==================== trace_stream_serializer
<file path="src/rtl/trace_stream_serializer.sv">
// Splits wide AXI-Stream trace packets into OUT_WIDTH beats, MSB slice first.
// Optional per-packet sequence header beat: define TRACE_SERIALIZER_SEQ_HEADER_EN.
module trace_stream_serializer #(
  parameter int IN_WIDTH  = 1024,
  parameter int OUT_WIDTH = 64
) (
  input  logic                 clk,
  input  logic                 rst_n,
  input  logic                 S_AXIS_tvalid,
  output logic                 S_AXIS_tready,
  input  logic [IN_WIDTH-1:0]  S_AXIS_tdata,
  input  logic                 S_AXIS_tlast,
  output logic                 M_AXIS_tvalid,
  input  logic                 M_AXIS_tready,
  output logic [OUT_WIDTH-1:0] M_AXIS_tdata,
  output logic                 M_AXIS_tlast,
  output logic [31:0]          pkt_count,
  output logic                 busy
);

  localparam int BEATS = IN_WIDTH / OUT_WIDTH;
`ifdef TRACE_SERIALIZER_SEQ_HEADER_EN
  localparam int LAST = BEATS;
`else
  localparam int LAST = BEATS - 1;
`endif
  localparam int IDX_W = $clog2(BEATS + 1);
  localparam logic [IDX_W-1:0] LAST_IDX = IDX_W'(LAST);

  generate
    if ((IN_WIDTH % OUT_WIDTH) != 0 || IN_WIDTH < OUT_WIDTH) begin : g_bad_width
      $error("IN_WIDTH must be an integer multiple of OUT_WIDTH");
    end
`ifdef TRACE_SERIALIZER_SEQ_HEADER_EN
    if (OUT_WIDTH <= 48) begin : g_bad_hdr_width
      $error("header beat needs OUT_WIDTH > 48");
    end
`endif
  endgenerate

  typedef enum logic {IDLE, SEND} state_t;

  state_t               state;
  state_t               state_nxt;
  logic [IN_WIDTH-1:0]  sreg;
  logic [IDX_W-1:0]     idx;
  logic                 lflag;
  logic                 at_last;
  logic                 in_hs;
  logic                 out_hs;

`ifdef TRACE_SERIALIZER_SEQ_HEADER_EN
  logic [31:0]          seq;
  logic [31:0]          hdr_seq;
`endif

  assign busy    = (state == SEND);
  assign at_last = (idx == LAST_IDX);
  assign out_hs  = busy & M_AXIS_tready;
  // Final-beat term lets the next packet load in the cycle the last beat leaves.
  assign S_AXIS_tready = rst_n & ((state == IDLE) | (busy & at_last & M_AXIS_tready));
  assign in_hs   = S_AXIS_tvalid & S_AXIS_tready;

  always_ff @(posedge clk) begin
    if (!rst_n) state <= IDLE;
    else        state <= state_nxt;
  end

  always_comb begin
    state_nxt = state;
    case (state)
      IDLE:    if (in_hs) state_nxt = SEND;
      SEND:    if (out_hs && at_last && !in_hs) state_nxt = IDLE;
      default: state_nxt = IDLE;
    endcase
  end

  always_comb begin
    M_AXIS_tvalid = 1'b0;
    M_AXIS_tdata  = '0;
    M_AXIS_tlast  = 1'b0;
    if (busy) begin
      M_AXIS_tvalid = 1'b1;
      M_AXIS_tdata  = sreg[IN_WIDTH-1 -: OUT_WIDTH];
`ifdef TRACE_SERIALIZER_SEQ_HEADER_EN
      if (idx == '0) M_AXIS_tdata = {16'hA5C3, hdr_seq, {(OUT_WIDTH-48){1'b0}}};
`endif
      M_AXIS_tlast  = lflag & at_last;
    end
  end

  always_ff @(posedge clk) begin
    if (!rst_n) begin
      sreg      <= '0;
      idx       <= '0;
      lflag     <= 1'b0;
      pkt_count <= '0;
`ifdef TRACE_SERIALIZER_SEQ_HEADER_EN
      seq       <= '0;
      hdr_seq   <= '0;
`endif
    end else begin
      if (out_hs) begin
        if (!at_last) begin
`ifdef TRACE_SERIALIZER_SEQ_HEADER_EN
          // Header occupies beat 0, so the first data slice is not shifted out yet.
          if (idx != '0) sreg <= sreg << OUT_WIDTH;
`else
          sreg <= sreg << OUT_WIDTH;
`endif
          idx <= idx + 1'b1;
        end else begin
          pkt_count <= pkt_count + 32'd1;
        end
      end
      if (in_hs) begin
        sreg  <= S_AXIS_tdata;
        lflag <= S_AXIS_tlast;
        idx   <= '0;
`ifdef TRACE_SERIALIZER_SEQ_HEADER_EN
        hdr_seq <= seq;
        seq     <= seq + 32'd1;
`endif
      end
    end
  end

endmodule

</file>
<file path="config.mk">
export PLATFORM = sky130hd
export DESIGN_NAME = trace_stream_serializer
export DESIGN_NICKNAME = d
export VERILOG_FILES = /design/src/rtl/trace_stream_serializer.sv
export SDC_FILE = /design/constraint.sdc
export NUM_CORES = 2
export LEC_CHECK = 0
export ABC_AREA = 0
export CAP_MARGIN = 20
export CORE_AREA = 2 2 444 446
export DETAILED_ROUTE_END_ITERATION = 8
export DIE_AREA = 0 0 446 448
export PLACE_DENSITY_LB_ADDON = 0.12
export SYNTH_ARGS = -nofsm -noshare
export SYNTH_HDL_FRONTEND = slang
export SYNTH_SLANG_ARGS = --single-unit
</file>
<file path="constraint.sdc">
create_clock -name clk -period 5.7 [get_ports clk]
set_input_delay 0.855 -clock clk [delete_from_list [all_inputs] [get_ports clk]]
set_output_delay 0.855 -clock clk [all_outputs]
set_load 0.1 [all_outputs]
</file>
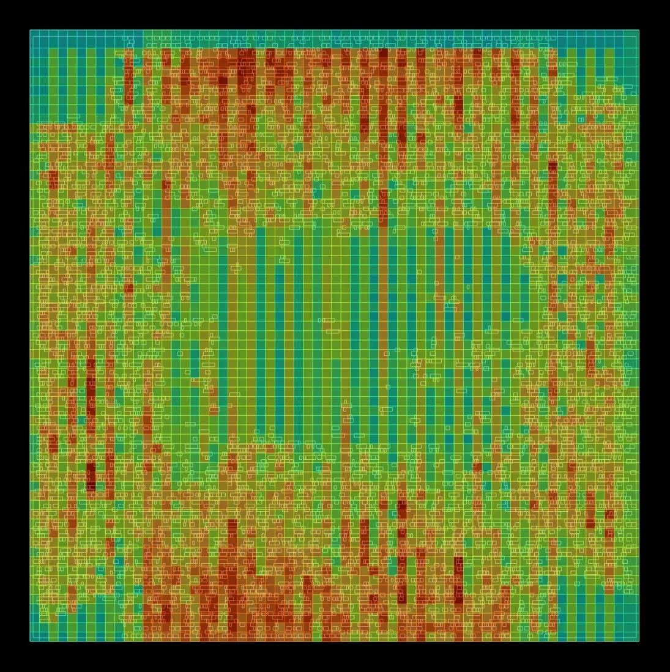
Figure 1: trace_stream_serializer, congestion heat map.
GRT Util Overall: 20.9%
DR WL/cell: 26.0 µm
GR Util met1: 22.9%

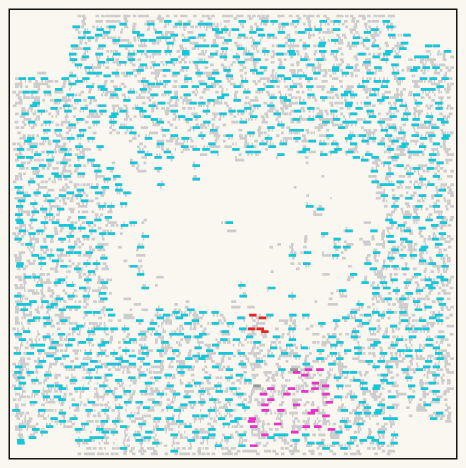
Figure 2: trace_stream_serializer, where the registers sit.
(1 px per µm)
- sreg: cyan (sequential cells 1024; where spread over the die)
- pkt_count: magenta (sequential cells 32)
- idx: red (sequential cells 5)
- not coloured: 2

==> GITHUB_STEP_SUMMARY <==
## PnR job results

| Metric | Value |
|---|---|
| Comb gates | 3374 |
| CTS tree | done |
| I/O Buffers | 1128 |
| First-pass DRT Iterations | 5 |
| RR Endpoint | sreg[424] |
| Die span in x | 446 µm |
| Share of cells above drive strength 1 | 4.90% |
| CP Max Fanout | 33 |
| Setup slack, reg-to-reg | 2.24 ns |
| CP startpoint | busy |
| Starting Density | 21.4% |
| Maximum achievable frequency | 235 MHz |
| Syn Area/Cell | 8.46 µm² |
| Synthesized instance count | 4924 |
| Yosys synthesis chip area | 41600 µm² |
| Worst VDD drop | 0.207 mV |
| Seq_cells | 1063 |
| Final #Nets | 6819 |
| FA/HA/MAJ Cells, Area Fraction | 0.0901% |
| Yosys Instances | 4924 |
| Setup violators final | 0 |
| Min-Delay Path Class | reg -> reg |
| Synth Area in Simple Gates | 13.7% |
| # IOs | 1129 |
| Inserted Clock Buffers | 135 |
| Synth cell types | 39 |
| Worst EP required | 4.85 ns |
| Clkbuf count | 204 |
| Ys async rst share | 0% |
| Via count | 40800 |
| GPL Wtd Cong | 0.835 |
| Cell Area, Placed | 55100 µm² |
| Arrival time worst endpoint | 3.40 ns |
| Clock tree buffer depth | 3 |
| Core area | 195000 µm² |
| Largest net degree at the start of global routing | 224 |
| Flop area | 21300 µm² |
| Tool warnings | 60 |
| Status | finished, final reports clean |
| RSZ-0062 raised after global routing | no |
| Hold slack | 0.448 ns |
| Dominant logic cell type in the layout | clkdlybuf4s50_1 |
| Levels on crit path | 3 |
| Post-synth net total | 5956 |
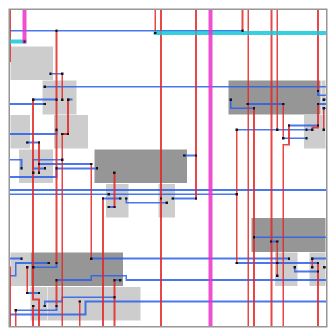
Figure 3: trace_stream_serializer, layout detail.
Region (210, 122) to (235, 147) µm. Cells in grey, sequential cells in the stronger grey; small squares are vias.
- metal 4: magenta
- metal 1: blue
- metal 2: red
- metal 3: cyan
- sequential cells in the window: 4
- netlist names of flops here include: sreg (4)
- cells with their middle in the window: 16
- most frequent: a21oi_1 (4), dfxtp_1 (4), nand2_1 (3)

[sequential cells by signal (all words and copies together) (netlist names)]
name,flops
sreg,1024
lflag,1
pkt_count,32
idx,5
busy,1
[Yosys cell counts (2+ instances only)]
cell type,number,area [µm²]
nand2_1,1112,4170
dfxtp_1,1063,21300
a21oi_1,979,4900
a22oi_1,896,6730
clkbuf_1,267,1000
buf_2,179,896
nand3_1,79,395
nor2_1,78,293
and2_1,65,407
a311oi_1,64,561
buf_4,16,120
buf_1,15,56.3
or4_1,14,105
o31ai_1,11,82.6
nand4_1,10,62.6
xnor2_1,8,70.1
and4_1,6,52.6
inv_1,6,22.5
mux2i_1,6,60.1
nand2b_1,6,37.5
nor4_1,6,37.5
and3_1,5,31.3
xor2_1,5,43.8
buf_6,3,33.8
ha_1,3,37.5
nor3_1,3,15.0
o21ai_0,3,15.0
or3_1,3,18.8
and3_2,2,15.0
nand4_2,2,25.0
[worst register-to-register path, delay by kind of cell, from the launching register on]
kind	cells	cell delay [ns]
compound gates	2	0.87
buf+inv	2	1.06
flops	1	0.80
simple gates	1	0.63
[where the power goes]
part,internal (mW),switching (mW)
registers,7.78,0.280
clock network,5.01,3.54
logic,1.04,1.12

==================== fpu_pipe_sched
Figure 4. Pin placement (fpu_pipe_sched).
(4 px per µm) Pins as bars across the die edge, other pins in grey.
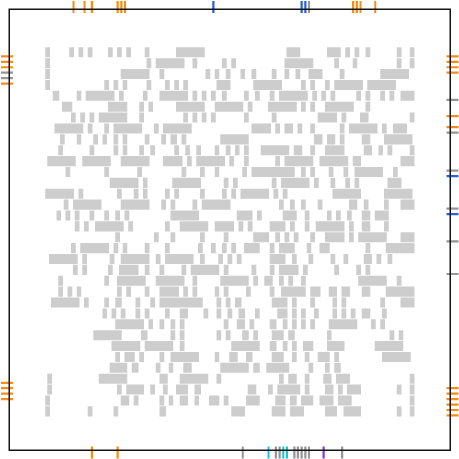
Figure 5. Layout detail (fpu_pipe_sched).
Region (42, 20) to (67, 45) µm. Cells in grey, sequential cells in the stronger grey; small squares are vias.
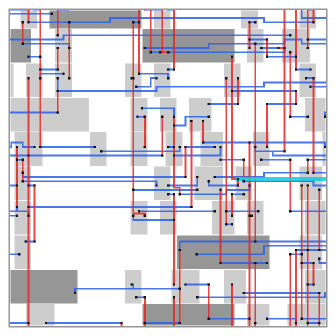
Figure 6. Selected gate families (fpu_pipe_sched).
(2 px per µm)
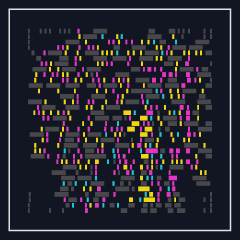
--- src/rtl/fpu_sched_pkg.sv ---
// Shared types and default latencies for the FPU issue scheduler.
package fpu_sched_pkg;

  localparam int unsigned LAT_FADD_DEF = 2;
  localparam int unsigned LAT_FMUL_DEF = 2;
  localparam int unsigned LAT_FINV_DEF = 6;
  localparam int unsigned TAG_W_DEF    = 5;
  localparam int unsigned MAX_LAT_DEF  = 8;

  typedef enum logic [2:0] {
    OP_FADD = 3'd0,
    OP_FSUB = 3'd1,
    OP_FMUL = 3'd2,
    OP_FINV = 3'd3,
    OP_FDIV = 3'd4
  } op_e;

  typedef enum logic [1:0] {
    WB_ADD = 2'd0,
    WB_MUL = 2'd1,
    WB_INV = 2'd2
  } wb_sel_e;

  typedef enum logic [1:0] {
    StIdle = 2'd0,
    StWait = 2'd1,
    StMul  = 2'd2
  } fdiv_st_e;

  typedef struct packed {
    logic                 valid;
    logic [TAG_W_DEF-1:0] tag;
    wb_sel_e              sel;
  } rsv_slot_t;

endpackage

--- src/rtl/fpu_wb_rsv.sv ---
// Writeback reservation shift register. Slot k (array index k-1) holds the result that
// retires k-1 cycles after the current one; the head drives writeback directly.
module fpu_wb_rsv
  import fpu_sched_pkg::*;
#(
  parameter int unsigned MAX_LAT = MAX_LAT_DEF,
  parameter int unsigned IDX_W   = $clog2(MAX_LAT + 1)
) (
  input  logic             clk,
  input  logic             rstn,
  input  logic             wr_en,
  input  logic [IDX_W-1:0] wr_idx,
  input  rsv_slot_t        wr_slot,
  input  logic [IDX_W-1:0] query_idx,
  output logic             query_free,
  output rsv_slot_t        head,
  output logic             any_valid
);

  rsv_slot_t slot_q   [MAX_LAT];
  rsv_slot_t slot_d   [MAX_LAT];
  rsv_slot_t shifted  [MAX_LAT];

  // Advance every slot one step toward the head; the tail fills with empty.
  always_comb begin
    for (int i = 0; i < MAX_LAT - 1; i++) begin
      shifted[i] = slot_q[i + 1];
    end
    shifted[MAX_LAT-1] = '0;
  end

  // Free query looks at the post-shift view so a slot vacated this cycle is reusable.
  always_comb begin
    query_free = 1'b1;
    for (int i = 0; i < MAX_LAT; i++) begin
      if (query_idx == IDX_W'(i + 1) && shifted[i].valid) begin
        query_free = 1'b0;
      end
    end
  end

  // Next-state: shifted contents plus the optional new reservation.
  always_comb begin
    for (int i = 0; i < MAX_LAT; i++) begin
      slot_d[i] = (wr_en && wr_idx == IDX_W'(i + 1)) ? wr_slot : shifted[i];
    end
  end

  // Slot storage with synchronous clear.
  always_ff @(posedge clk) begin
    for (int i = 0; i < MAX_LAT; i++) begin
      if (!rstn) begin
        slot_q[i] <= '0;
      end else begin
        slot_q[i] <= slot_d[i];
      end
    end
  end

  // Occupancy summary for the busy flag.
  always_comb begin
    any_valid = 1'b0;
    for (int i = 0; i < MAX_LAT; i++) begin
      any_valid = any_valid | slot_q[i].valid;
    end
  end

  assign head = slot_q[0];

endmodule

--- src/rtl/fpu_pipe_sched.sv ---
// Issue scheduler for the fixed-latency FPU pipes: reserves the shared writeback port at
// issue time and sequences FDIV as finv(y) then fmul(x, inv).
// Optional stall counter enabled by defining FPU_SCHED_PERF_EN.
module fpu_pipe_sched
  import fpu_sched_pkg::*;
#(
  parameter int unsigned LAT_FADD = LAT_FADD_DEF,
  parameter int unsigned LAT_FMUL = LAT_FMUL_DEF,
  parameter int unsigned LAT_FINV = LAT_FINV_DEF,
  parameter int unsigned TAG_W    = TAG_W_DEF,
  parameter int unsigned MAX_LAT  = MAX_LAT_DEF
) (
  input  logic             clk,
  input  logic             rstn,
  input  logic             req_valid,
  output logic             req_ready,
  input  logic [2:0]       req_op,
  input  logic [TAG_W-1:0] req_tag,
  output logic             fadd_go,
  output logic             fadd_neg,
  output logic             fmul_go,
  output logic             fmul_src_sel,
  output logic             finv_go,
  output logic             fdiv_hold,
  output logic             wb_valid,
  output logic [TAG_W-1:0] wb_tag,
  output logic [1:0]       wb_sel,
  output logic             busy,
  output logic [31:0]      perf_stall_cnt
);

  localparam int unsigned LAT_FDIV = LAT_FINV + LAT_FMUL;
  localparam int unsigned IDX_W    = $clog2(MAX_LAT + 1);
  localparam int unsigned CNT_W    = $clog2(LAT_FINV + 1);

  if (MAX_LAT < LAT_FDIV) begin : g_chk_depth
    $error("MAX_LAT must be >= LAT_FINV + LAT_FMUL");
  end
  if (TAG_W != TAG_W_DEF) begin : g_chk_tag
    $error("TAG_W must match the package slot tag width");
  end
  if (LAT_FINV < 2 || LAT_FADD < 1 || LAT_FMUL < 1 || LAT_FADD > MAX_LAT) begin : g_chk_lat
    $error("unsupported latency configuration");
  end

  op_e              op;
  fdiv_st_e         state_q, state_d;
  logic [CNT_W-1:0] cnt_q, cnt_d;
  logic [IDX_W-1:0] rsv_idx;
  wb_sel_e          rsv_sel;
  logic             needs_rsv, blocked, query_free, accept, any_valid;
  rsv_slot_t        wr_slot, head;

  assign op = op_e'(req_op);

  // Decode the request into its writeback slot and any FDIV-sequencer hazard.
  always_comb begin
    rsv_idx   = '0;
    rsv_sel   = WB_ADD;
    needs_rsv = 1'b1;
    blocked   = 1'b0;
    case (op)
      OP_FADD, OP_FSUB: rsv_idx = IDX_W'(LAT_FADD);
      OP_FMUL: begin
        rsv_idx = IDX_W'(LAT_FMUL);
        rsv_sel = WB_MUL;
        blocked = (state_q == StMul);  // fmul pipe taken by FDIV phase 2
      end
      OP_FINV: begin
        rsv_idx = IDX_W'(LAT_FINV);
        rsv_sel = WB_INV;
      end
      OP_FDIV: begin
        rsv_idx = IDX_W'(LAT_FDIV);
        rsv_sel = WB_MUL;
        blocked = (state_q != StIdle);
      end
      // Unknown codes are consumed without issuing or reserving anything.
      default: needs_rsv = 1'b0;
    endcase
    wr_slot = '{valid: 1'b1, tag: req_tag, sel: rsv_sel};
  end

  assign req_ready = !blocked && (!needs_rsv || query_free);
  assign accept    = req_valid && req_ready;

  fpu_wb_rsv #(
    .MAX_LAT (MAX_LAT),
    .IDX_W   (IDX_W)
  ) u_rsv (
    .clk        (clk),
    .rstn       (rstn),
    .wr_en      (accept && needs_rsv),
    .wr_idx     (rsv_idx),
    .wr_slot    (wr_slot),
    .query_idx  (rsv_idx),
    .query_free (query_free),
    .head       (head),
    .any_valid  (any_valid)
  );

  // FDIV sequencer state register.
  always_ff @(posedge clk) begin
    if (!rstn) begin
      state_q <= StIdle;
      cnt_q   <= '0;
    end else begin
      state_q <= state_d;
      cnt_q   <= cnt_d;
    end
  end

  // FDIV sequencer next state: countdown lands StMul exactly LAT_FINV cycles after accept.
  always_comb begin
    state_d = state_q;
    cnt_d   = cnt_q;
    case (state_q)
      StIdle: begin
        if (accept && op == OP_FDIV) begin
          state_d = StWait;
          cnt_d   = CNT_W'(LAT_FINV - 1);
        end
      end
      StWait: begin
        cnt_d = cnt_q - 1'b1;
        if (cnt_q <= CNT_W'(1)) state_d = StMul;
      end
      StMul:   state_d = StIdle;
      default: state_d = StIdle;
    endcase
  end

  // Issue strobes for the accept cycle and the FDIV second phase.
  always_comb begin
    fadd_go      = accept && (op == OP_FADD || op == OP_FSUB);
    fadd_neg     = accept && (op == OP_FSUB);
    fmul_go      = (accept && op == OP_FMUL) || (state_q == StMul);
    fmul_src_sel = (state_q == StMul);
    finv_go      = accept && (op == OP_FINV || op == OP_FDIV);
    fdiv_hold    = accept && (op == OP_FDIV);
  end

  assign wb_valid = head.valid;
  assign wb_tag   = head.tag;
  assign wb_sel   = head.sel;
  assign busy     = any_valid || (state_q != StIdle);

`ifdef FPU_SCHED_PERF_EN
  logic [31:0] perf_q;

  // Saturating count of cycles a request waited.
  always_ff @(posedge clk) begin
    if (!rstn) begin
      perf_q <= '0;
    end else if (req_valid && !req_ready && perf_q != '1) begin
      perf_q <= perf_q + 32'd1;
    end
  end

  assign perf_stall_cnt = perf_q;
`else
  assign perf_stall_cnt = '0;
`endif

endmodule

--- config.mk ---
export PLATFORM = sky130hd
export DESIGN_NAME = fpu_pipe_sched
export DESIGN_NICKNAME = d
export VERILOG_FILES = /design/src/rtl/fpu_sched_pkg.sv /design/src/rtl/fpu_wb_rsv.sv /design/src/rtl/fpu_pipe_sched.sv
export SDC_FILE = /design/constraint.sdc
export NUM_CORES = 1
export LEC_CHECK = 0
export ABC_AREA = 1
export CELL_PAD_IN_SITES_DETAIL_PLACEMENT = 1
export CELL_PAD_IN_SITES_GLOBAL_PLACEMENT = 1
export CORE_MARGIN = 8
export CORE_UTILIZATION = 37
export CTS_CLUSTER_DIAMETER = 80
export DETAILED_ROUTE_END_ITERATION = 6
export PLACE_DENSITY_LB_ADDON = 0.1
export REMOVE_ABC_BUFFERS = 1
export SETUP_SLACK_MARGIN = 0.4
export SLEW_MARGIN = 20
export SYNTH_ARGS = -nofsm -noshare
export SYNTH_HDL_FRONTEND = slang
export SYNTH_HIERARCHICAL = 1
export SYNTH_SLANG_ARGS = --single-unit
--- constraint.sdc ---
create_clock -name clk -period 4 [get_ports clk]
set_input_delay 0.6 -clock clk [delete_from_list [all_inputs] [get_ports clk]]
set_output_delay 0.6 -clock clk [all_outputs]
set_load 0.02 [all_outputs]
==> GITHUB_STEP_SUMMARY <==
## PnR job results

| Metric | Value |
|---|---|
| Status | finished, final reports clean |
| Ant diodes | 0 |
| FA/HA/MAJ Cells, Area Fraction | 0.768% |
| CTS Sinks | 69 |
| CP startpoint | req_op[0] |
| Pwr/cell area | 403 nW/µm² |
| CP peak stage delay | 0.61 ns |
| Worst path bufs/invs | 3 |
| First-pass DRT Iterations | 4 |
| Core area | 8640 µm² |
| Number of global-route vias before repair | 2734 |
| Logic share of the area | 41.8% |
| RR Endpoint | u_rsv/slot_q[1][31] |
| Synth top cells by count | 130 x nor2_1, 123 x nand2_1, 69 x dfxtp_1 |
| Synth Seq Share | 42.4% |
| Initial antenna violation count | 0 |
| Bufs w/o clock | 31 |
| Aoi share | 1.73% |
| Final HPWL DP | 5780 µm |
| H-tree depth reported by CTS | 3 |
| Xor/xnor share | 0% |
| Min-Delay Endpoint | u_rsv/slot_q[0][6] |
| GPL Wtd Cong | 0.825 |
| Logic inverters | 40 |
| MI comb area | 1560 µm² |
| Clock period minus worst slack | 3.39 ns |
| Synth top area cells | dfxtp_1 42%, nor2_1 15%, nand2_1 14% |
| Critical Path Source Type | input port |
## Picture notes: Figure 4
- busy: purple (pins 1; direction output; edge bottom)
- req_tag: blue (pins 5; direction input; edge 3 top, 2 right)
- req_op: cyan (pins 3; direction input; edge bottom)
- perf_stall_cnt: orange (pins 32; direction output; edge 12 right, 10 top, 8 left, 2 bottom)
- all pins by edge: 20 right, 15 bottom, 14 top, 10 left

## Picture notes: Figure 5
- metal 2: red
- metal 1: blue
- metal 3: cyan
- most frequent: nand2_1 (14), inv_1 (7), dfxtp_1 (5)
- sequential cells in the window: 5
- cells with their middle in the window: 48
- netlist names of flops here include: u_rsv/slot_q (3), state_q (2)

## Picture notes: Figure 6
- inv cells: cyan (cells 40; most used inv_1)
- nor cells: yellow (cells 145; most used nor2_1)
- nand cells: magenta (cells 153; most used nand2_1)

report_power, final:
part / switching [mW] / leakage, nW / total [mW] / internal (mW)
clock: 0.270 / 0.112 / 0.637 / 0.367
sequential: 0.00404 / 0.557 / 0.701 / 0.697
combinational: 0.121 / 1.06 / 0.169 / 0.0473
through the flow:
step                      worst slack [ns]  hold slack [ns]  cells  utilization, %  power (mW)
after floorplan                      0.705            0.416    465               -       0.823
after global placement               0.268            0.423    604            40.7       0.878
after detailed placement            0.0776            0.433    604            40.7       0.881
after CTS                            0.419            0.447    620            43.3        1.53
after global routing                 0.435            0.473    620            43.3        1.58
final                                0.609            0.437    620            43.3        1.51
repair_timing:
item / in CTS / in global routing
cloned: 0 / 0
pin swaps: 0 / 0
endpoints found under the setup margin: 5 / 2
hold buffers: 0 / 0
gates resized: 6 / 4
metal layers:
| layer | up-vias | share of wire, % | global-route usage (%) |
|---|---|---|---|
| li1 | 1429 | - | - |
| met1 | 1286 | 50 | 18.0 |
| met2 | 47 | 45 | 22.7 |
| met3 | 7 | 4.6 | 4.51 |
| met4 | 0 | 0.94 | 4.05 |
| met5 | - | 0 | 0 |

==================== accel_filter
Figure 7. Pin placement (accel_filter).
(3 px per µm) Pins as bars across the die edge, other pins in grey.
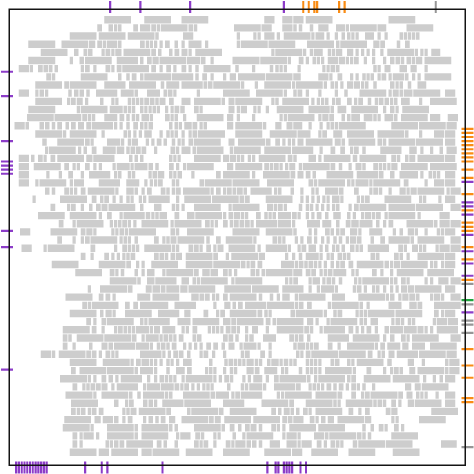
Figure 8. Where the registers sit (accel_filter).
(2 px per µm)
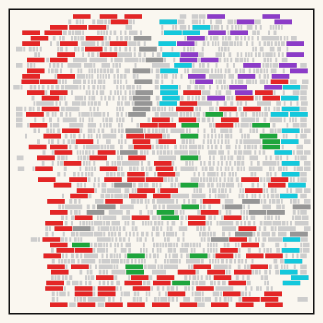
--- config.mk ---
export PLATFORM = sky130hd
export DESIGN_NAME = accel_filter
export DESIGN_NICKNAME = d
export VERILOG_FILES = /design/src/rtl/accel_filter.sv
export SDC_FILE = /design/constraint.sdc
export NUM_CORES = 1
export LEC_CHECK = 0
export ABC_AREA = 1
export CAP_MARGIN = 5
export CORE_UTILIZATION = 60
export CTS_CLUSTER_DIAMETER = 120
export CTS_CLUSTER_SIZE = 20
export DETAILED_ROUTE_END_ITERATION = 10
export MAX_ROUTING_LAYER = met4
export PLACE_DENSITY = 0.84
export SETUP_SLACK_MARGIN = 0.4
export SLEW_MARGIN = 20
export SYNTH_ARGS = -nofsm -noshare
export SYNTH_HDL_FRONTEND = slang
export SYNTH_SLANG_ARGS = --single-unit
--- constraint.sdc ---
create_clock -name clk -period 3.6 [get_ports clk]
set_input_delay 0.9 -clock clk [delete_from_list [all_inputs] [get_ports clk]]
set_output_delay 0.9 -clock clk [all_outputs]
set_load 0.02 [all_outputs]
--- src/rtl/accel_filter.sv ---
// Per-channel power-of-two moving-average filter with tick-paced, valid/ready framed output.
// Define ACCEL_FILTER_SAT_EN to saturate the width reduction instead of truncating it.
module accel_filter #(
   parameter int NUM_CH   = 3,
   parameter int IN_W     = 16,
   parameter int OUT_W    = 10,
   parameter int AVG_LOG2 = 2,
   parameter int TICK_DIV = 10_000_000
) (
   input  logic                      clk,
   input  logic                      rst,
   input  logic                      in_valid,
   input  logic [NUM_CH*IN_W-1:0]    in_data,
   input  logic                      freeze,
   input  logic                      out_ready,
   output logic [NUM_CH*OUT_W-1:0]   out_data,
   output logic                      out_valid,
   output logic                      overrun,
   output logic                      primed
);

   localparam int D     = 1 << AVG_LOG2;
   localparam int SUM_W = IN_W + AVG_LOG2;
   localparam int PW    = (AVG_LOG2 > 0) ? AVG_LOG2 : 1;
   localparam int CW    = (TICK_DIV > 1) ? $clog2(TICK_DIV) : 1;

`ifdef ACCEL_FILTER_SAT_EN
   localparam logic signed [SUM_W-1:0] SAT_HI = SUM_W'((1 << (OUT_W - 1)) - 1);
   localparam logic signed [SUM_W-1:0] SAT_LO = ~SAT_HI;
`endif

   typedef enum logic [1:0] {EMPTY, FILLING, RUN} fill_t;

   fill_t                   state, state_nx;
   logic signed [IN_W-1:0]  hist   [NUM_CH][D];
   logic signed [SUM_W-1:0] sum    [NUM_CH];
   logic signed [SUM_W-1:0] sum_nx [NUM_CH];
   logic [OUT_W-1:0]        avg    [NUM_CH];
   logic [PW-1:0]           wp;
   logic [CW-1:0]           tick_cnt;
   logic                    tick;
   logic                    snap;

   function automatic logic [OUT_W-1:0] reduce(input logic signed [SUM_W-1:0] s);
`ifdef ACCEL_FILTER_SAT_EN
      logic signed [SUM_W-1:0] a;
      a = s >>> AVG_LOG2;
      if (a > SAT_HI) return SAT_HI[OUT_W-1:0];
      if (a < SAT_LO) return SAT_LO[OUT_W-1:0];
      return a[OUT_W-1:0];
`else
      return OUT_W'(s >>> AVG_LOG2);
`endif
   endfunction

   always_comb begin
      for (int unsigned c = 0; c < NUM_CH; c++) begin
         sum_nx[c] = sum[c] + SUM_W'(signed'(in_data[c*IN_W +: IN_W])) - SUM_W'(hist[c][wp]);
      end
   end

   // Fill tracking: the D-th accepted sample is the one written at wp == D-1.
   always_comb begin
      state_nx = state;
      case (state)
         EMPTY:   if (in_valid) state_nx = (D == 1) ? RUN : FILLING;
         FILLING: if (in_valid && wp == PW'(D - 1)) state_nx = RUN;
         RUN:     state_nx = RUN;
         default: state_nx = EMPTY;
      endcase
   end

   always_ff @(posedge clk or negedge rst) begin
      if (!rst) state <= EMPTY;
      else      state <= state_nx;
   end

   assign primed = (state == RUN);
   assign tick   = (tick_cnt == CW'(TICK_DIV - 1));
   assign snap   = tick && primed && !freeze;

   always_ff @(posedge clk or negedge rst) begin
      if (!rst)      tick_cnt <= '0;
      else if (tick) tick_cnt <= '0;
      else           tick_cnt <= tick_cnt + CW'(1);
   end

   // avg is held already reduced to OUT_W; the reduction is a pure function of the average.
   always_ff @(posedge clk or negedge rst) begin
      if (!rst) begin
         wp <= '0;
         for (int unsigned c = 0; c < NUM_CH; c++) begin
            sum[c] <= '0;
            avg[c] <= '0;
            for (int unsigned k = 0; k < D; k++) hist[c][k] <= '0;
         end
      end else if (in_valid) begin
         wp <= (wp == PW'(D - 1)) ? '0 : wp + PW'(1);
         for (int unsigned c = 0; c < NUM_CH; c++) begin
            sum[c]      <= sum_nx[c];
            hist[c][wp] <= signed'(in_data[c*IN_W +: IN_W]);
            avg[c]      <= reduce(sum_nx[c]);
         end
      end
   end

   // A snapshot outranks a coincident acceptance: the new frame stays pending.
   always_ff @(posedge clk or negedge rst) begin
      if (!rst) begin
         out_data  <= '0;
         out_valid <= 1'b0;
         overrun   <= 1'b0;
      end else if (snap) begin
         for (int unsigned c = 0; c < NUM_CH; c++) out_data[c*OUT_W +: OUT_W] <= avg[c];
         out_valid <= 1'b1;
         if (out_valid && !out_ready) overrun <= 1'b1;
      end else if (out_valid && out_ready) begin
         out_valid <= 1'b0;
      end
   end

endmodule

==> GITHUB_STEP_SUMMARY <==
## PnR job results

| Metric | Value |
|---|---|
| Clock period minus worst slack | 3.01 ns |
| First-pass DRT Iterations | 6 |
| Area delta synth->final | 10.5% |
| Tap cells | 280 |
| Share of cells above drive strength 1 | 3.24% |
| Aoi share | 12.3% |
| CTS Sinks | 240 |
| Die Y | 151 µm |
| Biggest register | hist |
| GRT Util Overall | 29.6% |
| ANT nets after route | 0 |
| Core area | 21900 µm² |
| Worst EP required | 3.96 ns |
| Xor/xnor share | 1.44% |
| Syn Area/Cell | 7.81 µm² |
| Cells after DPL | 2021 |
| Arrival time worst endpoint | 3.37 ns |
| Clkbuf count | 16 |
| GPL Wtd Cong | 0.936 |
| R2r worst-path depth | 17 |
| Min-Delay Path Class | in -> async |
| CTS tree | done |
| Synthesized area | 13400 µm² |
| Top-area cell share | 44.8% |
| Logic inverters | 241 |
| CP Capture Type | register |
| First-pass GRT wire length | 52200 µm |
| Yosys Instances | 1716 |
| Synth cell types | 36 |
| Starting Density | 61.2% |
| Dominant logic cell type in the layout | nand2_1 |
| DRC Markers | 0 |
| Status | finished, final reports clean |
| Actual transition at the worst max-transition pin | 0.796 ns |
| Comb gates | 1164 |
| Clock-pin slew on the worst setup and hold paths | 0.09 ns |
| Post-CTS Setup Repair Bufs | 0 |
| Clock Network Area Fraction | 2.56% |
Notes on Figure 7 above:
- out_data: orange (pins 30; direction output; edge 24 right, 6 top)
- primed: green (pins 1; direction output; edge right)
- in_data: purple (pins 48; direction input; edge 25 bottom, 10 left, 9 right, 4 top)
- all pins by edge: 40 right, 25 bottom, 11 top, 10 left

Notes on Figure 8 above:
- tick_cnt: purple (sequential cells 24)
- avg: green (sequential cells 18)
- hist: red (sequential cells 144; where spread over the die)
- out_data: cyan (sequential cells 30)

Yosys cell counts (all sizes together):
master	count
nand4	43
o22ai	34
nand3b	8
inv	240
ha	45
nand3	65
a32o	1
dfrtp	240
clkinv	1
fa	33
a21o	5
o21bai	3
a21oi	26
xor2	13
clkbuf	51
o21ai	245
xnor2	9
nor3	12
buf	20
nor4	4
nand2	477
o211ai	1
nor2	139
nor3b	1
per-layer routing:
metal / vias to the layer above / part of all wire [%] / GRT usage (%) / wire (µm)
li1: 5546 / - / - / -
met1: 5387 / 45 / 41.3 / 14200
met2: 406 / 45 / 46.5 / 14200
met3: 54 / 7.7 / 3.92 / 2410
met4: 0 / 1.9 / 6.65 / 597
met5: - / 0 / - / 0
worst max-delay path, cell delays in order, from the launching register on:
cell	delay [ns]
dfrtp_2	0.45
inv_4	0.20
buf_12	0.24
o21ai_0	0.10
o22ai_1	0.25
ha_1	0.30
inv_1	0.06
ha_1	0.18
inv_1	0.07
fa_1	0.37
inv_1	0.08
nand3_1	0.06
nand3_1	0.15
nand2_1	0.10
nand2_1	0.08
nand2_1	0.05
nand3_1	0.07
o21ai_0	0.08

==================== aes_stream_mode_ctrl
### config.mk
export PLATFORM = sky130hd
export DESIGN_NAME = aes_stream_mode_ctrl
export DESIGN_NICKNAME = d
export VERILOG_FILES = /design/src/rtl/aes_mode_pkg.sv /design/src/rtl/aes_mode_datapath.sv /design/src/rtl/aes_stream_mode_ctrl.sv
export SDC_FILE = /design/constraint.sdc
export NUM_CORES = 2
export LEC_CHECK = 0
export CORE_AREA = 2 2 261 263
export DETAILED_ROUTE_END_ITERATION = 12
export DIE_AREA = 0 0 263 265
export PLACE_DENSITY = 0.73
export SETUP_SLACK_MARGIN = 0.5
export SLEW_MARGIN = 20
export SYNTH_ARGS = -nofsm -noshare
export SYNTH_HDL_FRONTEND = slang
export SYNTH_SLANG_ARGS = --single-unit
### constraint.sdc
create_clock -name clk -period 2.8 [get_ports clk]
set_input_delay 0.56 -clock clk [delete_from_list [all_inputs] [get_ports clk]]
set_output_delay 0.56 -clock clk [all_outputs]
set_load 0.01 [all_outputs]
### src/rtl/aes_mode_pkg.sv
// Shared definitions for the AES stream mode controller: block width default,
// cipher mode encodings and controller state encoding.
package aes_mode_pkg;

  localparam int DATA_W_DEF = 128;

  typedef enum logic [2:0] {
    MODE_ECB = 3'd0,
    MODE_CBC = 3'd1,
    MODE_CFB = 3'd2,
    MODE_OFB = 3'd3,
    MODE_CTR = 3'd4
  } mode_e;

  // Any mode code above this one is rejected at start.
  localparam logic [2:0] MODE_MAX = 3'd4;

  typedef enum logic [2:0] {
    ST_IDLE      = 3'd0,
    ST_LOAD      = 3'd1,
    ST_WAIT_IN   = 3'd2,
    ST_CORE_GO   = 3'd3,
    ST_CORE_WAIT = 3'd4,
    ST_OUT       = 3'd5,
    ST_FIN       = 3'd6
  } state_e;

endpackage

### src/rtl/aes_mode_datapath.sv
// Combinational pre-XOR, post-XOR and feedback selection for the five block
// cipher modes; the controller owns every register.
module aes_mode_datapath
  import aes_mode_pkg::*;
#(
  parameter int DATA_W = DATA_W_DEF,
  parameter int CTR_W  = 32
) (
  input  logic [2:0]        mode_i,
  input  logic              encrypt_i,
  input  logic [DATA_W-1:0] data_i,
  input  logic [DATA_W-1:0] fb_i,
  input  logic [DATA_W-1:0] core_out_i,
  output logic [DATA_W-1:0] core_in_o,
  output logic              core_decrypt_o,
  output logic [DATA_W-1:0] out_o,
  output logic [DATA_W-1:0] fb_next_o
);

  // Only the low CTR_W bits of the counter block roll over; the rest is a nonce.
  localparam logic [DATA_W-1:0] CTR_MASK = {DATA_W{1'b1}} >> (DATA_W - CTR_W);

  logic [DATA_W-1:0] ctr_next;
  logic [DATA_W-1:0] stream_out;

  assign ctr_next   = (fb_i & ~CTR_MASK) | ((fb_i + DATA_W'(1)) & CTR_MASK);
  assign stream_out = data_i ^ core_out_i;

  always_comb begin
    core_in_o      = data_i;
    core_decrypt_o = 1'b0;
    out_o          = core_out_i;
    fb_next_o      = fb_i;
    case (mode_i)
      MODE_ECB: begin
        core_decrypt_o = ~encrypt_i;
      end
      MODE_CBC: begin
        core_decrypt_o = ~encrypt_i;
        if (encrypt_i) begin
          core_in_o = data_i ^ fb_i;
          fb_next_o = core_out_i;
        end else begin
          out_o     = core_out_i ^ fb_i;
          fb_next_o = data_i;
        end
      end
      MODE_CFB: begin
        core_in_o = fb_i;
        out_o     = stream_out;
        fb_next_o = encrypt_i ? stream_out : data_i;
      end
      MODE_OFB: begin
        core_in_o = fb_i;
        out_o     = stream_out;
        fb_next_o = core_out_i;
      end
      MODE_CTR: begin
        core_in_o = fb_i;
        out_o     = stream_out;
        fb_next_o = ctr_next;
      end
      default: begin
        core_decrypt_o = ~encrypt_i;
      end
    endcase
  end

endmodule

### src/rtl/aes_stream_mode_ctrl.sv
// Block cipher mode sequencer: streams blocks through an external AES core in
// ECB/CBC/CFB/OFB/CTR with exactly one block in flight.
module aes_stream_mode_ctrl
  import aes_mode_pkg::*;
#(
  parameter int DATA_W = DATA_W_DEF,
  parameter int CTR_W  = 32,
  parameter int CNT_W  = 16
) (
  input  logic              clk,
  input  logic              reset_n,
  input  logic              start,
  input  logic              abort,
  input  logic [2:0]        mode,
  input  logic              encrypt,
  input  logic [DATA_W-1:0] iv,
  input  logic [CNT_W-1:0]  num_blocks,
  input  logic              in_valid,
  output logic              in_ready,
  input  logic [DATA_W-1:0] in_data,
  output logic              core_start,
  output logic              core_decrypt,
  output logic [DATA_W-1:0] core_in,
  input  logic              core_done,
  input  logic [DATA_W-1:0] core_out,
  output logic              out_valid,
  input  logic              out_ready,
  output logic [DATA_W-1:0] out_data,
  output logic              busy,
  output logic              done,
  output logic              error
);

  state_e            state_q, state_d;
  logic [2:0]        mode_q, mode_d;
  logic              enc_q, enc_d;
  logic [DATA_W-1:0] fb_q, fb_d;
  logic [DATA_W-1:0] fb_pend_q, fb_pend_d;
  logic [DATA_W-1:0] din_q, din_d;
  logic [DATA_W-1:0] out_q, out_d;
  logic [CNT_W-1:0]  remain_q, remain_d;
  logic              error_q, error_d;

  logic [DATA_W-1:0] dp_out;
  logic [DATA_W-1:0] dp_fb_next;

  aes_mode_datapath #(
    .DATA_W (DATA_W),
    .CTR_W  (CTR_W)
  ) u_datapath (
    .mode_i         (mode_q),
    .encrypt_i      (enc_q),
    .data_i         (din_q),
    .fb_i           (fb_q),
    .core_out_i     (core_out),
    .core_in_o      (core_in),
    .core_decrypt_o (core_decrypt),
    .out_o          (dp_out),
    .fb_next_o      (dp_fb_next)
  );

  always_ff @(posedge clk or negedge reset_n) begin
    if (!reset_n) begin
      state_q   <= ST_IDLE;
      mode_q    <= 3'd0;
      enc_q     <= 1'b0;
      fb_q      <= '0;
      fb_pend_q <= '0;
      din_q     <= '0;
      out_q     <= '0;
      remain_q  <= '0;
      error_q   <= 1'b0;
    end else begin
      state_q   <= state_d;
      mode_q    <= mode_d;
      enc_q     <= enc_d;
      fb_q      <= fb_d;
      fb_pend_q <= fb_pend_d;
      din_q     <= din_d;
      out_q     <= out_d;
      remain_q  <= remain_d;
      error_q   <= error_d;
    end
  end

  // The feedback value is computed while core_out is valid but only committed
  // once the consumer accepts the block, so an abort leaves the chain intact.
  always_comb begin
    state_d   = state_q;
    mode_d    = mode_q;
    enc_d     = enc_q;
    fb_d      = fb_q;
    fb_pend_d = fb_pend_q;
    din_d     = din_q;
    out_d     = out_q;
    remain_d  = remain_q;
    error_d   = 1'b0;

    case (state_q)
      ST_IDLE: begin
        if (start) begin
          if (mode <= MODE_MAX) state_d = ST_LOAD;
          else                  error_d = 1'b1;
        end
      end
      ST_LOAD: begin
        mode_d   = mode;
        enc_d    = encrypt;
        fb_d     = iv;
        remain_d = num_blocks;
        state_d  = (num_blocks == '0) ? ST_FIN : ST_WAIT_IN;
      end
      ST_WAIT_IN: begin
        if (in_valid) begin
          din_d   = in_data;
          state_d = ST_CORE_GO;
        end
      end
      ST_CORE_GO: begin
        state_d = ST_CORE_WAIT;
      end
      ST_CORE_WAIT: begin
        if (core_done) begin
          out_d     = dp_out;
          fb_pend_d = dp_fb_next;
          state_d   = ST_OUT;
        end
      end
      ST_OUT: begin
        if (out_ready) begin
          fb_d     = fb_pend_q;
          remain_d = remain_q - CNT_W'(1);
          state_d  = (remain_q == CNT_W'(1)) ? ST_FIN : ST_WAIT_IN;
        end
      end
      ST_FIN: begin
        state_d = ST_IDLE;
      end
      default: begin
        state_d = ST_IDLE;
      end
    endcase

    if (abort && (state_q != ST_IDLE)) state_d = ST_IDLE;
  end

  assign in_ready   = (state_q == ST_WAIT_IN);
  assign core_start = (state_q == ST_CORE_GO);
  assign out_valid  = (state_q == ST_OUT);
  assign out_data   = out_q;
  assign busy       = (state_q != ST_IDLE);
  assign done       = (state_q == ST_FIN);
  assign error      = error_q;

endmodule

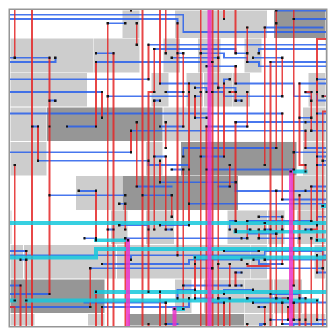
Figure 9: aes_stream_mode_ctrl, layout detail.
Region (119, 67) to (144, 92) µm. Cells in grey, sequential cells in the stronger grey; small squares are vias.
- metal 2: red
- metal 4: magenta
- metal 3: cyan
- metal 1: blue
- sequential cells in the window: 4
- cells with their middle in the window: 36
- most frequent: nand2_1 (8), dfrtp_1 (4), buf_12 (4)
- netlist names of flops here include: fb_pend_q (2), fb_q (2)

==> GITHUB_STEP_SUMMARY <==
## PnR job results

| Metric | Value |
|---|---|
| Share of cells above drive strength 1 | 20.1% |
| GPL Wtd Cong | 0.945 |
| Status | finished with violations |
| Failing checks | setup timing |
| Flop area | 13400 µm² |
| Setup slack, reg-to-reg | 0.35 ns |
| Synth Area in Simple Gates | 14.3% |
| Worst Clk Skew | 0.0202 ns |
| Setup violators final | 128 |
| Clock-pin slew on the worst setup and hold paths | 0.07 ns |
| Most instantiated library cell after synthesis | nand2_1 |
| Inserted Clock Buffers | 60 |
| Synthesized instance count | 3525 |
| Crit-path slowest cell | dfrtp_1 |
| Final worst slack | -0.495 ns |
| Pre-CTS setup slack | -0.126 ns |
| Min-Delay Path Class | in -> async |
| GR Util met3 | 9.13% |
| Levels on crit path | 7 |
| Post-CTS Setup Repair Bufs | 22 |
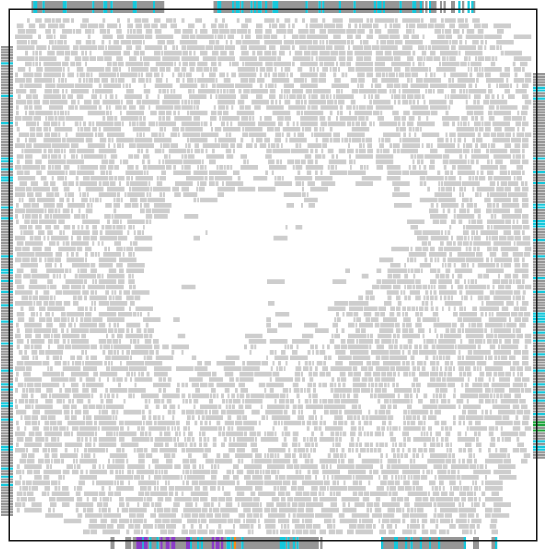
Figure 10: aes_stream_mode_ctrl, pin placement.
(2 px per µm) Pins as bars across the die edge, other pins in grey.
- mode: green (pins 3; direction input; edge right)
- num_blocks: purple (pins 16; direction input; edge bottom)
- done: orange (pins 1; direction output; edge bottom)
- out_data: cyan (pins 128; direction output; edge 43 top, 30 right, 29 left, 26 bottom)

-- area by class of cell --
cell class	instances	area share, %
antenna	17	0.0993
clock buffer	90	4.22
clock inverter	21	0.514
inverter	26	0.245
multi-input combinational	2631	39.8
sequential	536	31.3
tap	873	2.55
timing repair buffer	891	21.3
-- power by group through the flow --
stage	clock network [mW]	logic, mW	registers (mW)
after floorplan	0	17.9	14.4
after global placement	0	28.6	16.1
after detailed placement	0	29.1	16.2
after CTS	8.28	30.0	16.3
after global routing	8.58	34.5	17.1
final	8.22	32.4	16.7
-- cell usage in the layout, fill, tap and decap left out, drive strengths merged, types with 17 or more instances in the layout --
cell / count
a21oi: 188
a222oi: 95
a22oi: 141
a311oi: 133
a31oi: 138
buf: 327
clkbuf: 108
clkdlybuf4s50: 538
dfrtp: 536
diode: 17
inv: 27
mux2: 128
nand2: 611
nand3: 36
nand4: 20
nor2: 310
nor3: 25
nor4: 20
o21ai: 414
o22ai: 34
xnor2: 74
xor2: 133
-- state kept, by name, indices dropped and copies added, names as in the netlist --
signal,flops
out_data,128
enc_q,1
state_q,3
mode_q,3
fb_q,128
error,1
din_q,128
fb_pend_q,128
remain_q,16

==================== reg_alu_seq
Figure 11. Congestion heat map (reg_alu_seq).
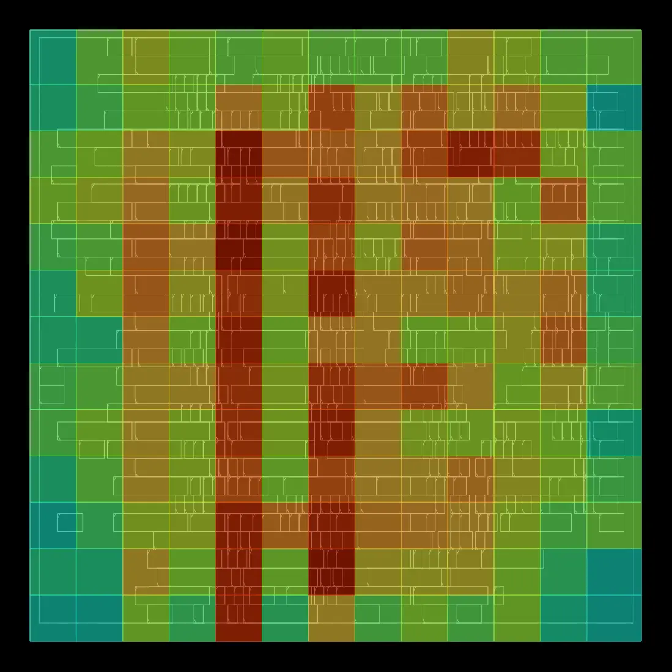
Figure 12. Where the registers sit (reg_alu_seq).
(3 px per µm)
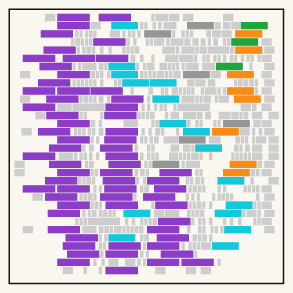
[src/rtl/reg_alu_seq_pkg.sv]
// Shared definitions for the reg_alu instruction sequencer.
// Holds the instruction width, the instruction-kind codes and the bit positions
// of every field inside a 16-bit instruction word.
package reg_alu_seq_pkg;

    localparam int unsigned InstrWidth = 16;

    // Field bit positions inside an instruction word
    localparam int unsigned KindHi = 15;
    localparam int unsigned KindLo = 14;
    localparam int unsigned OpHi   = 13;
    localparam int unsigned OpLo   = 12;
    localparam int unsigned WaHi   = 11;
    localparam int unsigned WaLo   = 9;
    localparam int unsigned RaHi   = 8;
    localparam int unsigned RaLo   = 6;
    localparam int unsigned RbHi   = 5;
    localparam int unsigned RbLo   = 3;
    localparam int unsigned ImmHi  = 7;
    localparam int unsigned ImmLo  = 0;

    typedef enum logic [1:0] {
        KindNop = 2'b00,
        KindLdi = 2'b01,
        KindAlu = 2'b10,
        KindRd  = 2'b11
    } kind_e;

    function automatic kind_e instr_kind(input logic [InstrWidth-1:0] instr);
        return kind_e'(instr[KindHi:KindLo]);
    endfunction

endpackage

[src/rtl/instr_fifo.sv]
// Instruction FIFO for reg_alu_seq.
// Ports:
//   clk_i   - rising-edge clock
//   rst_i   - asynchronous active-high reset (clears pointers and count)
//   push_i  - write data_i; accepted when not full or when popping in the same cycle
//   data_i  - entry to write
//   pop_i   - remove the head entry (ignored when empty)
//   data_o  - head entry
//   empty_o - no entries held
//   full_o  - DEPTH entries held
module instr_fifo #(
    parameter int unsigned DEPTH = 4,
    parameter int unsigned WIDTH = 16
) (
    input  logic             clk_i,
    input  logic             rst_i,
    input  logic             push_i,
    input  logic [WIDTH-1:0] data_i,
    input  logic             pop_i,
    output logic [WIDTH-1:0] data_o,
    output logic             empty_o,
    output logic             full_o
);

    localparam int unsigned PtrW = $clog2(DEPTH);
    localparam int unsigned CntW = PtrW + 1;

    logic [WIDTH-1:0] mem_q [DEPTH];
    logic [PtrW-1:0]  wr_ptr_q, rd_ptr_q;
    logic [CntW-1:0]  count_q;
    logic             do_push, do_pop;

    assign empty_o = (count_q == '0);
    assign full_o  = (count_q == CntW'(DEPTH));
    assign do_pop  = pop_i && !empty_o;
    // A simultaneous pop frees the slot, so a push while full is still taken
    assign do_push = push_i && (!full_o || do_pop);
    assign data_o  = mem_q[rd_ptr_q];

    // DEPTH is a power of two, so the pointers wrap by plain overflow
    always_ff @(posedge clk_i or posedge rst_i) begin
        if (rst_i) begin
            wr_ptr_q <= '0;
            rd_ptr_q <= '0;
            count_q  <= '0;
        end else begin
            if (do_push) wr_ptr_q <= wr_ptr_q + PtrW'(1);
            if (do_pop)  rd_ptr_q <= rd_ptr_q + PtrW'(1);
            unique case ({do_push, do_pop})
                2'b10:   count_q <= count_q + CntW'(1);
                2'b01:   count_q <= count_q - CntW'(1);
                default: count_q <= count_q;
            endcase
        end
    end

    always_ff @(posedge clk_i) begin
        if (do_push) mem_q[wr_ptr_q] <= data_i;
    end

endmodule

[src/rtl/reg_alu_seq.sv]
// Instruction sequencer driving an external reg_alu (register file + ALU).
// Instructions are queued in a FIFO, moved into a single issue register and
// decoded from there, one cycle per instruction. RD results are captured into a
// valid/ready result register; an RD that cannot deliver stalls the pipeline.
// Ports:
//   clk, reset              - clock, asynchronous active-high reset
//   in_valid/in_instr/in_ready - instruction input handshake
//   sel, wr, op, rd_addr_a, rd_addr_b, wr_addr, d_in - reg_alu controls
//   d_out_a                 - reg_alu read port A (combinational from rd_addr_a)
//   res_valid/res_data/res_ready - captured read result handshake
//   busy                    - FIFO non-empty or an instruction is issuing
module reg_alu_seq
    import reg_alu_seq_pkg::*;
#(
    parameter int unsigned DEPTH = 4
) (
    input  logic                  clk,
    input  logic                  reset,
    input  logic                  in_valid,
    input  logic [InstrWidth-1:0] in_instr,
    output logic                  in_ready,
    output logic                  sel,
    output logic                  wr,
    output logic [1:0]            op,
    output logic [2:0]            rd_addr_a,
    output logic [2:0]            rd_addr_b,
    output logic [2:0]            wr_addr,
    output logic [7:0]            d_in,
    input  logic [7:0]            d_out_a,
    output logic                  res_valid,
    output logic [7:0]            res_data,
    input  logic                  res_ready,
    output logic                  busy
);

    logic                  fifo_push, fifo_pop, fifo_empty, fifo_full;
    logic [InstrWidth-1:0] fifo_head;

    logic                  iss_valid_q;
    logic [InstrWidth-1:0] iss_instr_q;
    logic                  res_valid_q;
    logic [7:0]            res_data_q;

    kind_e                 iss_kind;
    logic                  rd_blocked, retire, rd_retire, load;

    instr_fifo #(
        .DEPTH(DEPTH),
        .WIDTH(InstrWidth)
    ) u_fifo (
        .clk_i  (clk),
        .rst_i  (reset),
        .push_i (fifo_push),
        .data_i (in_instr),
        .pop_i  (fifo_pop),
        .data_o (fifo_head),
        .empty_o(fifo_empty),
        .full_o (fifo_full)
    );

    assign in_ready  = !reset && !fifo_full;
    assign fifo_push = in_valid && in_ready;

    assign iss_kind   = instr_kind(iss_instr_q);
    // An RD may only retire if the previous result is gone or leaving now
    assign rd_blocked = (iss_kind == KindRd) && res_valid_q && !res_ready;
    assign retire     = iss_valid_q && !rd_blocked;
    assign rd_retire  = retire && (iss_kind == KindRd);
    assign load       = !fifo_empty && (!iss_valid_q || retire);
    assign fifo_pop   = load;

    assign busy      = !fifo_empty || iss_valid_q;
    assign res_valid = res_valid_q;
    assign res_data  = res_data_q;

    always_ff @(posedge clk or posedge reset) begin
        if (reset) begin
            iss_valid_q <= 1'b0;
            iss_instr_q <= '0;
        end else if (load) begin
            iss_valid_q <= 1'b1;
            iss_instr_q <= fifo_head;
        end else if (retire) begin
            iss_valid_q <= 1'b0;
        end
    end

    always_ff @(posedge clk or posedge reset) begin
        if (reset) begin
            res_valid_q <= 1'b0;
            res_data_q  <= '0;
        end else if (rd_retire) begin
            res_valid_q <= 1'b1;
            res_data_q  <= d_out_a;
        end else if (res_ready) begin
            res_valid_q <= 1'b0;
        end
    end

    // Controls come only from the issue register; an empty slot gives idle values
    always_comb begin
        sel       = 1'b0;
        wr        = 1'b0;
        op        = '0;
        rd_addr_a = '0;
        rd_addr_b = '0;
        wr_addr   = '0;
        d_in      = '0;
        if (iss_valid_q) begin
            unique case (iss_kind)
                KindLdi: begin
                    wr      = 1'b1;
                    wr_addr = iss_instr_q[WaHi:WaLo];
                    d_in    = iss_instr_q[ImmHi:ImmLo];
                end
                KindAlu: begin
                    wr        = 1'b1;
                    sel       = 1'b1;
                    op        = iss_instr_q[OpHi:OpLo];
                    wr_addr   = iss_instr_q[WaHi:WaLo];
                    rd_addr_a = iss_instr_q[RaHi:RaLo];
                    rd_addr_b = iss_instr_q[RbHi:RbLo];
                end
                KindRd: begin
                    rd_addr_a = iss_instr_q[RaHi:RaLo];
                end
                KindNop: begin
                end
            endcase
        end
    end

endmodule
[config.mk]
export PLATFORM = sky130hd
export DESIGN_NAME = reg_alu_seq
export DESIGN_NICKNAME = d
export VERILOG_FILES = /design/src/rtl/reg_alu_seq_pkg.sv /design/src/rtl/instr_fifo.sv /design/src/rtl/reg_alu_seq.sv
export SDC_FILE = /design/constraint.sdc
export NUM_CORES = 1
export LEC_CHECK = 0
export ABC_AREA = 1
export CAP_MARGIN = 20
export CORE_UTILIZATION = 55
export DETAILED_ROUTE_END_ITERATION = 8
export PLACE_DENSITY = 0.78
export SLEW_MARGIN = 0
export SYNTH_ARGS = -nofsm -noshare
export SYNTH_HDL_FRONTEND = slang
export SYNTH_SLANG_ARGS = --single-unit
[constraint.sdc]
create_clock -name clk -period 2.95 [get_ports clk]
set_clock_uncertainty 0.15 [all_clocks]
set_input_delay 0.7375 -clock clk [delete_from_list [all_inputs] [get_ports clk]]
set_output_delay 0.7375 -clock clk [all_outputs]
set_load 0.01 [all_outputs]
==> GITHUB_STEP_SUMMARY <==
## PnR job results

| Metric | Value |
|---|---|
| Synth Seq Share | 63.2% |
| Cells after DPL | 622 |
| Cell Area, Placed | 5070 µm² |
| FA/HA/MAJ Cells, Area Fraction | 2.76% |
| Bufs w/o clock | 72 |
| DRT Wirelength | 8400 µm |
| Die span in x | 90.9 µm |
| Initial antenna violation count | 0 |
| Logic share of the area | 21.6% |
| Top-area cell share | 44.2% |
| ANT nets after route | 0 |
| Setup TNS | 0 ns |
| P_clk | 1.01 mW |
| Setup slack, reg-to-reg | 0.72 ns |
| Top layer in use | met4 |
| Yosys warns | 0 |
| Critical Path Source Type | register |
| Dominant comb cell | simple AND/OR/NAND/NOR gates |
| Maximum achievable frequency | 350 MHz |
| Setup CP Type | reg -> out |
| CP Max Fanout | 3 |
| # IOs | 60 |
| Synth cell types | 25 |
| Final HPWL DP | 5540 µm |
| Power Total | 5.12 mW |
| Post-layout period usage | 97.0% |
| Worst path bufs/invs | 3 |
| Clock root buffer master | clkbuf_8 |
| Pre-CTS setup slack | 0.204 ns |
| CTS Hold Bufs | 0 |
| Total die size | 8260 µm² |
| M1 wire length | 3430 µm |
| Total grt overflow | 0 |
| Gate power share | 42.2% |
| Logic inverters | 101 |
| First-pass DRT Iterations | 7 |
| Ys async rst share | 34.0% |
| Core area | 7690 µm² |
| Syn Area/Cell | 9.39 µm² |
| Non-clock buffers, area share | 13.0% |
| Hold Path Cell Cnt | 2 |
| Fin area | 5340 µm² |
| Status | finished, final reports clean |
| Post-synth net total | 500 |
About Figure 11:
Final Core Density: 69.5%
GR Util met3: 5.47%
GRT Util Overall: 22.5%
GR Util met1: 27.3%
gr busiest metal: met2

About Figure 12:
- u_fifo.mem_q: purple (sequential cells 64)
- iss_instr_q: cyan (sequential cells 16)
- u_fifo.count_q: green (sequential cells 3)
- res_data: orange (sequential cells 8)

[worst max-delay path by stage]
stage	depth (start not counted)	from	end	slack [ns]
after global placement	3	reset	in_ready	0.22
after floorplan	3	reset	u_fifo.mem_q[0][0]	-0.22
after detailed placement	3	reset	in_ready	0.20
after global routing	6	iss_instr_q[14]	wr_addr[0]	-0.01
after CTS	6	iss_instr_q[14]	wr_addr[1]	0.01
final	6	iss_instr_q[14]	wr_addr[0]	0.09
[sequential cells by signal, indices dropped and copies added (netlist names)]
register / cells
res_valid: 1
u_fifo.rd_ptr_q: 2
u_fifo.count_q: 3
iss_instr_q: 16
iss_valid_q: 1
u_fifo.mem_q: 64
u_fifo.wr_ptr_q: 2
res_data: 8
[cells in the final DEF (no fill, tap or decap), drive strengths merged]
cell / count
a21oi: 2
clkinv: 2
nand4: 2
bufinv: 3
inv: 102
dlymetal6s2s: 2
o21ai: 1
nand2: 166
xor2: 2
fa: 1
buf: 13
clkdlybuf4s50: 57
nor2: 23
xnor2: 1
dfrtp: 33
a31oi: 1
edfxtp: 64
nand3: 44
clkbuf: 10
a21boi: 1
ha: 8
[worst min-delay path, delay by kind of cell, from the launching register on]
kind,cells,cell delay (ns)
flops,1,0.35
simple gates,2,0.10

==================== fpcvt_pipe
Figure 13. Where the registers sit (fpcvt_pipe).
(3 px per µm)
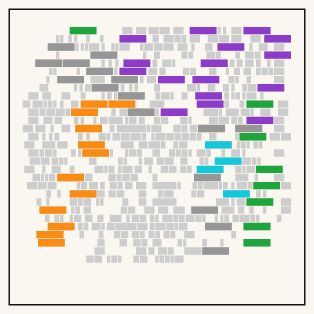
`src/rtl/fpcvt_pkg.sv`:
```
// Shared constants and width helpers for the fixed-point to compact float converter.
package fpcvt_pkg;

    localparam logic [1:0] RND_TRUNC  = 2'b00;
    localparam logic [1:0] RND_HALFUP = 2'b01;
    localparam logic [1:0] RND_RNE    = 2'b10;

    function automatic int out_w(input int exp_w, input int man_w);
        return 1 + exp_w + man_w;
    endfunction

    function automatic int e_max(input int exp_w);
        return (1 << exp_w) - 1;
    endfunction

    function automatic int f_max(input int man_w);
        return (1 << man_w) - 1;
    endfunction

    // Holds bitlen 0..in_w and the raw exponent after a rounding carry.
    function automatic int er_w(input int in_w);
        return $clog2(in_w + 2);
    endfunction

endpackage

```
`src/rtl/fpcvt_lzc.sv`:
```
// Leading-one detector: returns bit length of an unsigned magnitude (0 for zero).
module fpcvt_lzc #(
    parameter int IN_W = 12,
    parameter int LW   = 4
) (
    input  logic [IN_W-1:0] mag,
    output logic [LW-1:0]   len
);

    // Highest set bit wins because the scan runs upward.
    always_comb begin
        len = {LW{1'b0}};
        for (int i = 0; i < IN_W; i++) begin
            len = mag[i] ? LW'(i + 1) : len;
        end
    end

endmodule

```
`src/rtl/fpcvt_pipe.sv`:
```
// Three-stage valid/ready converter from signed fixed-point to {S, E, F} words
// with per-sample rounding, saturation flag and saturation event counter.
module fpcvt_pipe
    import fpcvt_pkg::*;
#(
    parameter int IN_W  = 12,
    parameter int EXP_W = 3,
    parameter int MAN_W = 4,
    parameter int CNT_W = 16
) (
    input  logic                             clk,
    input  logic                             rst_n,
    input  logic                             in_valid,
    output logic                             in_ready,
    input  logic [IN_W-1:0]                  in_data,
    input  logic [1:0]                       in_rnd,
    output logic                             out_valid,
    input  logic                             out_ready,
    output logic [out_w(EXP_W, MAN_W)-1:0]   out_data,
    output logic                             out_sat,
    output logic [CNT_W-1:0]                 sat_cnt,
    input  logic                             sat_clr
);

    localparam int OW    = out_w(EXP_W, MAN_W);
    localparam int ER_W  = er_w(IN_W);
    localparam int E_MAX = e_max(EXP_W);
    localparam int F_MAX = f_max(MAN_W);
    localparam int FW    = MAN_W + 1;

    logic              en_s;
    logic              v1_q, v1_d, s1_q, s1_d;
    logic [IN_W-1:0]   m1_q, m1_d;
    logic [1:0]        rnd1_q, rnd1_d;
    logic              v2_q, v2_d, s2_q, s2_d, g2_q, g2_d, st2_q, st2_d;
    logic [ER_W-1:0]   er2_q, er2_d, er_m1_s, len_s;
    logic [MAN_W-1:0]  f2_q, f2_d, f3_s;
    logic [1:0]        rnd2_q, rnd2_d;
    logic              out_valid_q, out_valid_d, out_sat_q, out_sat_d, inc_s;
    logic [OW-1:0]     out_data_q, out_data_d;
    logic [FW-1:0]     fsum_s;
    logic [ER_W-1:0]   e3_s;
    logic [CNT_W-1:0]  sat_cnt_q, sat_cnt_d;

    assign en_s      = !out_valid_q || out_ready;
    assign in_ready  = en_s;
    assign out_valid = out_valid_q;
    assign out_data  = out_data_q;
    assign out_sat   = out_sat_q;
    assign sat_cnt   = sat_cnt_q;

    fpcvt_lzc #(.IN_W(IN_W), .LW(ER_W)) u_lzc (
        .mag (m1_q),
        .len (len_s)
    );

    // Stage 1: sign and magnitude; the most negative input maps to 2^(IN_W-1) unsigned.
    always_comb begin
        v1_d   = in_valid;
        s1_d   = in_data[IN_W-1];
        rnd1_d = in_rnd;
        if (in_data[IN_W-1]) begin
            m1_d = ~in_data + IN_W'(1);
        end else begin
            m1_d = in_data;
        end
    end

    // Stage 2: raw exponent, truncated significand, guard and sticky bits.
    always_comb begin
        v2_d   = v1_q;
        s2_d   = s1_q;
        rnd2_d = rnd1_q;
        if (len_s > ER_W'(MAN_W)) begin
            er2_d = len_s - ER_W'(MAN_W);
        end else begin
            er2_d = {ER_W{1'b0}};
        end
        er_m1_s = er2_d - ER_W'(1);
        f2_d    = MAN_W'(m1_q >> er2_d);
        if (er2_d != {ER_W{1'b0}}) begin
            g2_d  = |(m1_q & (IN_W'(1) << er_m1_s));
            st2_d = |(m1_q & ((IN_W'(1) << er_m1_s) - IN_W'(1)));
        end else begin
            g2_d  = 1'b0;
            st2_d = 1'b0;
        end
    end

    // Stage 3: rounding, mantissa carry into the exponent, saturation, counter.
    always_comb begin
        case (rnd2_q)
            RND_TRUNC: inc_s = 1'b0;
            RND_RNE:   inc_s = g2_q && (st2_q || f2_q[0]);
            default:   inc_s = g2_q;
        endcase
        fsum_s = {1'b0, f2_q} + FW'(inc_s);
        if (fsum_s[MAN_W]) begin
            f3_s = MAN_W'(1) << (MAN_W - 1);
            e3_s = er2_q + ER_W'(1);
        end else begin
            f3_s = fsum_s[MAN_W-1:0];
            e3_s = er2_q;
        end
        out_valid_d = v2_q;
        if (32'(e3_s) > E_MAX) begin
            out_data_d = {s2_q, {EXP_W{1'b1}}, MAN_W'(F_MAX)};
            out_sat_d  = 1'b1;
        end else begin
            out_data_d = {s2_q, EXP_W'(e3_s), f3_s};
            out_sat_d  = 1'b0;
        end
        if (sat_clr) begin
            sat_cnt_d = {CNT_W{1'b0}};
        end else if (out_valid_q && out_ready && out_sat_q && (sat_cnt_q != {CNT_W{1'b1}})) begin
            sat_cnt_d = sat_cnt_q + CNT_W'(1);
        end else begin
            sat_cnt_d = sat_cnt_q;
        end
    end

    // Pipeline registers advance together; a stalled output freezes every stage.
    always_ff @(posedge clk or negedge rst_n) begin
        if (!rst_n) begin
            v1_q        <= 1'b0;
            s1_q        <= 1'b0;
            m1_q        <= {IN_W{1'b0}};
            rnd1_q      <= 2'b00;
            v2_q        <= 1'b0;
            s2_q        <= 1'b0;
            er2_q       <= {ER_W{1'b0}};
            f2_q        <= {MAN_W{1'b0}};
            g2_q        <= 1'b0;
            st2_q       <= 1'b0;
            rnd2_q      <= 2'b00;
            out_valid_q <= 1'b0;
            out_data_q  <= {OW{1'b0}};
            out_sat_q   <= 1'b0;
            sat_cnt_q   <= {CNT_W{1'b0}};
        end else begin
            sat_cnt_q <= sat_cnt_d;
            if (en_s) begin
                v1_q        <= v1_d;
                s1_q        <= s1_d;
                m1_q        <= m1_d;
                rnd1_q      <= rnd1_d;
                v2_q        <= v2_d;
                s2_q        <= s2_d;
                er2_q       <= er2_d;
                f2_q        <= f2_d;
                g2_q        <= g2_d;
                st2_q       <= st2_d;
                rnd2_q      <= rnd2_d;
                out_valid_q <= out_valid_d;
                out_data_q  <= out_data_d;
                out_sat_q   <= out_sat_d;
            end
        end
    end

endmodule

```
`config.mk`:
```
export PLATFORM = sky130hd
export DESIGN_NAME = fpcvt_pipe
export DESIGN_NICKNAME = d
export VERILOG_FILES = /design/src/rtl/fpcvt_pkg.sv /design/src/rtl/fpcvt_lzc.sv /design/src/rtl/fpcvt_pipe.sv
export SDC_FILE = /design/constraint.sdc
export NUM_CORES = 1
export LEC_CHECK = 0
export CAP_MARGIN = 20
export CORE_MARGIN = 4
export CORE_UTILIZATION = 45
export CTS_CLUSTER_DIAMETER = 30
export DETAILED_ROUTE_END_ITERATION = 10
export PLACE_DENSITY = 0.7
export SLEW_MARGIN = 20
export SYNTH_ARGS = -nofsm -noshare
export SYNTH_HDL_FRONTEND = slang
export SYNTH_HIERARCHICAL = 1
export SYNTH_SLANG_ARGS = --single-unit
```
`constraint.sdc`:
```
create_clock -name clk -period 2.91 [get_ports clk]
set_clock_uncertainty 0.05 [all_clocks]
set_input_delay 0.873 -clock clk [delete_from_list [all_inputs] [get_ports clk]]
set_output_delay 0.873 -clock clk [all_outputs]
set_load 0.05 [all_outputs]
```
==> GITHUB_STEP_SUMMARY <==
## PnR job results

| Metric | Value |
|---|---|
| Gate power share | 52.8% |
| Status | finished, final reports clean |
| # IOs | 46 |
| Syn Area/Cell | 8.62 µm² |
| Clock period minus worst slack | 2.80 ns |
| Initial antenna violation count | 0 |
| GR Util met3 | 2.93% |
| Arrival time worst endpoint | 1.88 ns |
| Tool warnings | 26 |
| Non-Filler Instances | 581 |
| Top layer in use | met4 |
| Synthesized area | 3640 µm² |
| Crit-path slowest cell | clkdlybuf4s50_1 |
| Clock root buffer master | clkbuf_8 |
| Most used flip-flop cell after synthesis | dfrtp_1 |
| Critical Path Source Type | input port |
| Yosys synthesis chip area | 3640 µm² |
## Picture notes: Figure 13
- er2_q: cyan (sequential cells 4; where right middle)
- m1_q: orange (sequential cells 12)
- sat_cnt: purple (sequential cells 16)
- out_data: green (sequential cells 8)

[kinds of logic (layout without fill, tap and decap cells)]
| kind of cell | count (synthesis) | in the layout |
|---|---|---|
| AOI/OAI and AO/OA | 102 | 102 |
| xor gates and xnor gates | 24 | 24 |
| adders and majority gates | 7 | 7 |
| buffers and inverters | 40 | 96 |
| DFF | 56 | 56 |
| muxes | 21 | 21 |
| and+or+nand+nor | 173 | 173 |
[placed cells by master, fill, tap and decap left out, types with 10 or more instances in the layout]
cell type / count
inv_1: 10
nand2_1: 61
xor2_1: 18
mux2i_1: 18
o21ai_0: 32
buf_4: 32
dfrtp_1: 56
nor2_1: 41
clkdlybuf4s50_1: 43
nand3_1: 18
a21oi_1: 15
[power by group through the flow]
stage / combinational [mW] / clock [mW] / sequential, mW
floorplan: 1.07 / 0 / 1.41
global placement: 1.77 / 0 / 1.19
detailed placement: 1.79 / 0 / 1.20
CTS: 1.79 / 0.448 / 1.18
global route: 1.97 / 0.476 / 1.21
finish: 1.80 / 0.429 / 1.18
[final timing paths]
check / end / cells past startpoint
max: in_ready / 4
min: out_valid / 1
max reg2reg: st2_q / 10
min reg2reg: out_valid / 1
max in group asynchronous: m1_q[10] / 2
min in group asynchronous: out_data[5] / 1

==================== key_event
### config.mk
export PLATFORM = sky130hd
export DESIGN_NAME = key_event
export DESIGN_NICKNAME = d
export VERILOG_FILES = /design/src/rtl/key_event.sv
export SDC_FILE = /design/constraint.sdc
export NUM_CORES = 1
export LEC_CHECK = 0
export ABC_AREA = 0
export CAP_MARGIN = 30
export CORE_MARGIN = 10
export CORE_UTILIZATION = 50
export DETAILED_ROUTE_END_ITERATION = 6
export PLACE_DENSITY = 0.65
export RECOVER_POWER = 100
export SLEW_MARGIN = 30
export SYNTH_ARGS = -nofsm -noshare
export SYNTH_HDL_FRONTEND = slang
export SYNTH_SLANG_ARGS = --single-unit
### constraint.sdc
create_clock -name Sys_CLK -period 3.2 [get_ports Sys_CLK]
set_input_delay 0.64 -clock Sys_CLK [delete_from_list [all_inputs] [get_ports Sys_CLK]]
set_output_delay 0.64 -clock Sys_CLK [all_outputs]
set_load 0.01 [all_outputs]
### src/rtl/key_event.sv
// Two-channel key event generator: turns debounced key levels into one-cycle
// press, release, long-press and auto-repeat pulses timed by a shared tick.
module key_event #(
    parameter int TICK_DIV  = 50000,
    parameter int LONG_MS   = 1000,
    parameter int REPEAT_MS = 200
) (
    input  logic       Sys_CLK,
    input  logic       Sys_RST,
    input  logic [1:0] Key_Level,
    output logic [1:0] Press_Pulse,
    output logic [1:0] Release_Pulse,
    output logic [1:0] Long_Pulse,
    output logic [1:0] Repeat_Pulse,
    output logic [1:0] Key_Held
);

    localparam int              PW      = $clog2(TICK_DIV);
    localparam logic [PW-1:0]   PRE_MAX = PW'(TICK_DIV - 1);
    localparam logic [15:0]     LONG_TH = 16'(LONG_MS);
    localparam logic [15:0]     REP_TH  = 16'(REPEAT_MS);

    typedef enum logic [1:0] {ST_IDLE, ST_HELD, ST_REPEAT} state_t;

    logic [1:0]    r_lv;
    logic [PW-1:0] r_pre;
    logic          r_tick;

    state_t        r_state    [2];
    logic [15:0]   r_hold_cnt [2];
    logic [15:0]   r_rep_cnt  [2];
    logic [1:0]    r_press;
    logic [1:0]    r_release;
    logic [1:0]    r_long;
    logic [1:0]    r_repeat;
    logic [1:0]    r_held;

    // Tick is registered so a threshold pulse appears one edge after the
    // prescaler terminal count, matching the input-register latency of presses.
    always_ff @(posedge Sys_CLK) begin
        if (Sys_RST) begin
            r_lv   <= '0;
            r_pre  <= '0;
            r_tick <= 1'b0;
        end else begin
            // NOTE: sequential state uses non-blocking assignments so every
            // register samples pre-edge values regardless of statement order.
            r_lv   <= Key_Level;
            r_pre  <= (r_pre == PRE_MAX) ? '0 : r_pre + PW'(1);
            r_tick <= (r_pre == PRE_MAX);
        end
    end

    always_ff @(posedge Sys_CLK) begin
        if (Sys_RST) begin
            for (int ch = 0; ch < 2; ch++) begin
                r_state[ch]    <= ST_IDLE;
                r_hold_cnt[ch] <= '0;
                r_rep_cnt[ch]  <= '0;
            end
            r_press   <= '0;
            r_release <= '0;
            r_long    <= '0;
            r_repeat  <= '0;
            r_held    <= '0;
        end else begin
            for (int ch = 0; ch < 2; ch++) begin
                r_press[ch]   <= 1'b0;
                r_release[ch] <= 1'b0;
                r_long[ch]    <= 1'b0;
                r_repeat[ch]  <= 1'b0;
                case (r_state[ch])
                    ST_IDLE: begin
                        if (r_lv[ch]) begin
                            r_press[ch]    <= 1'b1;
                            r_held[ch]     <= 1'b1;
                            r_hold_cnt[ch] <= '0;
                            r_state[ch]    <= ST_HELD;
                        end
                    end
                    ST_HELD: begin
                        // Release wins over a threshold reached in the same cycle.
                        if (!r_lv[ch]) begin
                            r_release[ch] <= 1'b1;
                            r_held[ch]    <= 1'b0;
                            r_state[ch]   <= ST_IDLE;
                        end else if (r_tick) begin
                            r_hold_cnt[ch] <= r_hold_cnt[ch] + 16'd1;
                            if (r_hold_cnt[ch] + 16'd1 == LONG_TH) begin
                                r_long[ch]    <= 1'b1;
                                r_rep_cnt[ch] <= '0;
                                r_state[ch]   <= ST_REPEAT;
                            end
                        end
                    end
                    ST_REPEAT: begin
                        if (!r_lv[ch]) begin
                            r_release[ch] <= 1'b1;
                            r_held[ch]    <= 1'b0;
                            r_state[ch]   <= ST_IDLE;
                        end else if (r_tick) begin
                            if (r_rep_cnt[ch] + 16'd1 == REP_TH) begin
                                r_repeat[ch]  <= 1'b1;
                                r_rep_cnt[ch] <= '0;
                            end else begin
                                r_rep_cnt[ch] <= r_rep_cnt[ch] + 16'd1;
                            end
                        end
                    end
                    default: begin
                        r_held[ch]  <= 1'b0;
                        r_state[ch] <= ST_IDLE;
                    end
                endcase
            end
        end
    end

    assign Press_Pulse   = r_press;
    assign Release_Pulse = r_release;
    assign Long_Pulse    = r_long;
    assign Repeat_Pulse  = r_repeat;
    assign Key_Held      = r_held;

endmodule
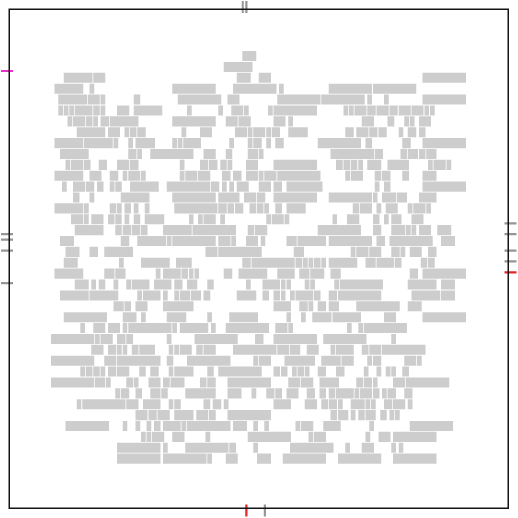
Figure 14: key_event, pin placement.
(4 px per µm) Pins as bars across the die edge, other pins in grey.
- Sys_CLK: magenta (pins 1; direction input; edge left)
- Long_Pulse: red (pins 2; direction output; edge 1 right, 1 bottom)
- all pins by edge: 5 right, 5 left, 2 top, 2 bottom

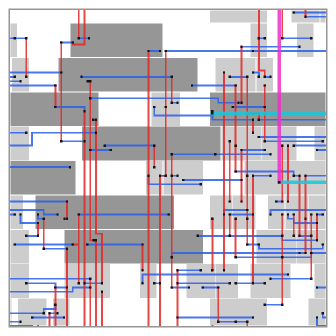
Figure 15: key_event, layout detail.
Region (50, 25) to (75, 50) µm. Cells in grey, sequential cells in the stronger grey; small squares are vias.
- metal 2: red
- metal 3: cyan
- metal 4: magenta
- metal 1: blue
- cells with their middle in the window: 35
- most frequent: edfxtp_1 (6), nor2_1 (5), nand3_1 (3)
- netlist names of flops here include: r_hold_cnt (6), Press_Pulse (1)
- sequential cells in the window: 7

==> GITHUB_STEP_SUMMARY <==
## PnR job results

| Metric | Value |
|---|---|
| Status | finished, final reports clean |
| Yosys synthesis chip area | 5450 µm² |
| Clock period minus worst slack | 2.88 ns |
| Setup CP Type | reg -> reg |
| DRC Markers | 0 |
| Mux cell area share | 0.367% |
| RR Endpoint | r_rep_cnt[1][1] |
| Worst Clk Skew | 0.0114 ns |
| Aoi share | 7.14% |
| CP top delay family | simple AND/OR/NAND/NOR gates |
| Crit-path slowest cell | or4_4 |
| Actual transition at the worst max-transition pin | 0.893 ns |
| Setup slack, reg-to-reg | 0.32 ns |
| Cells after DPL | 701 |
| Hold slack | 0.471 ns |
| Top Layout Cells | 103 x nor2_1, 67 x edfxtp_1, 39 x xnor2_1 |
| ANT nets after route | 0 |
| Slew Viols, Final | 0 |
| Ant diodes | 0 |
| Arrival time worst endpoint | 2.89 ns |
| Initial antenna violation count | 0 |
| Setup TNS | 0 ns |
| GRT Util Overall | 13.3% |
| Final #Nets | 591 |
| Synth top cells by count | 103 x nor2_1, 67 x edfxtp_1, 39 x xnor2_1 |
| Yosys warns | 0 |
| Maximum achievable frequency | 348 MHz |
| Worst EP required | 3.21 ns |
| Most instantiated library cell after synthesis | nor2_1 |
| CP peak stage delay | 0.61 ns |
| Cell Area, Placed | 5740 µm² |
| LEAKAGE | 1.98 nW |
| H-tree depth reported by CTS | 3 |
| Synthesized area | 5450 µm² |
| First-pass DRT Iterations | 4 |
| Total grt overflow | 0 |
| Min-Delay Path Class | reg -> reg |
| Ys flops | 97 |
| Vias per Instance | 5.56 |
| GPL Wtd Cong | 0.825 |
| Final worst slack | 0.324 ns |
| # rows | 38 |
| Number of global-route vias before repair | 3792 |
| Synth top area cells | edfxtp_1 37%, dfxtp_1 11%, nor2_1 7.1% |
| Critical Path Source Type | register |
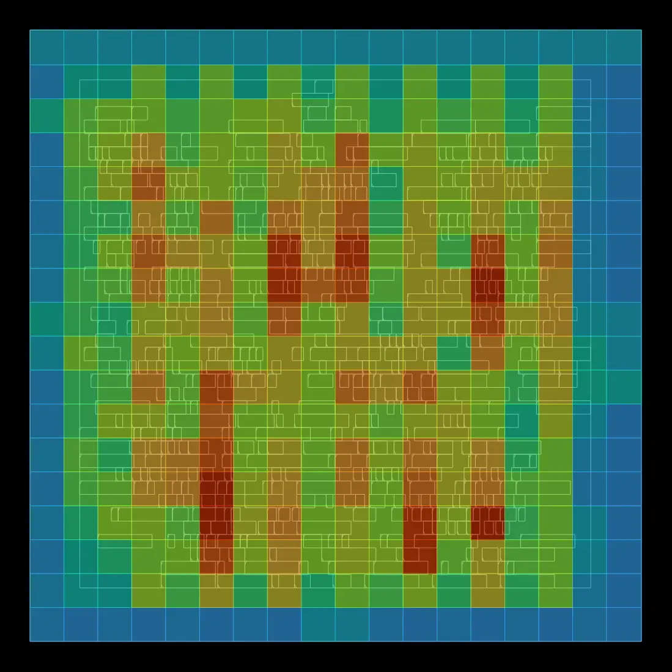
Figure 16: key_event, congestion heat map.
Final Core Density: 54.9%
GR Util met1: 17.2%
DR WL/cell: 14.4 µm

-- how the worst max path moves through the flow --
| stage | endpoint | slack, ns | cells after the start |
|---|---|---|---|
| floorplan | r_rep_cnt[0][0] | 0.43 | 8 |
| global placement | r_rep_cnt[0][11] | 0.35 | 8 |
| detailed placement | r_rep_cnt[0][12] | 0.27 | 8 |
| CTS | r_rep_cnt[1][8] | 0.30 | 6 |
| global route | r_rep_cnt[0][3] | 0.09 | 7 |
| finish | r_rep_cnt[1][1] | 0.32 | 6 |
-- final cells by class --
cell class	count	area, µm²	share of cell area (%)
flip-flops and latches	97	2610	44.3
multi-input cells	422	2660	45.1
clock inverters	1	6.26	0.106
repair buffers	23	180	3.06
well taps	140	175	2.97
inverters	19	71.3	1.21
clock buffers	15	188	3.18
-- power breakdown --
part | internal (mW) | switching (mW) | leakage (nW)
registers | 1.40 | 0.0753 | 0.935
clock network | 0.375 | 0.413 | 0.0994
logic | 0.0844 | 0.107 | 0.942
total | 1.86 | 0.595 | 1.98
-- metal layers --
layer,vias to the layer above,share of wire (%),wire [µm]
li1,2037,-,-
met4,0,1.7,176
met1,1888,49,5080
met3,14,2.7,274
met5,-,0,0
met2,48,46,4780

==================== tile_ram_arbiter
## config.mk

```make
export PLATFORM = sky130hd
export DESIGN_NAME = tile_ram_arbiter
export DESIGN_NICKNAME = d
export VERILOG_FILES = /design/src/rtl/tile_ram_arbiter_pkg.sv /design/src/rtl/tile_ram_arbiter_tile_index_calc.sv /design/src/rtl/tile_ram_arbiter.sv
export SDC_FILE = /design/constraint.sdc
export NUM_CORES = 1
export LEC_CHECK = 0
export CORE_ASPECT_RATIO = 0.7
export CORE_MARGIN = 2
export CORE_UTILIZATION = 55
export CTS_BUF_LIST = sky130_fd_sc_hd__clkbuf_4 sky130_fd_sc_hd__clkbuf_8 sky130_fd_sc_hd__clkbuf_16
export CTS_CLUSTER_DIAMETER = 50
export DETAILED_ROUTE_END_ITERATION = 10
export DONT_BUFFER_PORTS = 1
export PLACE_DENSITY = 0.7
export SLEW_MARGIN = 25
export SYNTH_ARGS = -nofsm -noshare
export SYNTH_HDL_FRONTEND = slang
export SYNTH_SLANG_ARGS = --single-unit
export TNS_END_PERCENT = 50
```

## constraint.sdc

```tcl
create_clock -name VGA_clock -period 2.9 [get_ports VGA_clock]
set_input_delay 0.58 -clock VGA_clock [delete_from_list [all_inputs] [get_ports VGA_clock]]
set_output_delay 0.58 -clock VGA_clock [all_outputs]
set_load 0.03 [all_outputs]
```

## src/rtl/tile_ram_arbiter_pkg.sv

```systemverilog
// Shared constants and state encoding for the tile RAM arbiter and the VGA timing block.
package tile_ram_arbiter_pkg;

  localparam int HMAX   = 800;
  localparam int VMAX   = 525;
  localparam int HLINES = 640;
  localparam int VLINES = 480;

  localparam int TILE_W = 4;

  typedef enum logic [1:0] {
    RENDER = 2'd0,
    TICK   = 2'd1,
    SERVE  = 2'd2
  } state_e;

endpackage

```

## src/rtl/tile_ram_arbiter_tile_index_calc.sv

```systemverilog
// Combinational tile index: row * COLS + col.
module tile_ram_arbiter_tile_index_calc #(
  parameter int COLS = 40
) (
  input  logic [10:0] row_i,
  input  logic [10:0] col_i,
  output logic [10:0] index_o
);

  generate
    if (COLS == 40) begin : g_x40
      // 40 = 32 + 8, so the multiply reduces to two shifts and an add
      assign index_o = (row_i << 5) + (row_i << 3) + col_i;
    end else begin : g_mul
      assign index_o = (row_i * 11'(COLS)) + col_i;
    end
  endgenerate

endmodule

```

## src/rtl/tile_ram_arbiter.sv

```systemverilog
// Shares the tile RAM port between the renderer (active video) and two
// round-robin writers (vertical blanking window), sequenced by hcount/vcount.
module tile_ram_arbiter
  import tile_ram_arbiter_pkg::*;
#(
  parameter int HMAX       = tile_ram_arbiter_pkg::HMAX,
  parameter int VMAX       = tile_ram_arbiter_pkg::VMAX,
  parameter int HLINES     = tile_ram_arbiter_pkg::HLINES,
  parameter int VLINES     = tile_ram_arbiter_pkg::VLINES,
  parameter int TILE_SHIFT = 4,
  parameter int COLS       = 40,
  parameter int GUARD      = 2
) (
  input  logic              VGA_clock,
  input  logic              reset,
  input  logic [10:0]       hcount,
  input  logic [10:0]       vcount,
  input  logic [1:0]        req,
  input  logic [10:0]       wr_addr0,
  input  logic [10:0]       wr_addr1,
  input  logic [TILE_W-1:0] wr_data0,
  input  logic [TILE_W-1:0] wr_data1,
  output logic [1:0]        gnt,
  output logic [10:0]       ram_addr,
  output logic [TILE_W-1:0] ram_wdata,
  output logic              ram_we,
  output logic              frame_tick,
  output logic              window
);

  localparam logic [10:0] H_LINES = 11'(HLINES);
  localparam logic [10:0] V_LINES = 11'(VLINES);
  localparam logic [10:0] V_MAX   = 11'(VMAX);
  localparam logic [10:0] H_CLOSE = 11'(HMAX - GUARD);

  state_e            state_q, state_d;
  logic              last_q;
  logic [10:0]       ram_addr_q;
  logic [TILE_W-1:0] ram_wdata_q;
  logic              ram_we_q;
  logic              frame_tick_q;
  logic              window_q;

  logic [1:0]        gnt_c;
  logic              xfer_c;
  logic              active_c;
  logic              open_c;
  logic              close_c;
  logic [10:0]       tile_idx;

  assign active_c = (hcount < H_LINES) && (vcount < V_LINES);
  assign open_c   = (vcount == V_LINES) && (hcount == 11'd0);
  assign close_c  = (vcount == V_MAX) && (hcount == H_CLOSE);

  tile_ram_arbiter_tile_index_calc #(
    .COLS (COLS)
  ) u_tile_index_calc (
    .row_i   (vcount >> TILE_SHIFT),
    .col_i   (hcount >> TILE_SHIFT),
    .index_o (tile_idx)
  );

  // Grants are withheld on the closing cycle so no write races the state change
  always_comb begin
    gnt_c = 2'b00;
    if (!reset && (state_q == SERVE) && !close_c) begin
      case (req)
        2'b01:   gnt_c = 2'b01;
        2'b10:   gnt_c = 2'b10;
        2'b11:   gnt_c = last_q ? 2'b01 : 2'b10;
        default: gnt_c = 2'b00;
      endcase
    end
  end

  assign xfer_c = |(req & gnt_c);

  always_comb begin
    state_d = state_q;
    case (state_q)
      RENDER:  if (open_c) state_d = TICK;
      TICK:    state_d = SERVE;
      SERVE:   if (close_c) state_d = RENDER;
      default: state_d = RENDER;
    endcase
  end

  always_ff @(posedge VGA_clock or posedge reset) begin
    if (reset) begin
      state_q <= RENDER;
      last_q  <= 1'b1;
    end else begin
      state_q <= state_d;
      if (xfer_c) last_q <= gnt_c[1];
    end
  end

  always_ff @(posedge VGA_clock or posedge reset) begin
    if (reset) begin
      ram_addr_q   <= '0;
      ram_wdata_q  <= '0;
      ram_we_q     <= 1'b0;
      frame_tick_q <= 1'b0;
      window_q     <= 1'b0;
    end else begin
      ram_we_q     <= xfer_c;
      frame_tick_q <= (state_d == TICK);
      window_q     <= (state_d == SERVE);
      if (xfer_c) begin
        ram_addr_q  <= gnt_c[0] ? wr_addr0 : wr_addr1;
        ram_wdata_q <= gnt_c[0] ? wr_data0 : wr_data1;
      end else if ((state_q == RENDER) && active_c) begin
        ram_addr_q <= tile_idx;
      end
    end
  end

  assign gnt        = gnt_c;
  assign ram_addr   = ram_addr_q;
  assign ram_wdata  = ram_wdata_q;
  assign ram_we     = ram_we_q;
  assign frame_tick = frame_tick_q;
  assign window     = window_q;

endmodule
```

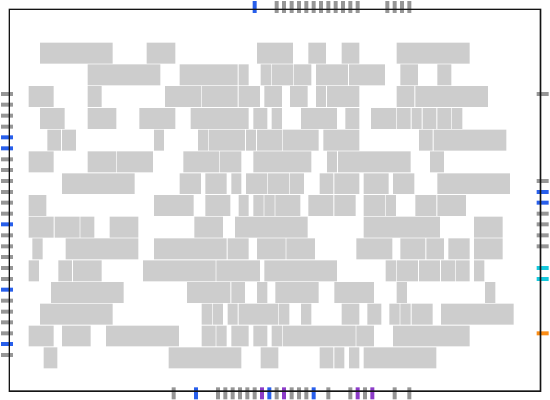
Figure 17: tile_ram_arbiter, pin placement.
(8 px per µm) Pins as bars across the die edge, other pins in grey.
- ram_addr: blue (pins 11; direction output; edge 5 left, 3 bottom, 2 right, 1 top)
- reset: orange (pins 1; direction input; edge right)
- req: cyan (pins 2; direction input; edge right)
- wr_data0: purple (pins 4; direction input; edge bottom)

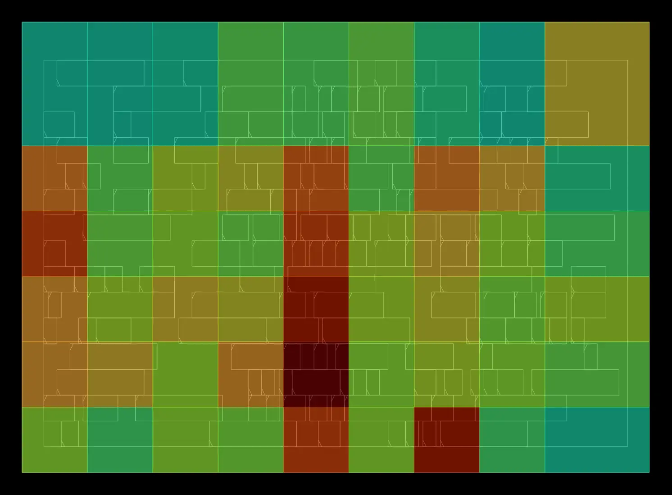
Figure 18: tile_ram_arbiter, congestion heat map.
GR Util met3: 5.88%
GR Util met1: 29.0%
GRT met2 Usage: 38.8%

## routing by layer
metal,wire length (µm),vias up
met2,1670,56
met1,1570,592
li1,-,572
met5,0,-
met3,238,6
met4,58,0
## Yosys cell counts (3+ instances only)
master and n:
inv_1 12, nand4_1 3, o22ai_1 4, o21ai_1 11, dfrtp_1 20, a221oi_2 3
mux2i_1 12, ha_1 11, o21ai_0 6, a21oi_1 3, nor2_1 12, o221ai_1 6
nor4_1 4, xor2_1 4, nand2_1 8, fa_1 3
## worst max-delay path: stages
cell,delay (ns)
or4_1,0.51
or4_4,0.54
o2111ai_1,0.28
inv_1,0.21
## registers in the layout (all words and copies together) (netlist names)
name,count
last_q,1
ram_wdata,4
ram_addr,11
frame_tick,1
state_q,2
window,1
ram_we,1
## where the power goes
part / total, mW / internal [mW] / switching, mW / leakage (nW)
registers: 0.413 / 0.326 / 0.0872 / 0.248
clock network: 0.203 / 0.107 / 0.0961 / 0.0262
logic: 0.189 / 0.0832 / 0.106 / 0.398
## cells by family after synthesis
kind of cell / after synthesis
compound gates: 44
fa+ha+maj: 14
simple gates: 36
xor+xnor: 6
buf+inv: 18
mux: 12
flops: 21
==> GITHUB_STEP_SUMMARY <==
## PnR job results

| Metric | Value |
|---|---|
| Status | finished, final reports clean |
| Arrival time worst endpoint | 2.12 ns |
| Bufs w/o clock | 6 |
| Logic inverters | 13 |
| CTS tree | done |
| First-pass DRT Iterations | 4 |
| Largest cell class | combinational gates |
| Top Layout Cells | 20 x dfrtp_1, 12 x nor2_1, 12 x inv_1, 12 x mux2i_1 |
| Synthesized instance count | 151 |
| Clock Network Area Fraction | 3.05% |
| CTS Hold Bufs | 0 |
| Final #Nets | 227 |
| Yosys synthesis chip area | 1490 µm² |
| Worst Clk Skew | 0.00688 ns |
| Synth Seq Share | 35.3% |
| Cell taking the most area after synthesis | dfrtp_1 |
| Flop area | 527 µm² |
| GPL Wtd Cong | 0.843 |
| Final hold vios | 0 |
| Yosys warns | 0 |
| DR WL/cell | 18.6 µm |
| Non-clock buffers, area share | 2.82% |
| Power Total | 0.806 mW |

==================== mem_stage
Figure 19. Congestion heat map (mem_stage).
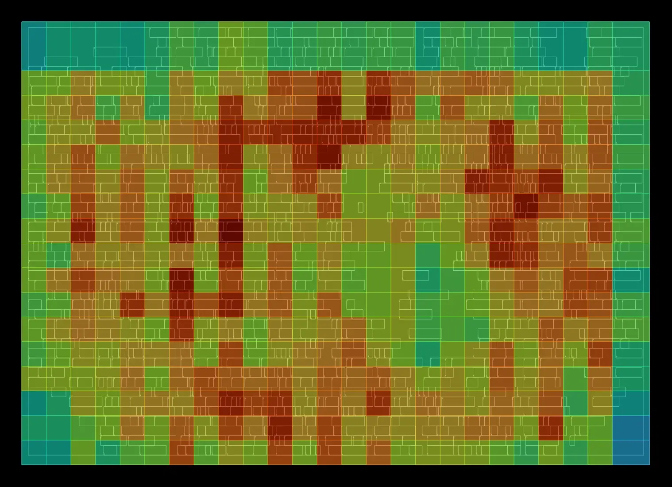
Figure 20. Where the registers sit (mem_stage).
(1.5 px per µm)
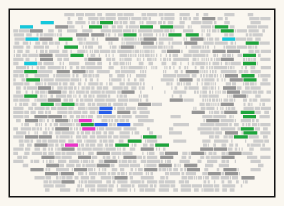
File: src/rtl/mem_stage.sv
`default_nettype none
// ============================================================================
// Module   : mem_stage
// Purpose  : EX/MEM and MEM/WB pipeline registers, req/ack data-memory port
//            with load formatting, store lane replication and access timeout.
// Revision : 1.0 - initial release
// ============================================================================
module mem_stage #(
   parameter int TIMEOUT = 16
) (
   input  logic        clk,
   input  logic        rst_n,
   input  logic        ex_valid,
   input  logic [31:0] ex_alu_result,
   input  logic [31:0] ex_store_data,
   input  logic [4:0]  ex_rd,
   input  logic [2:0]  ex_funct3,
   input  logic        ex_mem_read,
   input  logic        ex_mem_write,
   input  logic        ex_reg_write,
   input  logic        ex_mem_to_reg,
   output logic        mem_stall,
   output logic        dmem_req,
   output logic        dmem_we,
   output logic [31:0] dmem_addr,
   output logic [31:0] dmem_wdata,
   output logic [3:0]  dmem_be,
   input  logic        dmem_ack,
   input  logic [31:0] dmem_rdata,
   output logic [31:0] alu_result_MEM,
   output logic [4:0]  rd_MEM,
   output logic        reg_write_MEM,
   output logic        mem_read_MEM,
   output logic        wb_valid,
   output logic [4:0]  wb_rd,
   output logic        wb_reg_write,
   output logic [31:0] reg_write_data_WB,
   output logic        access_err
);

   localparam int                  c_WAIT_W    = $clog2(TIMEOUT);
   localparam logic [c_WAIT_W-1:0] c_WAIT_LAST = c_WAIT_W'(TIMEOUT - 1);

   typedef enum logic [0:0] {
      S_IDLE   = 1'b0,
      S_ACCESS = 1'b1
   } state_t;

   state_t              r_state;
   state_t              w_state_nxt;
   logic [c_WAIT_W-1:0] r_wait;

   logic        r_em_valid;
   logic [31:0] r_em_alu;
   logic [31:0] r_em_store_data;
   logic [4:0]  r_em_rd;
   logic [2:0]  r_em_funct3;
   logic        r_em_mem_read;
   logic        r_em_mem_write;
   logic        r_em_reg_write;
   logic        r_em_mem_to_reg;

   logic        r_wb_valid;
   logic [4:0]  r_wb_rd;
   logic        r_wb_reg_write;
   logic [31:0] r_wb_data;
   logic        r_err;

   logic        w_ex_legal;
   logic        w_em_bad;
   logic        w_access;
   logic        w_timeout;
   logic        w_retire;
   logic        w_abort;
   logic [31:0] w_wdata;
   logic [3:0]  w_be;
   logic [31:0] w_rshift;
   logic [31:0] w_load;

   // Misaligned halfword/word or an undefined size/sign encoding.
   function automatic logic f_bad_op(input logic [2:0] f3, input logic [1:0] a, input logic st);
      logic illegal;
      logic misal;
      illegal = (f3 == 3'b011) | (st ? f3[2] : (f3[2:1] == 2'b11));
      misal   = ((f3[1:0] == 2'b01) & a[0]) | ((f3[1:0] == 2'b10) & (a != 2'b00));
      return illegal | misal;
   endfunction

   assign w_ex_legal = ex_valid & (ex_mem_read | ex_mem_write)
                     & ~f_bad_op(ex_funct3, ex_alu_result[1:0], ex_mem_write);
   assign w_em_bad   = r_em_valid & (r_em_mem_read | r_em_mem_write)
                     & f_bad_op(r_em_funct3, r_em_alu[1:0], r_em_mem_write);
   assign w_access   = (r_state == S_ACCESS);

   // ACCESS is entered on the same edge that captures a legal memory op.
   always_comb begin
      w_state_nxt = r_state;
      w_timeout   = 1'b0;
      case (r_state)
         S_IDLE: begin
            if (w_ex_legal) w_state_nxt = S_ACCESS;
         end
         S_ACCESS: begin
            if (dmem_ack) begin
               w_state_nxt = w_ex_legal ? S_ACCESS : S_IDLE;
            end else if (r_wait == c_WAIT_LAST) begin
               w_timeout   = 1'b1;
               w_state_nxt = S_IDLE;
            end
         end
         default: w_state_nxt = S_IDLE;
      endcase
   end

   assign mem_stall = w_access & ~dmem_ack;
   assign w_retire  = r_em_valid & (~w_access | dmem_ack | w_timeout);
   assign w_abort   = w_em_bad | w_timeout;

   always_comb begin
      w_wdata = r_em_store_data;
      w_be    = 4'b1111;
      case (r_em_funct3[1:0])
         2'b00: begin
            w_wdata = {4{r_em_store_data[7:0]}};
            w_be    = 4'b0001 << r_em_alu[1:0];
         end
         2'b01: begin
            w_wdata = {2{r_em_store_data[15:0]}};
            w_be    = 4'b0011 << r_em_alu[1:0];
         end
         default: ;
      endcase
   end

   assign dmem_req   = w_access;
   assign dmem_we    = w_access & r_em_mem_write;
   assign dmem_addr  = w_access ? {r_em_alu[31:2], 2'b00} : 32'd0;
   assign dmem_wdata = dmem_we ? w_wdata : 32'd0;
   assign dmem_be    = w_access ? w_be : 4'b0000;

   // Word loads are aligned, so the shifted word equals the raw word there.
   assign w_rshift = dmem_rdata >> {r_em_alu[1:0], 3'b000};

   always_comb begin
      w_load = w_rshift;
      case (r_em_funct3)
         3'b000:  w_load = {{24{w_rshift[7]}}, w_rshift[7:0]};
         3'b001:  w_load = {{16{w_rshift[15]}}, w_rshift[15:0]};
         3'b100:  w_load = {24'd0, w_rshift[7:0]};
         3'b101:  w_load = {16'd0, w_rshift[15:0]};
         default: w_load = w_rshift;
      endcase
   end

   always_ff @(posedge clk or negedge rst_n) begin
      if (!rst_n) begin
         r_state <= S_IDLE;
         r_wait  <= '0;
      end else begin
         r_state <= w_state_nxt;
         r_wait  <= (w_access & ~dmem_ack & ~w_timeout) ? r_wait + 1'b1 : '0;
      end
   end

   always_ff @(posedge clk or negedge rst_n) begin
      if (!rst_n) begin
         r_em_valid      <= 1'b0;
         r_em_alu        <= 32'd0;
         r_em_store_data <= 32'd0;
         r_em_rd         <= 5'd0;
         r_em_funct3     <= 3'd0;
         r_em_mem_read   <= 1'b0;
         r_em_mem_write  <= 1'b0;
         r_em_reg_write  <= 1'b0;
         r_em_mem_to_reg <= 1'b0;
      end else if (!mem_stall) begin
         r_em_valid      <= ex_valid;
         r_em_alu        <= ex_alu_result;
         r_em_store_data <= ex_store_data;
         r_em_rd         <= ex_rd;
         r_em_funct3     <= ex_funct3;
         r_em_mem_read   <= ex_mem_read;
         r_em_mem_write  <= ex_mem_write;
         r_em_reg_write  <= ex_reg_write;
         r_em_mem_to_reg <= ex_mem_to_reg;
      end else if (w_timeout) begin
         r_em_valid      <= 1'b0;
      end
   end

   always_ff @(posedge clk or negedge rst_n) begin
      if (!rst_n) begin
         r_wb_valid     <= 1'b0;
         r_wb_rd        <= 5'd0;
         r_wb_reg_write <= 1'b0;
         r_wb_data      <= 32'd0;
         r_err          <= 1'b0;
      end else begin
         r_wb_valid     <= w_retire;
         r_err          <= w_retire & w_abort;
         r_wb_reg_write <= w_retire & r_em_reg_write & ~r_em_mem_write & ~w_abort;
         if (w_retire) begin
            r_wb_rd   <= r_em_rd;
            r_wb_data <= r_em_mem_to_reg ? w_load : r_em_alu;
         end
      end
   end

   assign alu_result_MEM    = r_em_alu;
   assign rd_MEM            = r_em_rd;
   assign reg_write_MEM     = r_em_valid & r_em_reg_write;
   assign mem_read_MEM      = r_em_valid & r_em_mem_read;
   assign wb_valid          = r_wb_valid;
   assign wb_rd             = r_wb_rd;
   assign wb_reg_write      = r_wb_reg_write;
   assign reg_write_data_WB = r_wb_data;
   assign access_err        = r_err;

endmodule
`default_nettype wire

File: config.mk
export PLATFORM = sky130hd
export DESIGN_NAME = mem_stage
export DESIGN_NICKNAME = d
export VERILOG_FILES = /design/src/rtl/mem_stage.sv
export SDC_FILE = /design/constraint.sdc
export NUM_CORES = 1
export LEC_CHECK = 0
export ABC_AREA = 1
export CORE_ASPECT_RATIO = 0.7
export CORE_MARGIN = 1.5
export CORE_UTILIZATION = 30
export DETAILED_ROUTE_END_ITERATION = 8
export REMOVE_ABC_BUFFERS = 1
export SYNTH_ARGS = -nofsm -noshare
export SYNTH_HDL_FRONTEND = slang
export SYNTH_SLANG_ARGS = --single-unit
File: constraint.sdc
create_clock -name clk -period 1.3 [get_ports clk]
set_input_delay 0.195 -clock clk [delete_from_list [all_inputs] [get_ports clk]]
set_output_delay 0.195 -clock clk [all_outputs]
set_load 0.05 [all_outputs]
==> GITHUB_STEP_SUMMARY <==
## PnR job results

| Metric | Value |
|---|---|
| Non-clock buffers, area share | 41.3% |
| R2r startpoint | alu_result_MEM[0] |
| GRT Util Overall | 27.3% |
| Min-Delay Path Class | in -> async |
| LEAKAGE | 6.98 nW |
| Xor/xnor share | 0.279% |
| Initial DRC Count | 539 |
| Status | finished with violations |
| Dominant logic cell type in the layout | buf_12 |
| CP startpoint | r_em_funct3[0] |
| Ys flops | 122 |
| Core area | 20600 µm² |
| Final #Nets | 1356 |
| Synth Area in Simple Gates | 27.6% |
| Final worst slack | -0.551 ns |
| Synthesized area | 6280 µm² |
| Largest cell class | non-clock buffers |
| DR WL/cell | 20.5 µm |
| # Max-Cap Violations | 0 |
| Setup CP Type | reg -> out |
| Flop area | 3070 µm² |
| Via count | 7667 |
| Setup violators final | 191 |
| H-tree depth reported by CTS | 4 |
| CP Max Fanout | 8 |
| Clkbuf count | 21 |
| Tap cells | 276 |
| Ant diodes | 0 |
| Inserted Clock Buffers | 17 |
| Failing checks | setup timing |
| Aoi share | 13.5% |
| Bufs w/o clock | 395 |
| Maximum achievable frequency | 540 MHz |
| CTS Hold Bufs | 1 |
| Post-CTS Setup Repair Bufs | 34 |
| Setup TNS | -57.62 ns |
| Area delta synth->final | 135% |
| Seq pwr | 4.92 mW |
| Switching power share of the total | 36.3% |
Notes on Figure 19 above:
GRT met2 Usage: 42.6%
GR Util met1: 36.9%

Notes on Figure 20 above:
- alu_result_MEM: green (sequential cells 32)
- r_wait: blue (sequential cells 4)
- r_em_funct3: magenta (sequential cells 3)
- rd_MEM: cyan (sequential cells 5)
- not coloured: 78

cells by family (layout without fill, tap and decap cells):
group | count (synthesis) | in the layout
compound gates | 165 | 165
xor+xnor | 2 | 2
fa+ha+maj | 1 | 1
buf+inv | 153 | 528
flops | 122 | 122
other cells | 1 | 2
simple gates | 435 | 435
through the flow:
stage	power [mW]	setup WS (ns)
after global placement	10.7	-0.268
after detailed placement	10.8	-0.256
after CTS	17.5	-0.555
final	18.0	-0.551
after floorplan	7.35	-2.00
after global routing	18.6	-0.630
per-layer routing:
| layer | up-vias | part of all wire, % | track usage (%) |
|---|---|---|---|
| li1 | 3511 | - | - |
| met1 | 3795 | 43 | 36.9 |
| met2 | 320 | 47 | 42.6 |
| met3 | 41 | 8.6 | 8.00 |
| met4 | 0 | 1.6 | 7.37 |
| met5 | - | 0 | 0 |
path summary, 6_finish.rpt:
path,endpoint,slack (ns),cells after the start
max,dmem_wdata[15],-0.55,6
min,r_em_store_data[26],0.21,2
max reg2reg,reg_write_data_WB[10],-0.42,10
min reg2reg,r_em_store_data[29],0.48,2
max in group asynchronous,alu_result_MEM[9],0.53,3
min in group clk,r_em_store_data[22],0.32,3

==================== zx_key_matrix_rx_flat
Figure 21. Congestion heat map (zx_key_matrix_rx_flat).
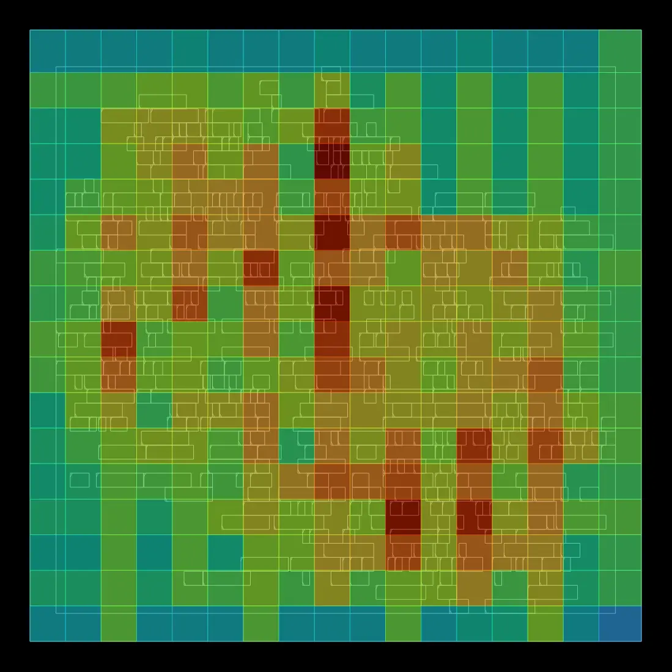
Figure 22. Pin placement (zx_key_matrix_rx_flat).
(4 px per µm) Pins as bars across the die edge, other pins in grey.
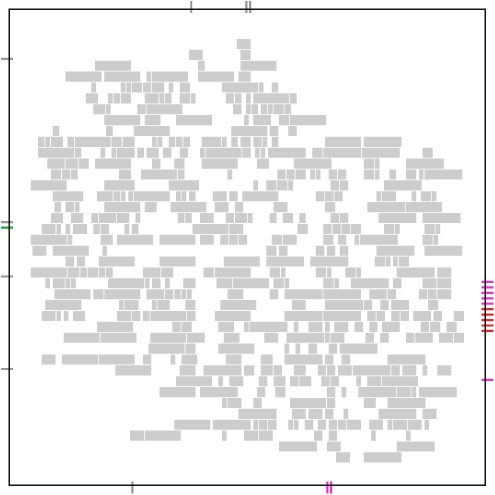
--- config.mk ---
export PLATFORM = sky130hd
export DESIGN_NAME = zx_key_matrix_rx_flat
export DESIGN_NICKNAME = d
export VERILOG_FILES = /design/src/rtl/zx_key_matrix_rx_if.sv /design/src/rtl/zx_key_matrix_rx.sv /design/src/flat_wrapper.sv
export SDC_FILE = /design/constraint.sdc
export NUM_CORES = 1
export LEC_CHECK = 0
export CORE_MARGIN = 5
export CORE_UTILIZATION = 40
export CTS_CLUSTER_DIAMETER = 100
export DETAILED_ROUTE_END_ITERATION = 7
export HOLD_SLACK_MARGIN = 0.15
export SYNTH_ARGS = -nofsm -noshare
export SYNTH_HDL_FRONTEND = slang
export SYNTH_SLANG_ARGS = --single-unit
--- constraint.sdc ---
create_clock -name clk -period 3.8 [get_ports clk]
set_input_delay 0.57 -clock clk [delete_from_list [all_inputs] [get_ports clk]]
set_output_delay 0.57 -clock clk [all_outputs]
set_load 0.1 [all_outputs]
--- src/rtl/zx_key_matrix_rx_if.sv ---
// rtl/zx_key_matrix_rx_if.sv - serial-link pins and bus-side signals of the key matrix receiver
interface zx_key_matrix_rx_if #(
    parameter int ROWS = 8,
    parameter int COLS = 5
);
    logic            dat;
    logic            sk;
    logic            stb;
    logic [ROWS-1:0] a;
    logic [COLS-1:0] kd;
    logic            nmi_oe;
    logic            rst_oe;
    logic            bsrq_oe;
    logic            frame_err;

    modport master (
        output dat, sk, stb, a,
        input  kd, nmi_oe, rst_oe, bsrq_oe, frame_err
    );

    modport slave (
        input  dat, sk, stb, a,
        output kd, nmi_oe, rst_oe, bsrq_oe, frame_err
    );
endinterface

--- src/rtl/zx_key_matrix_rx.sv ---
// rtl/zx_key_matrix_rx.sv - serial crosspoint receiver holding the ZX keyboard matrix and special keys
module zx_key_matrix_rx #(
    parameter int AY_W      = 3,
    parameter int AX_W      = 4,
    parameter int ROWS      = 8,
    parameter int COLS      = 5,
    parameter int SPECIAL_X = 8,
    parameter int RST_MIN   = 64,
    parameter int TIMEOUT   = 2**20
) (
    input  logic              clk,
    input  logic              rst,
    zx_key_matrix_rx_if.slave bus
);
    localparam int N  = AY_W + AX_W;
    localparam int BW = $clog2(N + 2);
    localparam int SW = $clog2(RST_MIN + 1);
    localparam int TW = (TIMEOUT > 0) ? $clog2(TIMEOUT + 1) : 1;

    localparam logic [BW-1:0] BC_FULL = BW'(N);
    localparam logic [BW-1:0] BC_SAT  = BW'(N + 1);
    localparam logic [TW-1:0] TO_MAX  = TW'(TIMEOUT);
    localparam logic [SW-1:0] ST_LOAD = SW'(RST_MIN);

    // {dat, sk, stb}
    logic [2:0]      s1, s2;
    logic            sk_q, stb_q;
    logic            dat_s, sk_rise, stb_rise;
    logic [N-1:0]    sr;
    logic [BW-1:0]   bitcnt;
    logic [AY_W-1:0] y;
    logic [AX_W-1:0] x;
    logic            frame_ok, spec;
    logic [TW-1:0]   tcnt;
    logic            timeout_hit;
    logic [COLS-1:0] key [ROWS];
    logic            magic_p, reset_p, pause_p, reset_nx;
    logic [SW-1:0]   stretch;
    logic            frame_err_q;
    logic [COLS-1:0] kd_v;

    assign dat_s    = s2[2];
    assign sk_rise  = s2[1] & ~sk_q;
    assign stb_rise = s2[0] & ~stb_q;
    assign y        = sr[N-1:AX_W];
    assign x        = sr[AX_W-1:0];
    assign frame_ok = stb_rise && (bitcnt == BC_FULL);
    assign spec     = frame_ok && (x == AX_W'(SPECIAL_X));

    assign timeout_hit = (TIMEOUT != 0) && !stb_rise && (tcnt == TO_MAX - TW'(1));

    always_ff @(posedge clk or posedge rst) begin
        if (rst) begin
            s1    <= '0;
            s2    <= '0;
            sk_q  <= 1'b0;
            stb_q <= 1'b0;
        end else begin
            s1    <= {bus.dat, bus.sk, bus.stb};
            s2    <= s1;
            sk_q  <= s2[1];
            stb_q <= s2[0];
        end
    end

    // A coincident SK rise shifts after the commit has sampled SR and seeds the next frame.
    always_ff @(posedge clk or posedge rst) begin
        if (rst) begin
            sr     <= '0;
            bitcnt <= '0;
        end else begin
            if (sk_rise)
                sr <= {sr[N-2:0], dat_s};
            if (stb_rise)
                bitcnt <= sk_rise ? BW'(1) : '0;
            else if (sk_rise && bitcnt != BC_SAT)
                bitcnt <= bitcnt + BW'(1);
        end
    end

    always_ff @(posedge clk or posedge rst) begin
        if (rst)
            tcnt <= '0;
        else if (stb_rise)
            tcnt <= '0;
        else if (TIMEOUT != 0 && tcnt != TO_MAX)
            tcnt <= tcnt + TW'(1);
    end

    always_comb begin
        reset_nx = reset_p;
        if (timeout_hit)
            reset_nx = 1'b0;
        else if (spec && y == AY_W'(6))
            reset_nx = ~dat_s;
    end

    always_ff @(posedge clk or posedge rst) begin
        if (rst) begin
            for (int r = 0; r < ROWS; r++)
                key[r] <= '1;
            magic_p     <= 1'b0;
            reset_p     <= 1'b0;
            pause_p     <= 1'b0;
            stretch     <= '0;
            frame_err_q <= 1'b0;
        end else begin
            for (int r = 0; r < ROWS; r++)
                for (int c = 0; c < COLS; c++)
                    if (timeout_hit)
                        key[r][c] <= 1'b1;
                    else if (frame_ok && x == AX_W'(r) && y == AY_W'(c))
                        key[r][c] <= dat_s;
            if (timeout_hit)
                magic_p <= 1'b0;
            else if (spec && y == AY_W'(5))
                magic_p <= ~dat_s;
            if (timeout_hit)
                pause_p <= 1'b0;
            else if (spec && y == AY_W'(7))
                pause_p <= ~dat_s;
            reset_p <= reset_nx;
            // Stretch window counts from each new press, so a re-press never opens a gap.
            if (reset_nx && !reset_p)
                stretch <= ST_LOAD;
            else if (stretch != '0)
                stretch <= stretch - SW'(1);
            frame_err_q <= stb_rise && (bitcnt != BC_FULL);
        end
    end

    always_comb begin
        kd_v = '1;
        for (int r = 0; r < ROWS; r++)
            if (!bus.a[r])
                kd_v = kd_v & key[r];
    end

    assign bus.kd        = kd_v;
    assign bus.nmi_oe    = magic_p;
    assign bus.bsrq_oe   = pause_p;
    assign bus.rst_oe    = reset_p | (stretch != '0);
    assign bus.frame_err = frame_err_q;
endmodule

--- src/flat_wrapper.sv ---
// flat-port wrapper written by rule: the top's interface ports become plain ports
module zx_key_matrix_rx_flat 
#(
    parameter int AY_W      = 3,
    parameter int AX_W      = 4,
    parameter int ROWS      = 8,
    parameter int COLS      = 5,
    parameter int SPECIAL_X = 8,
    parameter int RST_MIN   = 64,
    parameter int TIMEOUT   = 2**20
)
  (clk, rst, bus_dat, bus_sk, bus_stb, bus_a, bus_kd, bus_nmi_oe, bus_rst_oe, bus_bsrq_oe, bus_frame_err);
  zx_key_matrix_rx_if #(.ROWS(ROWS), .COLS(COLS)) bus_i ();
  input  logic clk;
  input  logic rst;
  input wire logic [$bits(bus_i.dat)-1:0] bus_dat;
  input wire logic [$bits(bus_i.sk)-1:0] bus_sk;
  input wire logic [$bits(bus_i.stb)-1:0] bus_stb;
  input wire logic [$bits(bus_i.a)-1:0] bus_a;
  output wire logic [$bits(bus_i.kd)-1:0] bus_kd;
  output wire logic [$bits(bus_i.nmi_oe)-1:0] bus_nmi_oe;
  output wire logic [$bits(bus_i.rst_oe)-1:0] bus_rst_oe;
  output wire logic [$bits(bus_i.bsrq_oe)-1:0] bus_bsrq_oe;
  output wire logic [$bits(bus_i.frame_err)-1:0] bus_frame_err;
  assign bus_i.dat = bus_dat;
  assign bus_i.sk = bus_sk;
  assign bus_i.stb = bus_stb;
  assign bus_i.a = bus_a;
  assign bus_kd = bus_i.kd;
  assign bus_nmi_oe = bus_i.nmi_oe;
  assign bus_rst_oe = bus_i.rst_oe;
  assign bus_bsrq_oe = bus_i.bsrq_oe;
  assign bus_frame_err = bus_i.frame_err;
  zx_key_matrix_rx #(.AY_W(AY_W), .AX_W(AX_W), .ROWS(ROWS), .COLS(COLS), .SPECIAL_X(SPECIAL_X), .RST_MIN(RST_MIN), .TIMEOUT(TIMEOUT)) u_core (.clk(clk), .rst(rst), .bus(bus_i));
endmodule
==> GITHUB_STEP_SUMMARY <==
## PnR job results

| Metric | Value |
|---|---|
| Status | finished, final reports clean |
| Inserted Clock Buffers | 9 |
| Sequential Power Share | 48.0% |
| Syn Area/Cell | 10.4 µm² |
| Post-CTS Resized | 0 |
| Total grt overflow | 0 |
| CTS Hold Bufs | 0 |
| Clkbuf count | 12 |
| Starting Density | 41.0% |
| Xor/xnor share | 2.23% |
| Ant diodes | 0 |
| Synth Area in Simple Gates | 25.8% |
| Bufs w/o clock | 25 |
| Met2 WL | 5160 µm |
| Clk Latency, worst-skew pair | 0.35 ns |
| Cell taking the most area after synthesis | dfrtp_1 |
| Synth cell types | 58 |
| Vias per Instance | 5.81 |
| Yosys warns | 0 |
| Via count | 3560 |
| Total die size | 14100 µm² |
| Actual transition at the worst max-transition pin | 0.989 ns |
| Most used flip-flop cell after synthesis | dfrtp_1 |
| First-pass GRT wire length | 18200 µm |
| I/O Buffers | 21 |
| Flop area | 2330 µm² |
| LEAKAGE | 2.09 nW |
| CTS tree | done |
| Worst EP required | 3.23 ns |
| CP Capture Type | output port |
| M1 wire length | 5140 µm |
| Top Layout Cells | 56 x nand2_1, 51 x dfrtp_1, 40 x dfstp_2 |
| Comb power | 0.474 mW |
| Area delta synth->final | 11.3% |
| Pwr/cell area | 480 nW/µm² |
| Dominant comb cell | simple AND/OR/NAND/NOR gates |
| Slew Viols, Final | 0 |
| Clock period minus worst slack | 2.52 ns |
| Most instantiated library cell after synthesis | nand2_1 |
| CP peak stage delay | 0.57 ns |
| Yosys Instances | 456 |
| Comb gates | 327 |
About Figure 21:
GR Util met1: 21.7%
GRT Util Overall: 16.1%

About Figure 22:
- bus_bsrq_oe: green (pins 1; direction output; edge left)
- bus_a: magenta (pins 8; direction input; edge 6 right, 2 bottom)
- bus_kd: red (pins 5; direction output; edge right)
- all pins by edge: 11 right, 5 left, 3 bottom, 3 top

[path summary, 6_finish.rpt]
kind | startpoint | endpoint | slack [ns] | depth (start not counted)
max | bus_a[1] | bus_kd[4] | 1.28 | 4
min | u_core.s1[1] | u_core.s2[1] | 0.35 | 0
max reg2reg | u_core.tcnt[0] | u_core.key[7] | 1.43 | 5
min reg2reg | u_core.s1[1] | u_core.s2[1] | 0.35 | 0
max in group asynchronous | rst | u_core.key[11] | 2.17 | 3
min in group asynchronous | rst | u_core.tcnt[16] | 0.74 | 2
[registers in the layout (all words and copies together) (netlist names)]
signal,cells
u_core.reset_p,1
u_core.s2,3
u_core.key,40
u_core.tcnt,21
u_core.s1,3
u_core.bus.bsrq_oe,1
u_core.stretch,7
u_core.bus.nmi_oe,1
u_core.stb_q,1
u_core.bitcnt,4
u_core.sr,7
u_core.bus.frame_err,1
u_core.sk_q,1
[stage by stage]
step                power [mW]  util [%]  instances  instance area [µm²]  setup WS (ns)
floorplan                 1.56         -        456                 4750          0.823
global placement          1.66      43.3        597                 4980           1.33
detailed placement        1.69      43.3        597                 4980           1.27
CTS                       2.54      45.6        613                 5250           1.27
global route              2.66      45.6        613                 5250           1.20
finish                    2.52      45.6        613                 5250           1.28

==================== mix_columns_iter
Figure 23. Layout detail (mix_columns_iter).
Region (62, 32) to (87, 57) µm. Cells in grey, sequential cells in the stronger grey; small squares are vias.
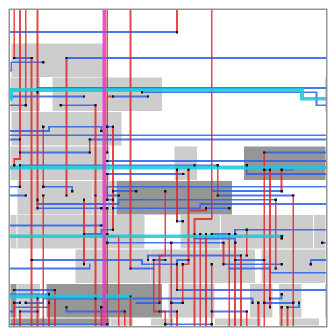
Figure 24. Where the registers sit (mix_columns_iter).
(2 px per µm)
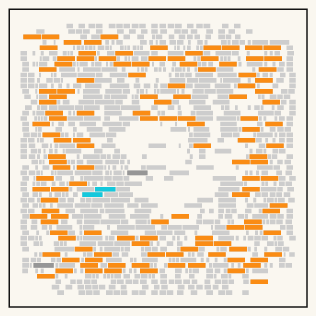
### src/rtl/mix_columns_iter_pkg.sv
// Shared AES definitions: FSM state encoding, GF(2^8) reduction constant and xtime.
package mix_columns_iter_pkg;

  typedef enum logic [1:0] {
    IDLE = 2'd0,
    BUSY = 2'd1,
    DONE = 2'd2
  } state_t;

  localparam logic [7:0] RED_POLY = 8'h1b;

  function automatic logic [7:0] xtime(input logic [7:0] a);
    return {a[6:0], 1'b0} ^ (a[7] ? RED_POLY : 8'h00);
  endfunction

endpackage

### src/rtl/mix_column_word.sv
// Forward MixColumns of one 32-bit column; row 0 sits in the most significant byte.
module mix_column_word
  import mix_columns_iter_pkg::*;
(
  input  logic [31:0] col,
  output logic [31:0] mixed
);

  logic [7:0] a0, a1, a2, a3;
  logic [7:0] d0, d1, d2, d3;
  logic [7:0] t0, t1, t2, t3;

  assign {a0, a1, a2, a3} = col;

  assign d0 = xtime(a0);
  assign d1 = xtime(a1);
  assign d2 = xtime(a2);
  assign d3 = xtime(a3);

  assign t0 = d0 ^ a0;
  assign t1 = d1 ^ a1;
  assign t2 = d2 ^ a2;
  assign t3 = d3 ^ a3;

  assign mixed[31:24] = d0 ^ t1 ^ a2 ^ a3;
  assign mixed[23:16] = a0 ^ d1 ^ t2 ^ a3;
  assign mixed[15:8]  = a0 ^ a1 ^ d2 ^ t3;
  assign mixed[7:0]   = t0 ^ a1 ^ a2 ^ d3;

endmodule

### src/rtl/mix_columns_iter.sv
// Iterative AES MixColumns: transforms COLS_PER_CYCLE columns per cycle in place.
//   state | meaning
//   IDLE  | waiting for in_valid, in_ready high
//   BUSY  | transforming column groups in ascending order
//   DONE  | result held on out_state until out_ready
module mix_columns_iter
  import mix_columns_iter_pkg::*;
#(
  parameter int COLS_PER_CYCLE = 1
) (
  input  logic         clk,
  input  logic         rst_n,
  input  logic         in_valid,
  output logic         in_ready,
  input  logic [127:0] in_state,
  output logic         out_valid,
  input  logic         out_ready,
  output logic [127:0] out_state,
  output logic         busy
);

  localparam logic [1:0] CTR_STEP = 2'(COLS_PER_CYCLE);

  state_t           state, state_next;
  logic [1:0]       ctr;
  logic [0:3][31:0] work;
  logic [0:3][31:0] next_work;
  logic             last_group;

  logic [1:0]  col_idx [COLS_PER_CYCLE];
  logic [31:0] mixed   [COLS_PER_CYCLE];

  // 3-bit sum so that a full group of four is seen as reaching column 4.
  assign last_group = (({1'b0, ctr} + 3'(COLS_PER_CYCLE)) == 3'd4);

  for (genvar k = 0; k < COLS_PER_CYCLE; k++) begin : g_col
    assign col_idx[k] = ctr + 2'(k);
    mix_column_word u_word (
      .col   (work[col_idx[k]]),
      .mixed (mixed[k])
    );
  end

  always_comb begin
    next_work = work;
    for (int k = 0; k < COLS_PER_CYCLE; k++) begin
      next_work[col_idx[k]] = mixed[k];
    end
  end

  always_ff @(posedge clk or negedge rst_n) begin
    if (!rst_n) begin
      state <= IDLE;
    end else begin
      state <= state_next;
    end
  end

  always_comb begin
    state_next = state;
    case (state)
      IDLE:    if (in_valid)   state_next = BUSY;
      BUSY:    if (last_group) state_next = DONE;
      DONE:    if (out_ready)  state_next = IDLE;
      default: state_next = IDLE;
    endcase
  end

  always_ff @(posedge clk or negedge rst_n) begin
    if (!rst_n) begin
      ctr  <= 2'd0;
      work <= '0;
    end else begin
      case (state)
        IDLE: begin
          if (in_valid) begin
            work <= in_state;
            ctr  <= 2'd0;
          end
        end
        BUSY: begin
          work <= next_work;
          ctr  <= ctr + CTR_STEP;
        end
        default: ;
      endcase
    end
  end

  assign in_ready  = (state == IDLE);
  assign out_valid = (state == DONE);
  assign busy      = (state == BUSY);
  assign out_state = work;

endmodule

### config.mk
export PLATFORM = sky130hd
export DESIGN_NAME = mix_columns_iter
export DESIGN_NICKNAME = d
export VERILOG_FILES = /design/src/rtl/mix_columns_iter_pkg.sv /design/src/rtl/mix_column_word.sv /design/src/rtl/mix_columns_iter.sv
export SDC_FILE = /design/constraint.sdc
export NUM_CORES = 1
export LEC_CHECK = 0
export CAP_MARGIN = 20
export CORE_MARGIN = 5
export CORE_UTILIZATION = 43
export DETAILED_ROUTE_END_ITERATION = 10
export GPL_TIMING_DRIVEN = 0
export HOLD_SLACK_MARGIN = 0.1
export PLACE_DENSITY = 0.78
export REMOVE_ABC_BUFFERS = 1
export SETUP_SLACK_MARGIN = 0.02
export SLEW_MARGIN = 10
export SYNTH_ARGS = -nofsm -noshare
export SYNTH_HDL_FRONTEND = slang
export SYNTH_SLANG_ARGS = --single-unit
export TNS_END_PERCENT = 5
### constraint.sdc
create_clock -name clk -period 2.4 [get_ports clk]
set_clock_uncertainty 0.1 [all_clocks]
set_input_delay 0.48 -clock clk [delete_from_list [all_inputs] [get_ports clk]]
set_output_delay 0.48 -clock clk [all_outputs]
set_load 0.01 [all_outputs]
==> GITHUB_STEP_SUMMARY <==
## PnR job results

| Metric | Value |
|---|---|
| Vias per Instance | 6.19 |
| Setup violators final | 70 |
| Post-layout period usage | 106% |
| RSZ-0062 raised after global routing | yes |
| Clkbuf count | 21 |
| Non-Filler Instances | 1233 |
| Cells after DPL | 1163 |
| CTS Sinks | 132 |
| Die span in x | 148 µm |
| Non-clock buffers, area share | 27.0% |
| Failing checks | setup timing |
| DRT Wirelength | 31900 µm |
| Total grt overflow | 0 |
| Status | finished with violations |
| Cell Area, Placed | 11100 µm² |
| Final worst slack | -0.138 ns |
| Xor/xnor share | 17.1% |
## Picture notes: Figure 23
- metal 1: blue
- metal 4: magenta
- metal 2: red
- metal 3: cyan
- sequential cells in the window: 3
- netlist names of flops here include: out_state (3)
- cells with their middle in the window: 20
- most frequent: o21ai_1 (3), dfrtp_1 (3)

## Picture notes: Figure 24
- ctr: cyan (sequential cells 2)
- out_state: orange (sequential cells 128; where spread over the die)

path summary, 6_finish.rpt:
path                               start             to  slack, ns  cells after the start
min in group asynchronous          rst_n  out_state[98]       0.51                      2
setup / recovery                  ctr[0]  out_state[91]      -0.14                      7
max in group asynchronous          rst_n         ctr[1]       0.89                      3
setup reg to reg                  ctr[0]  out_state[91]      -0.14                      7
hold / removal             out_state[94]  out_state[94]       0.43                      2
hold reg to reg            out_state[94]  out_state[94]       0.43                      2
sequential cells by signal (all words and copies together), names as in the netlist:
| register | cells |
|---|---|
| ctr | 2 |
| out_state | 128 |
| state | 2 |
cell usage after synthesis:
master and count:
a21o_1 4, a21oi_1 133, a22o_1 1, buf_12 1, buf_2 6, buf_6 3
buf_8 1, clkbuf_1 64, dfrtp_1 132, ha_1 4, inv_1 4, mux4_2 32
nand2_1 9, nand2b_1 4, nor2_1 49, nor4b_1 80, o21ai_0 54, o21ai_1 28
o21bai_1 1, o22ai_1 48, xnor2_1 8, xnor2_2 8, xnor2_4 4, xnor3_1 36
xor2_1 8, xor2_2 3, xor3_1 7


==> screenshots <==
Selected gate families.
image #1
(1.5 px per µm)
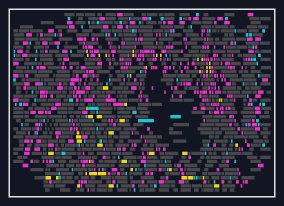
image #2
(2 px per µm)
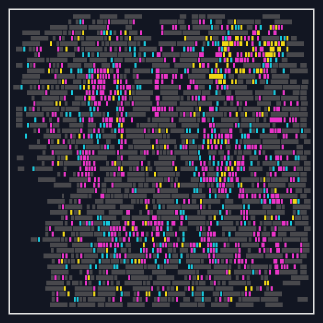
image #3
(4 px per µm)
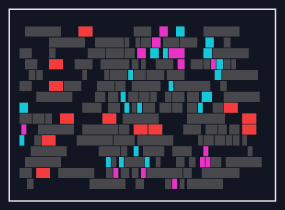
image #4
(3 px per µm)
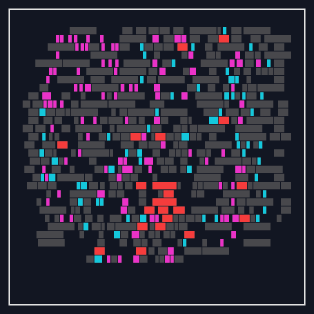
image #5
(3 px per µm)
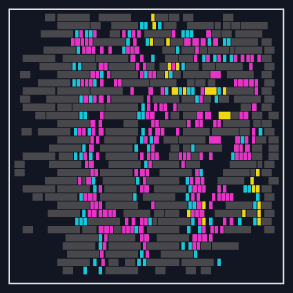
image #6
(2 px per µm)
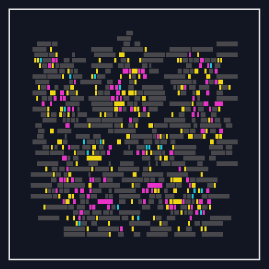
- fpcvt_pipe = image #4
- tile_ram_arbiter = image #3
- key_event = image #6
- mem_stage = image #1
- accel_filter = image #2
- reg_alu_seq = image #5
The one with the fewest cells is image #3.


==> notes/layouts.md <==
Pictures saved along the way, in no particular order.

Congestion heat map.
panel A
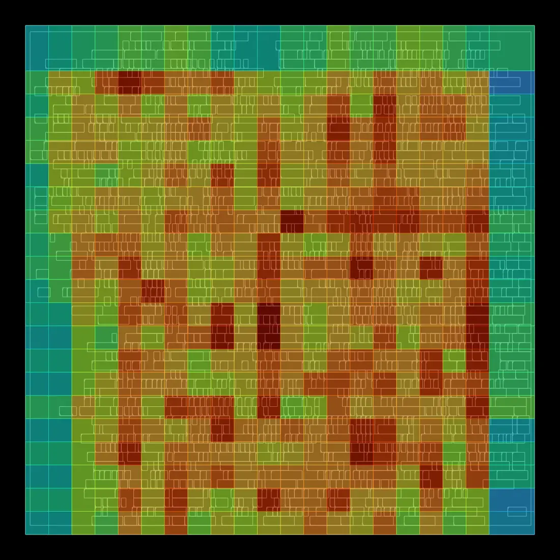
panel B
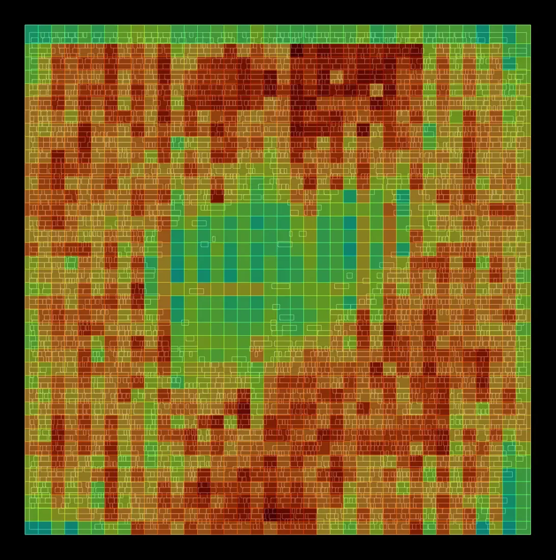
panel C
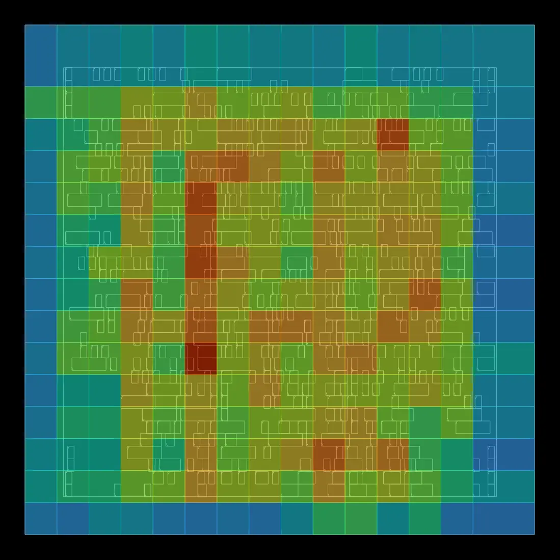
panel D
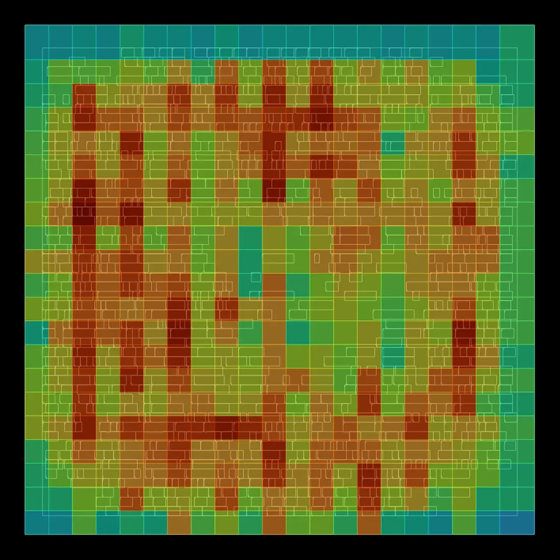
Panel A is accel_filter.
Panel C is fpu_pipe_sched.
Panel D is mix_columns_iter.
Panel B is aes_stream_mode_ctrl.
Of these, lowest utilization: panel C
Of these, lowest track usage: panel C

Power and IR drop assume default switching activity.
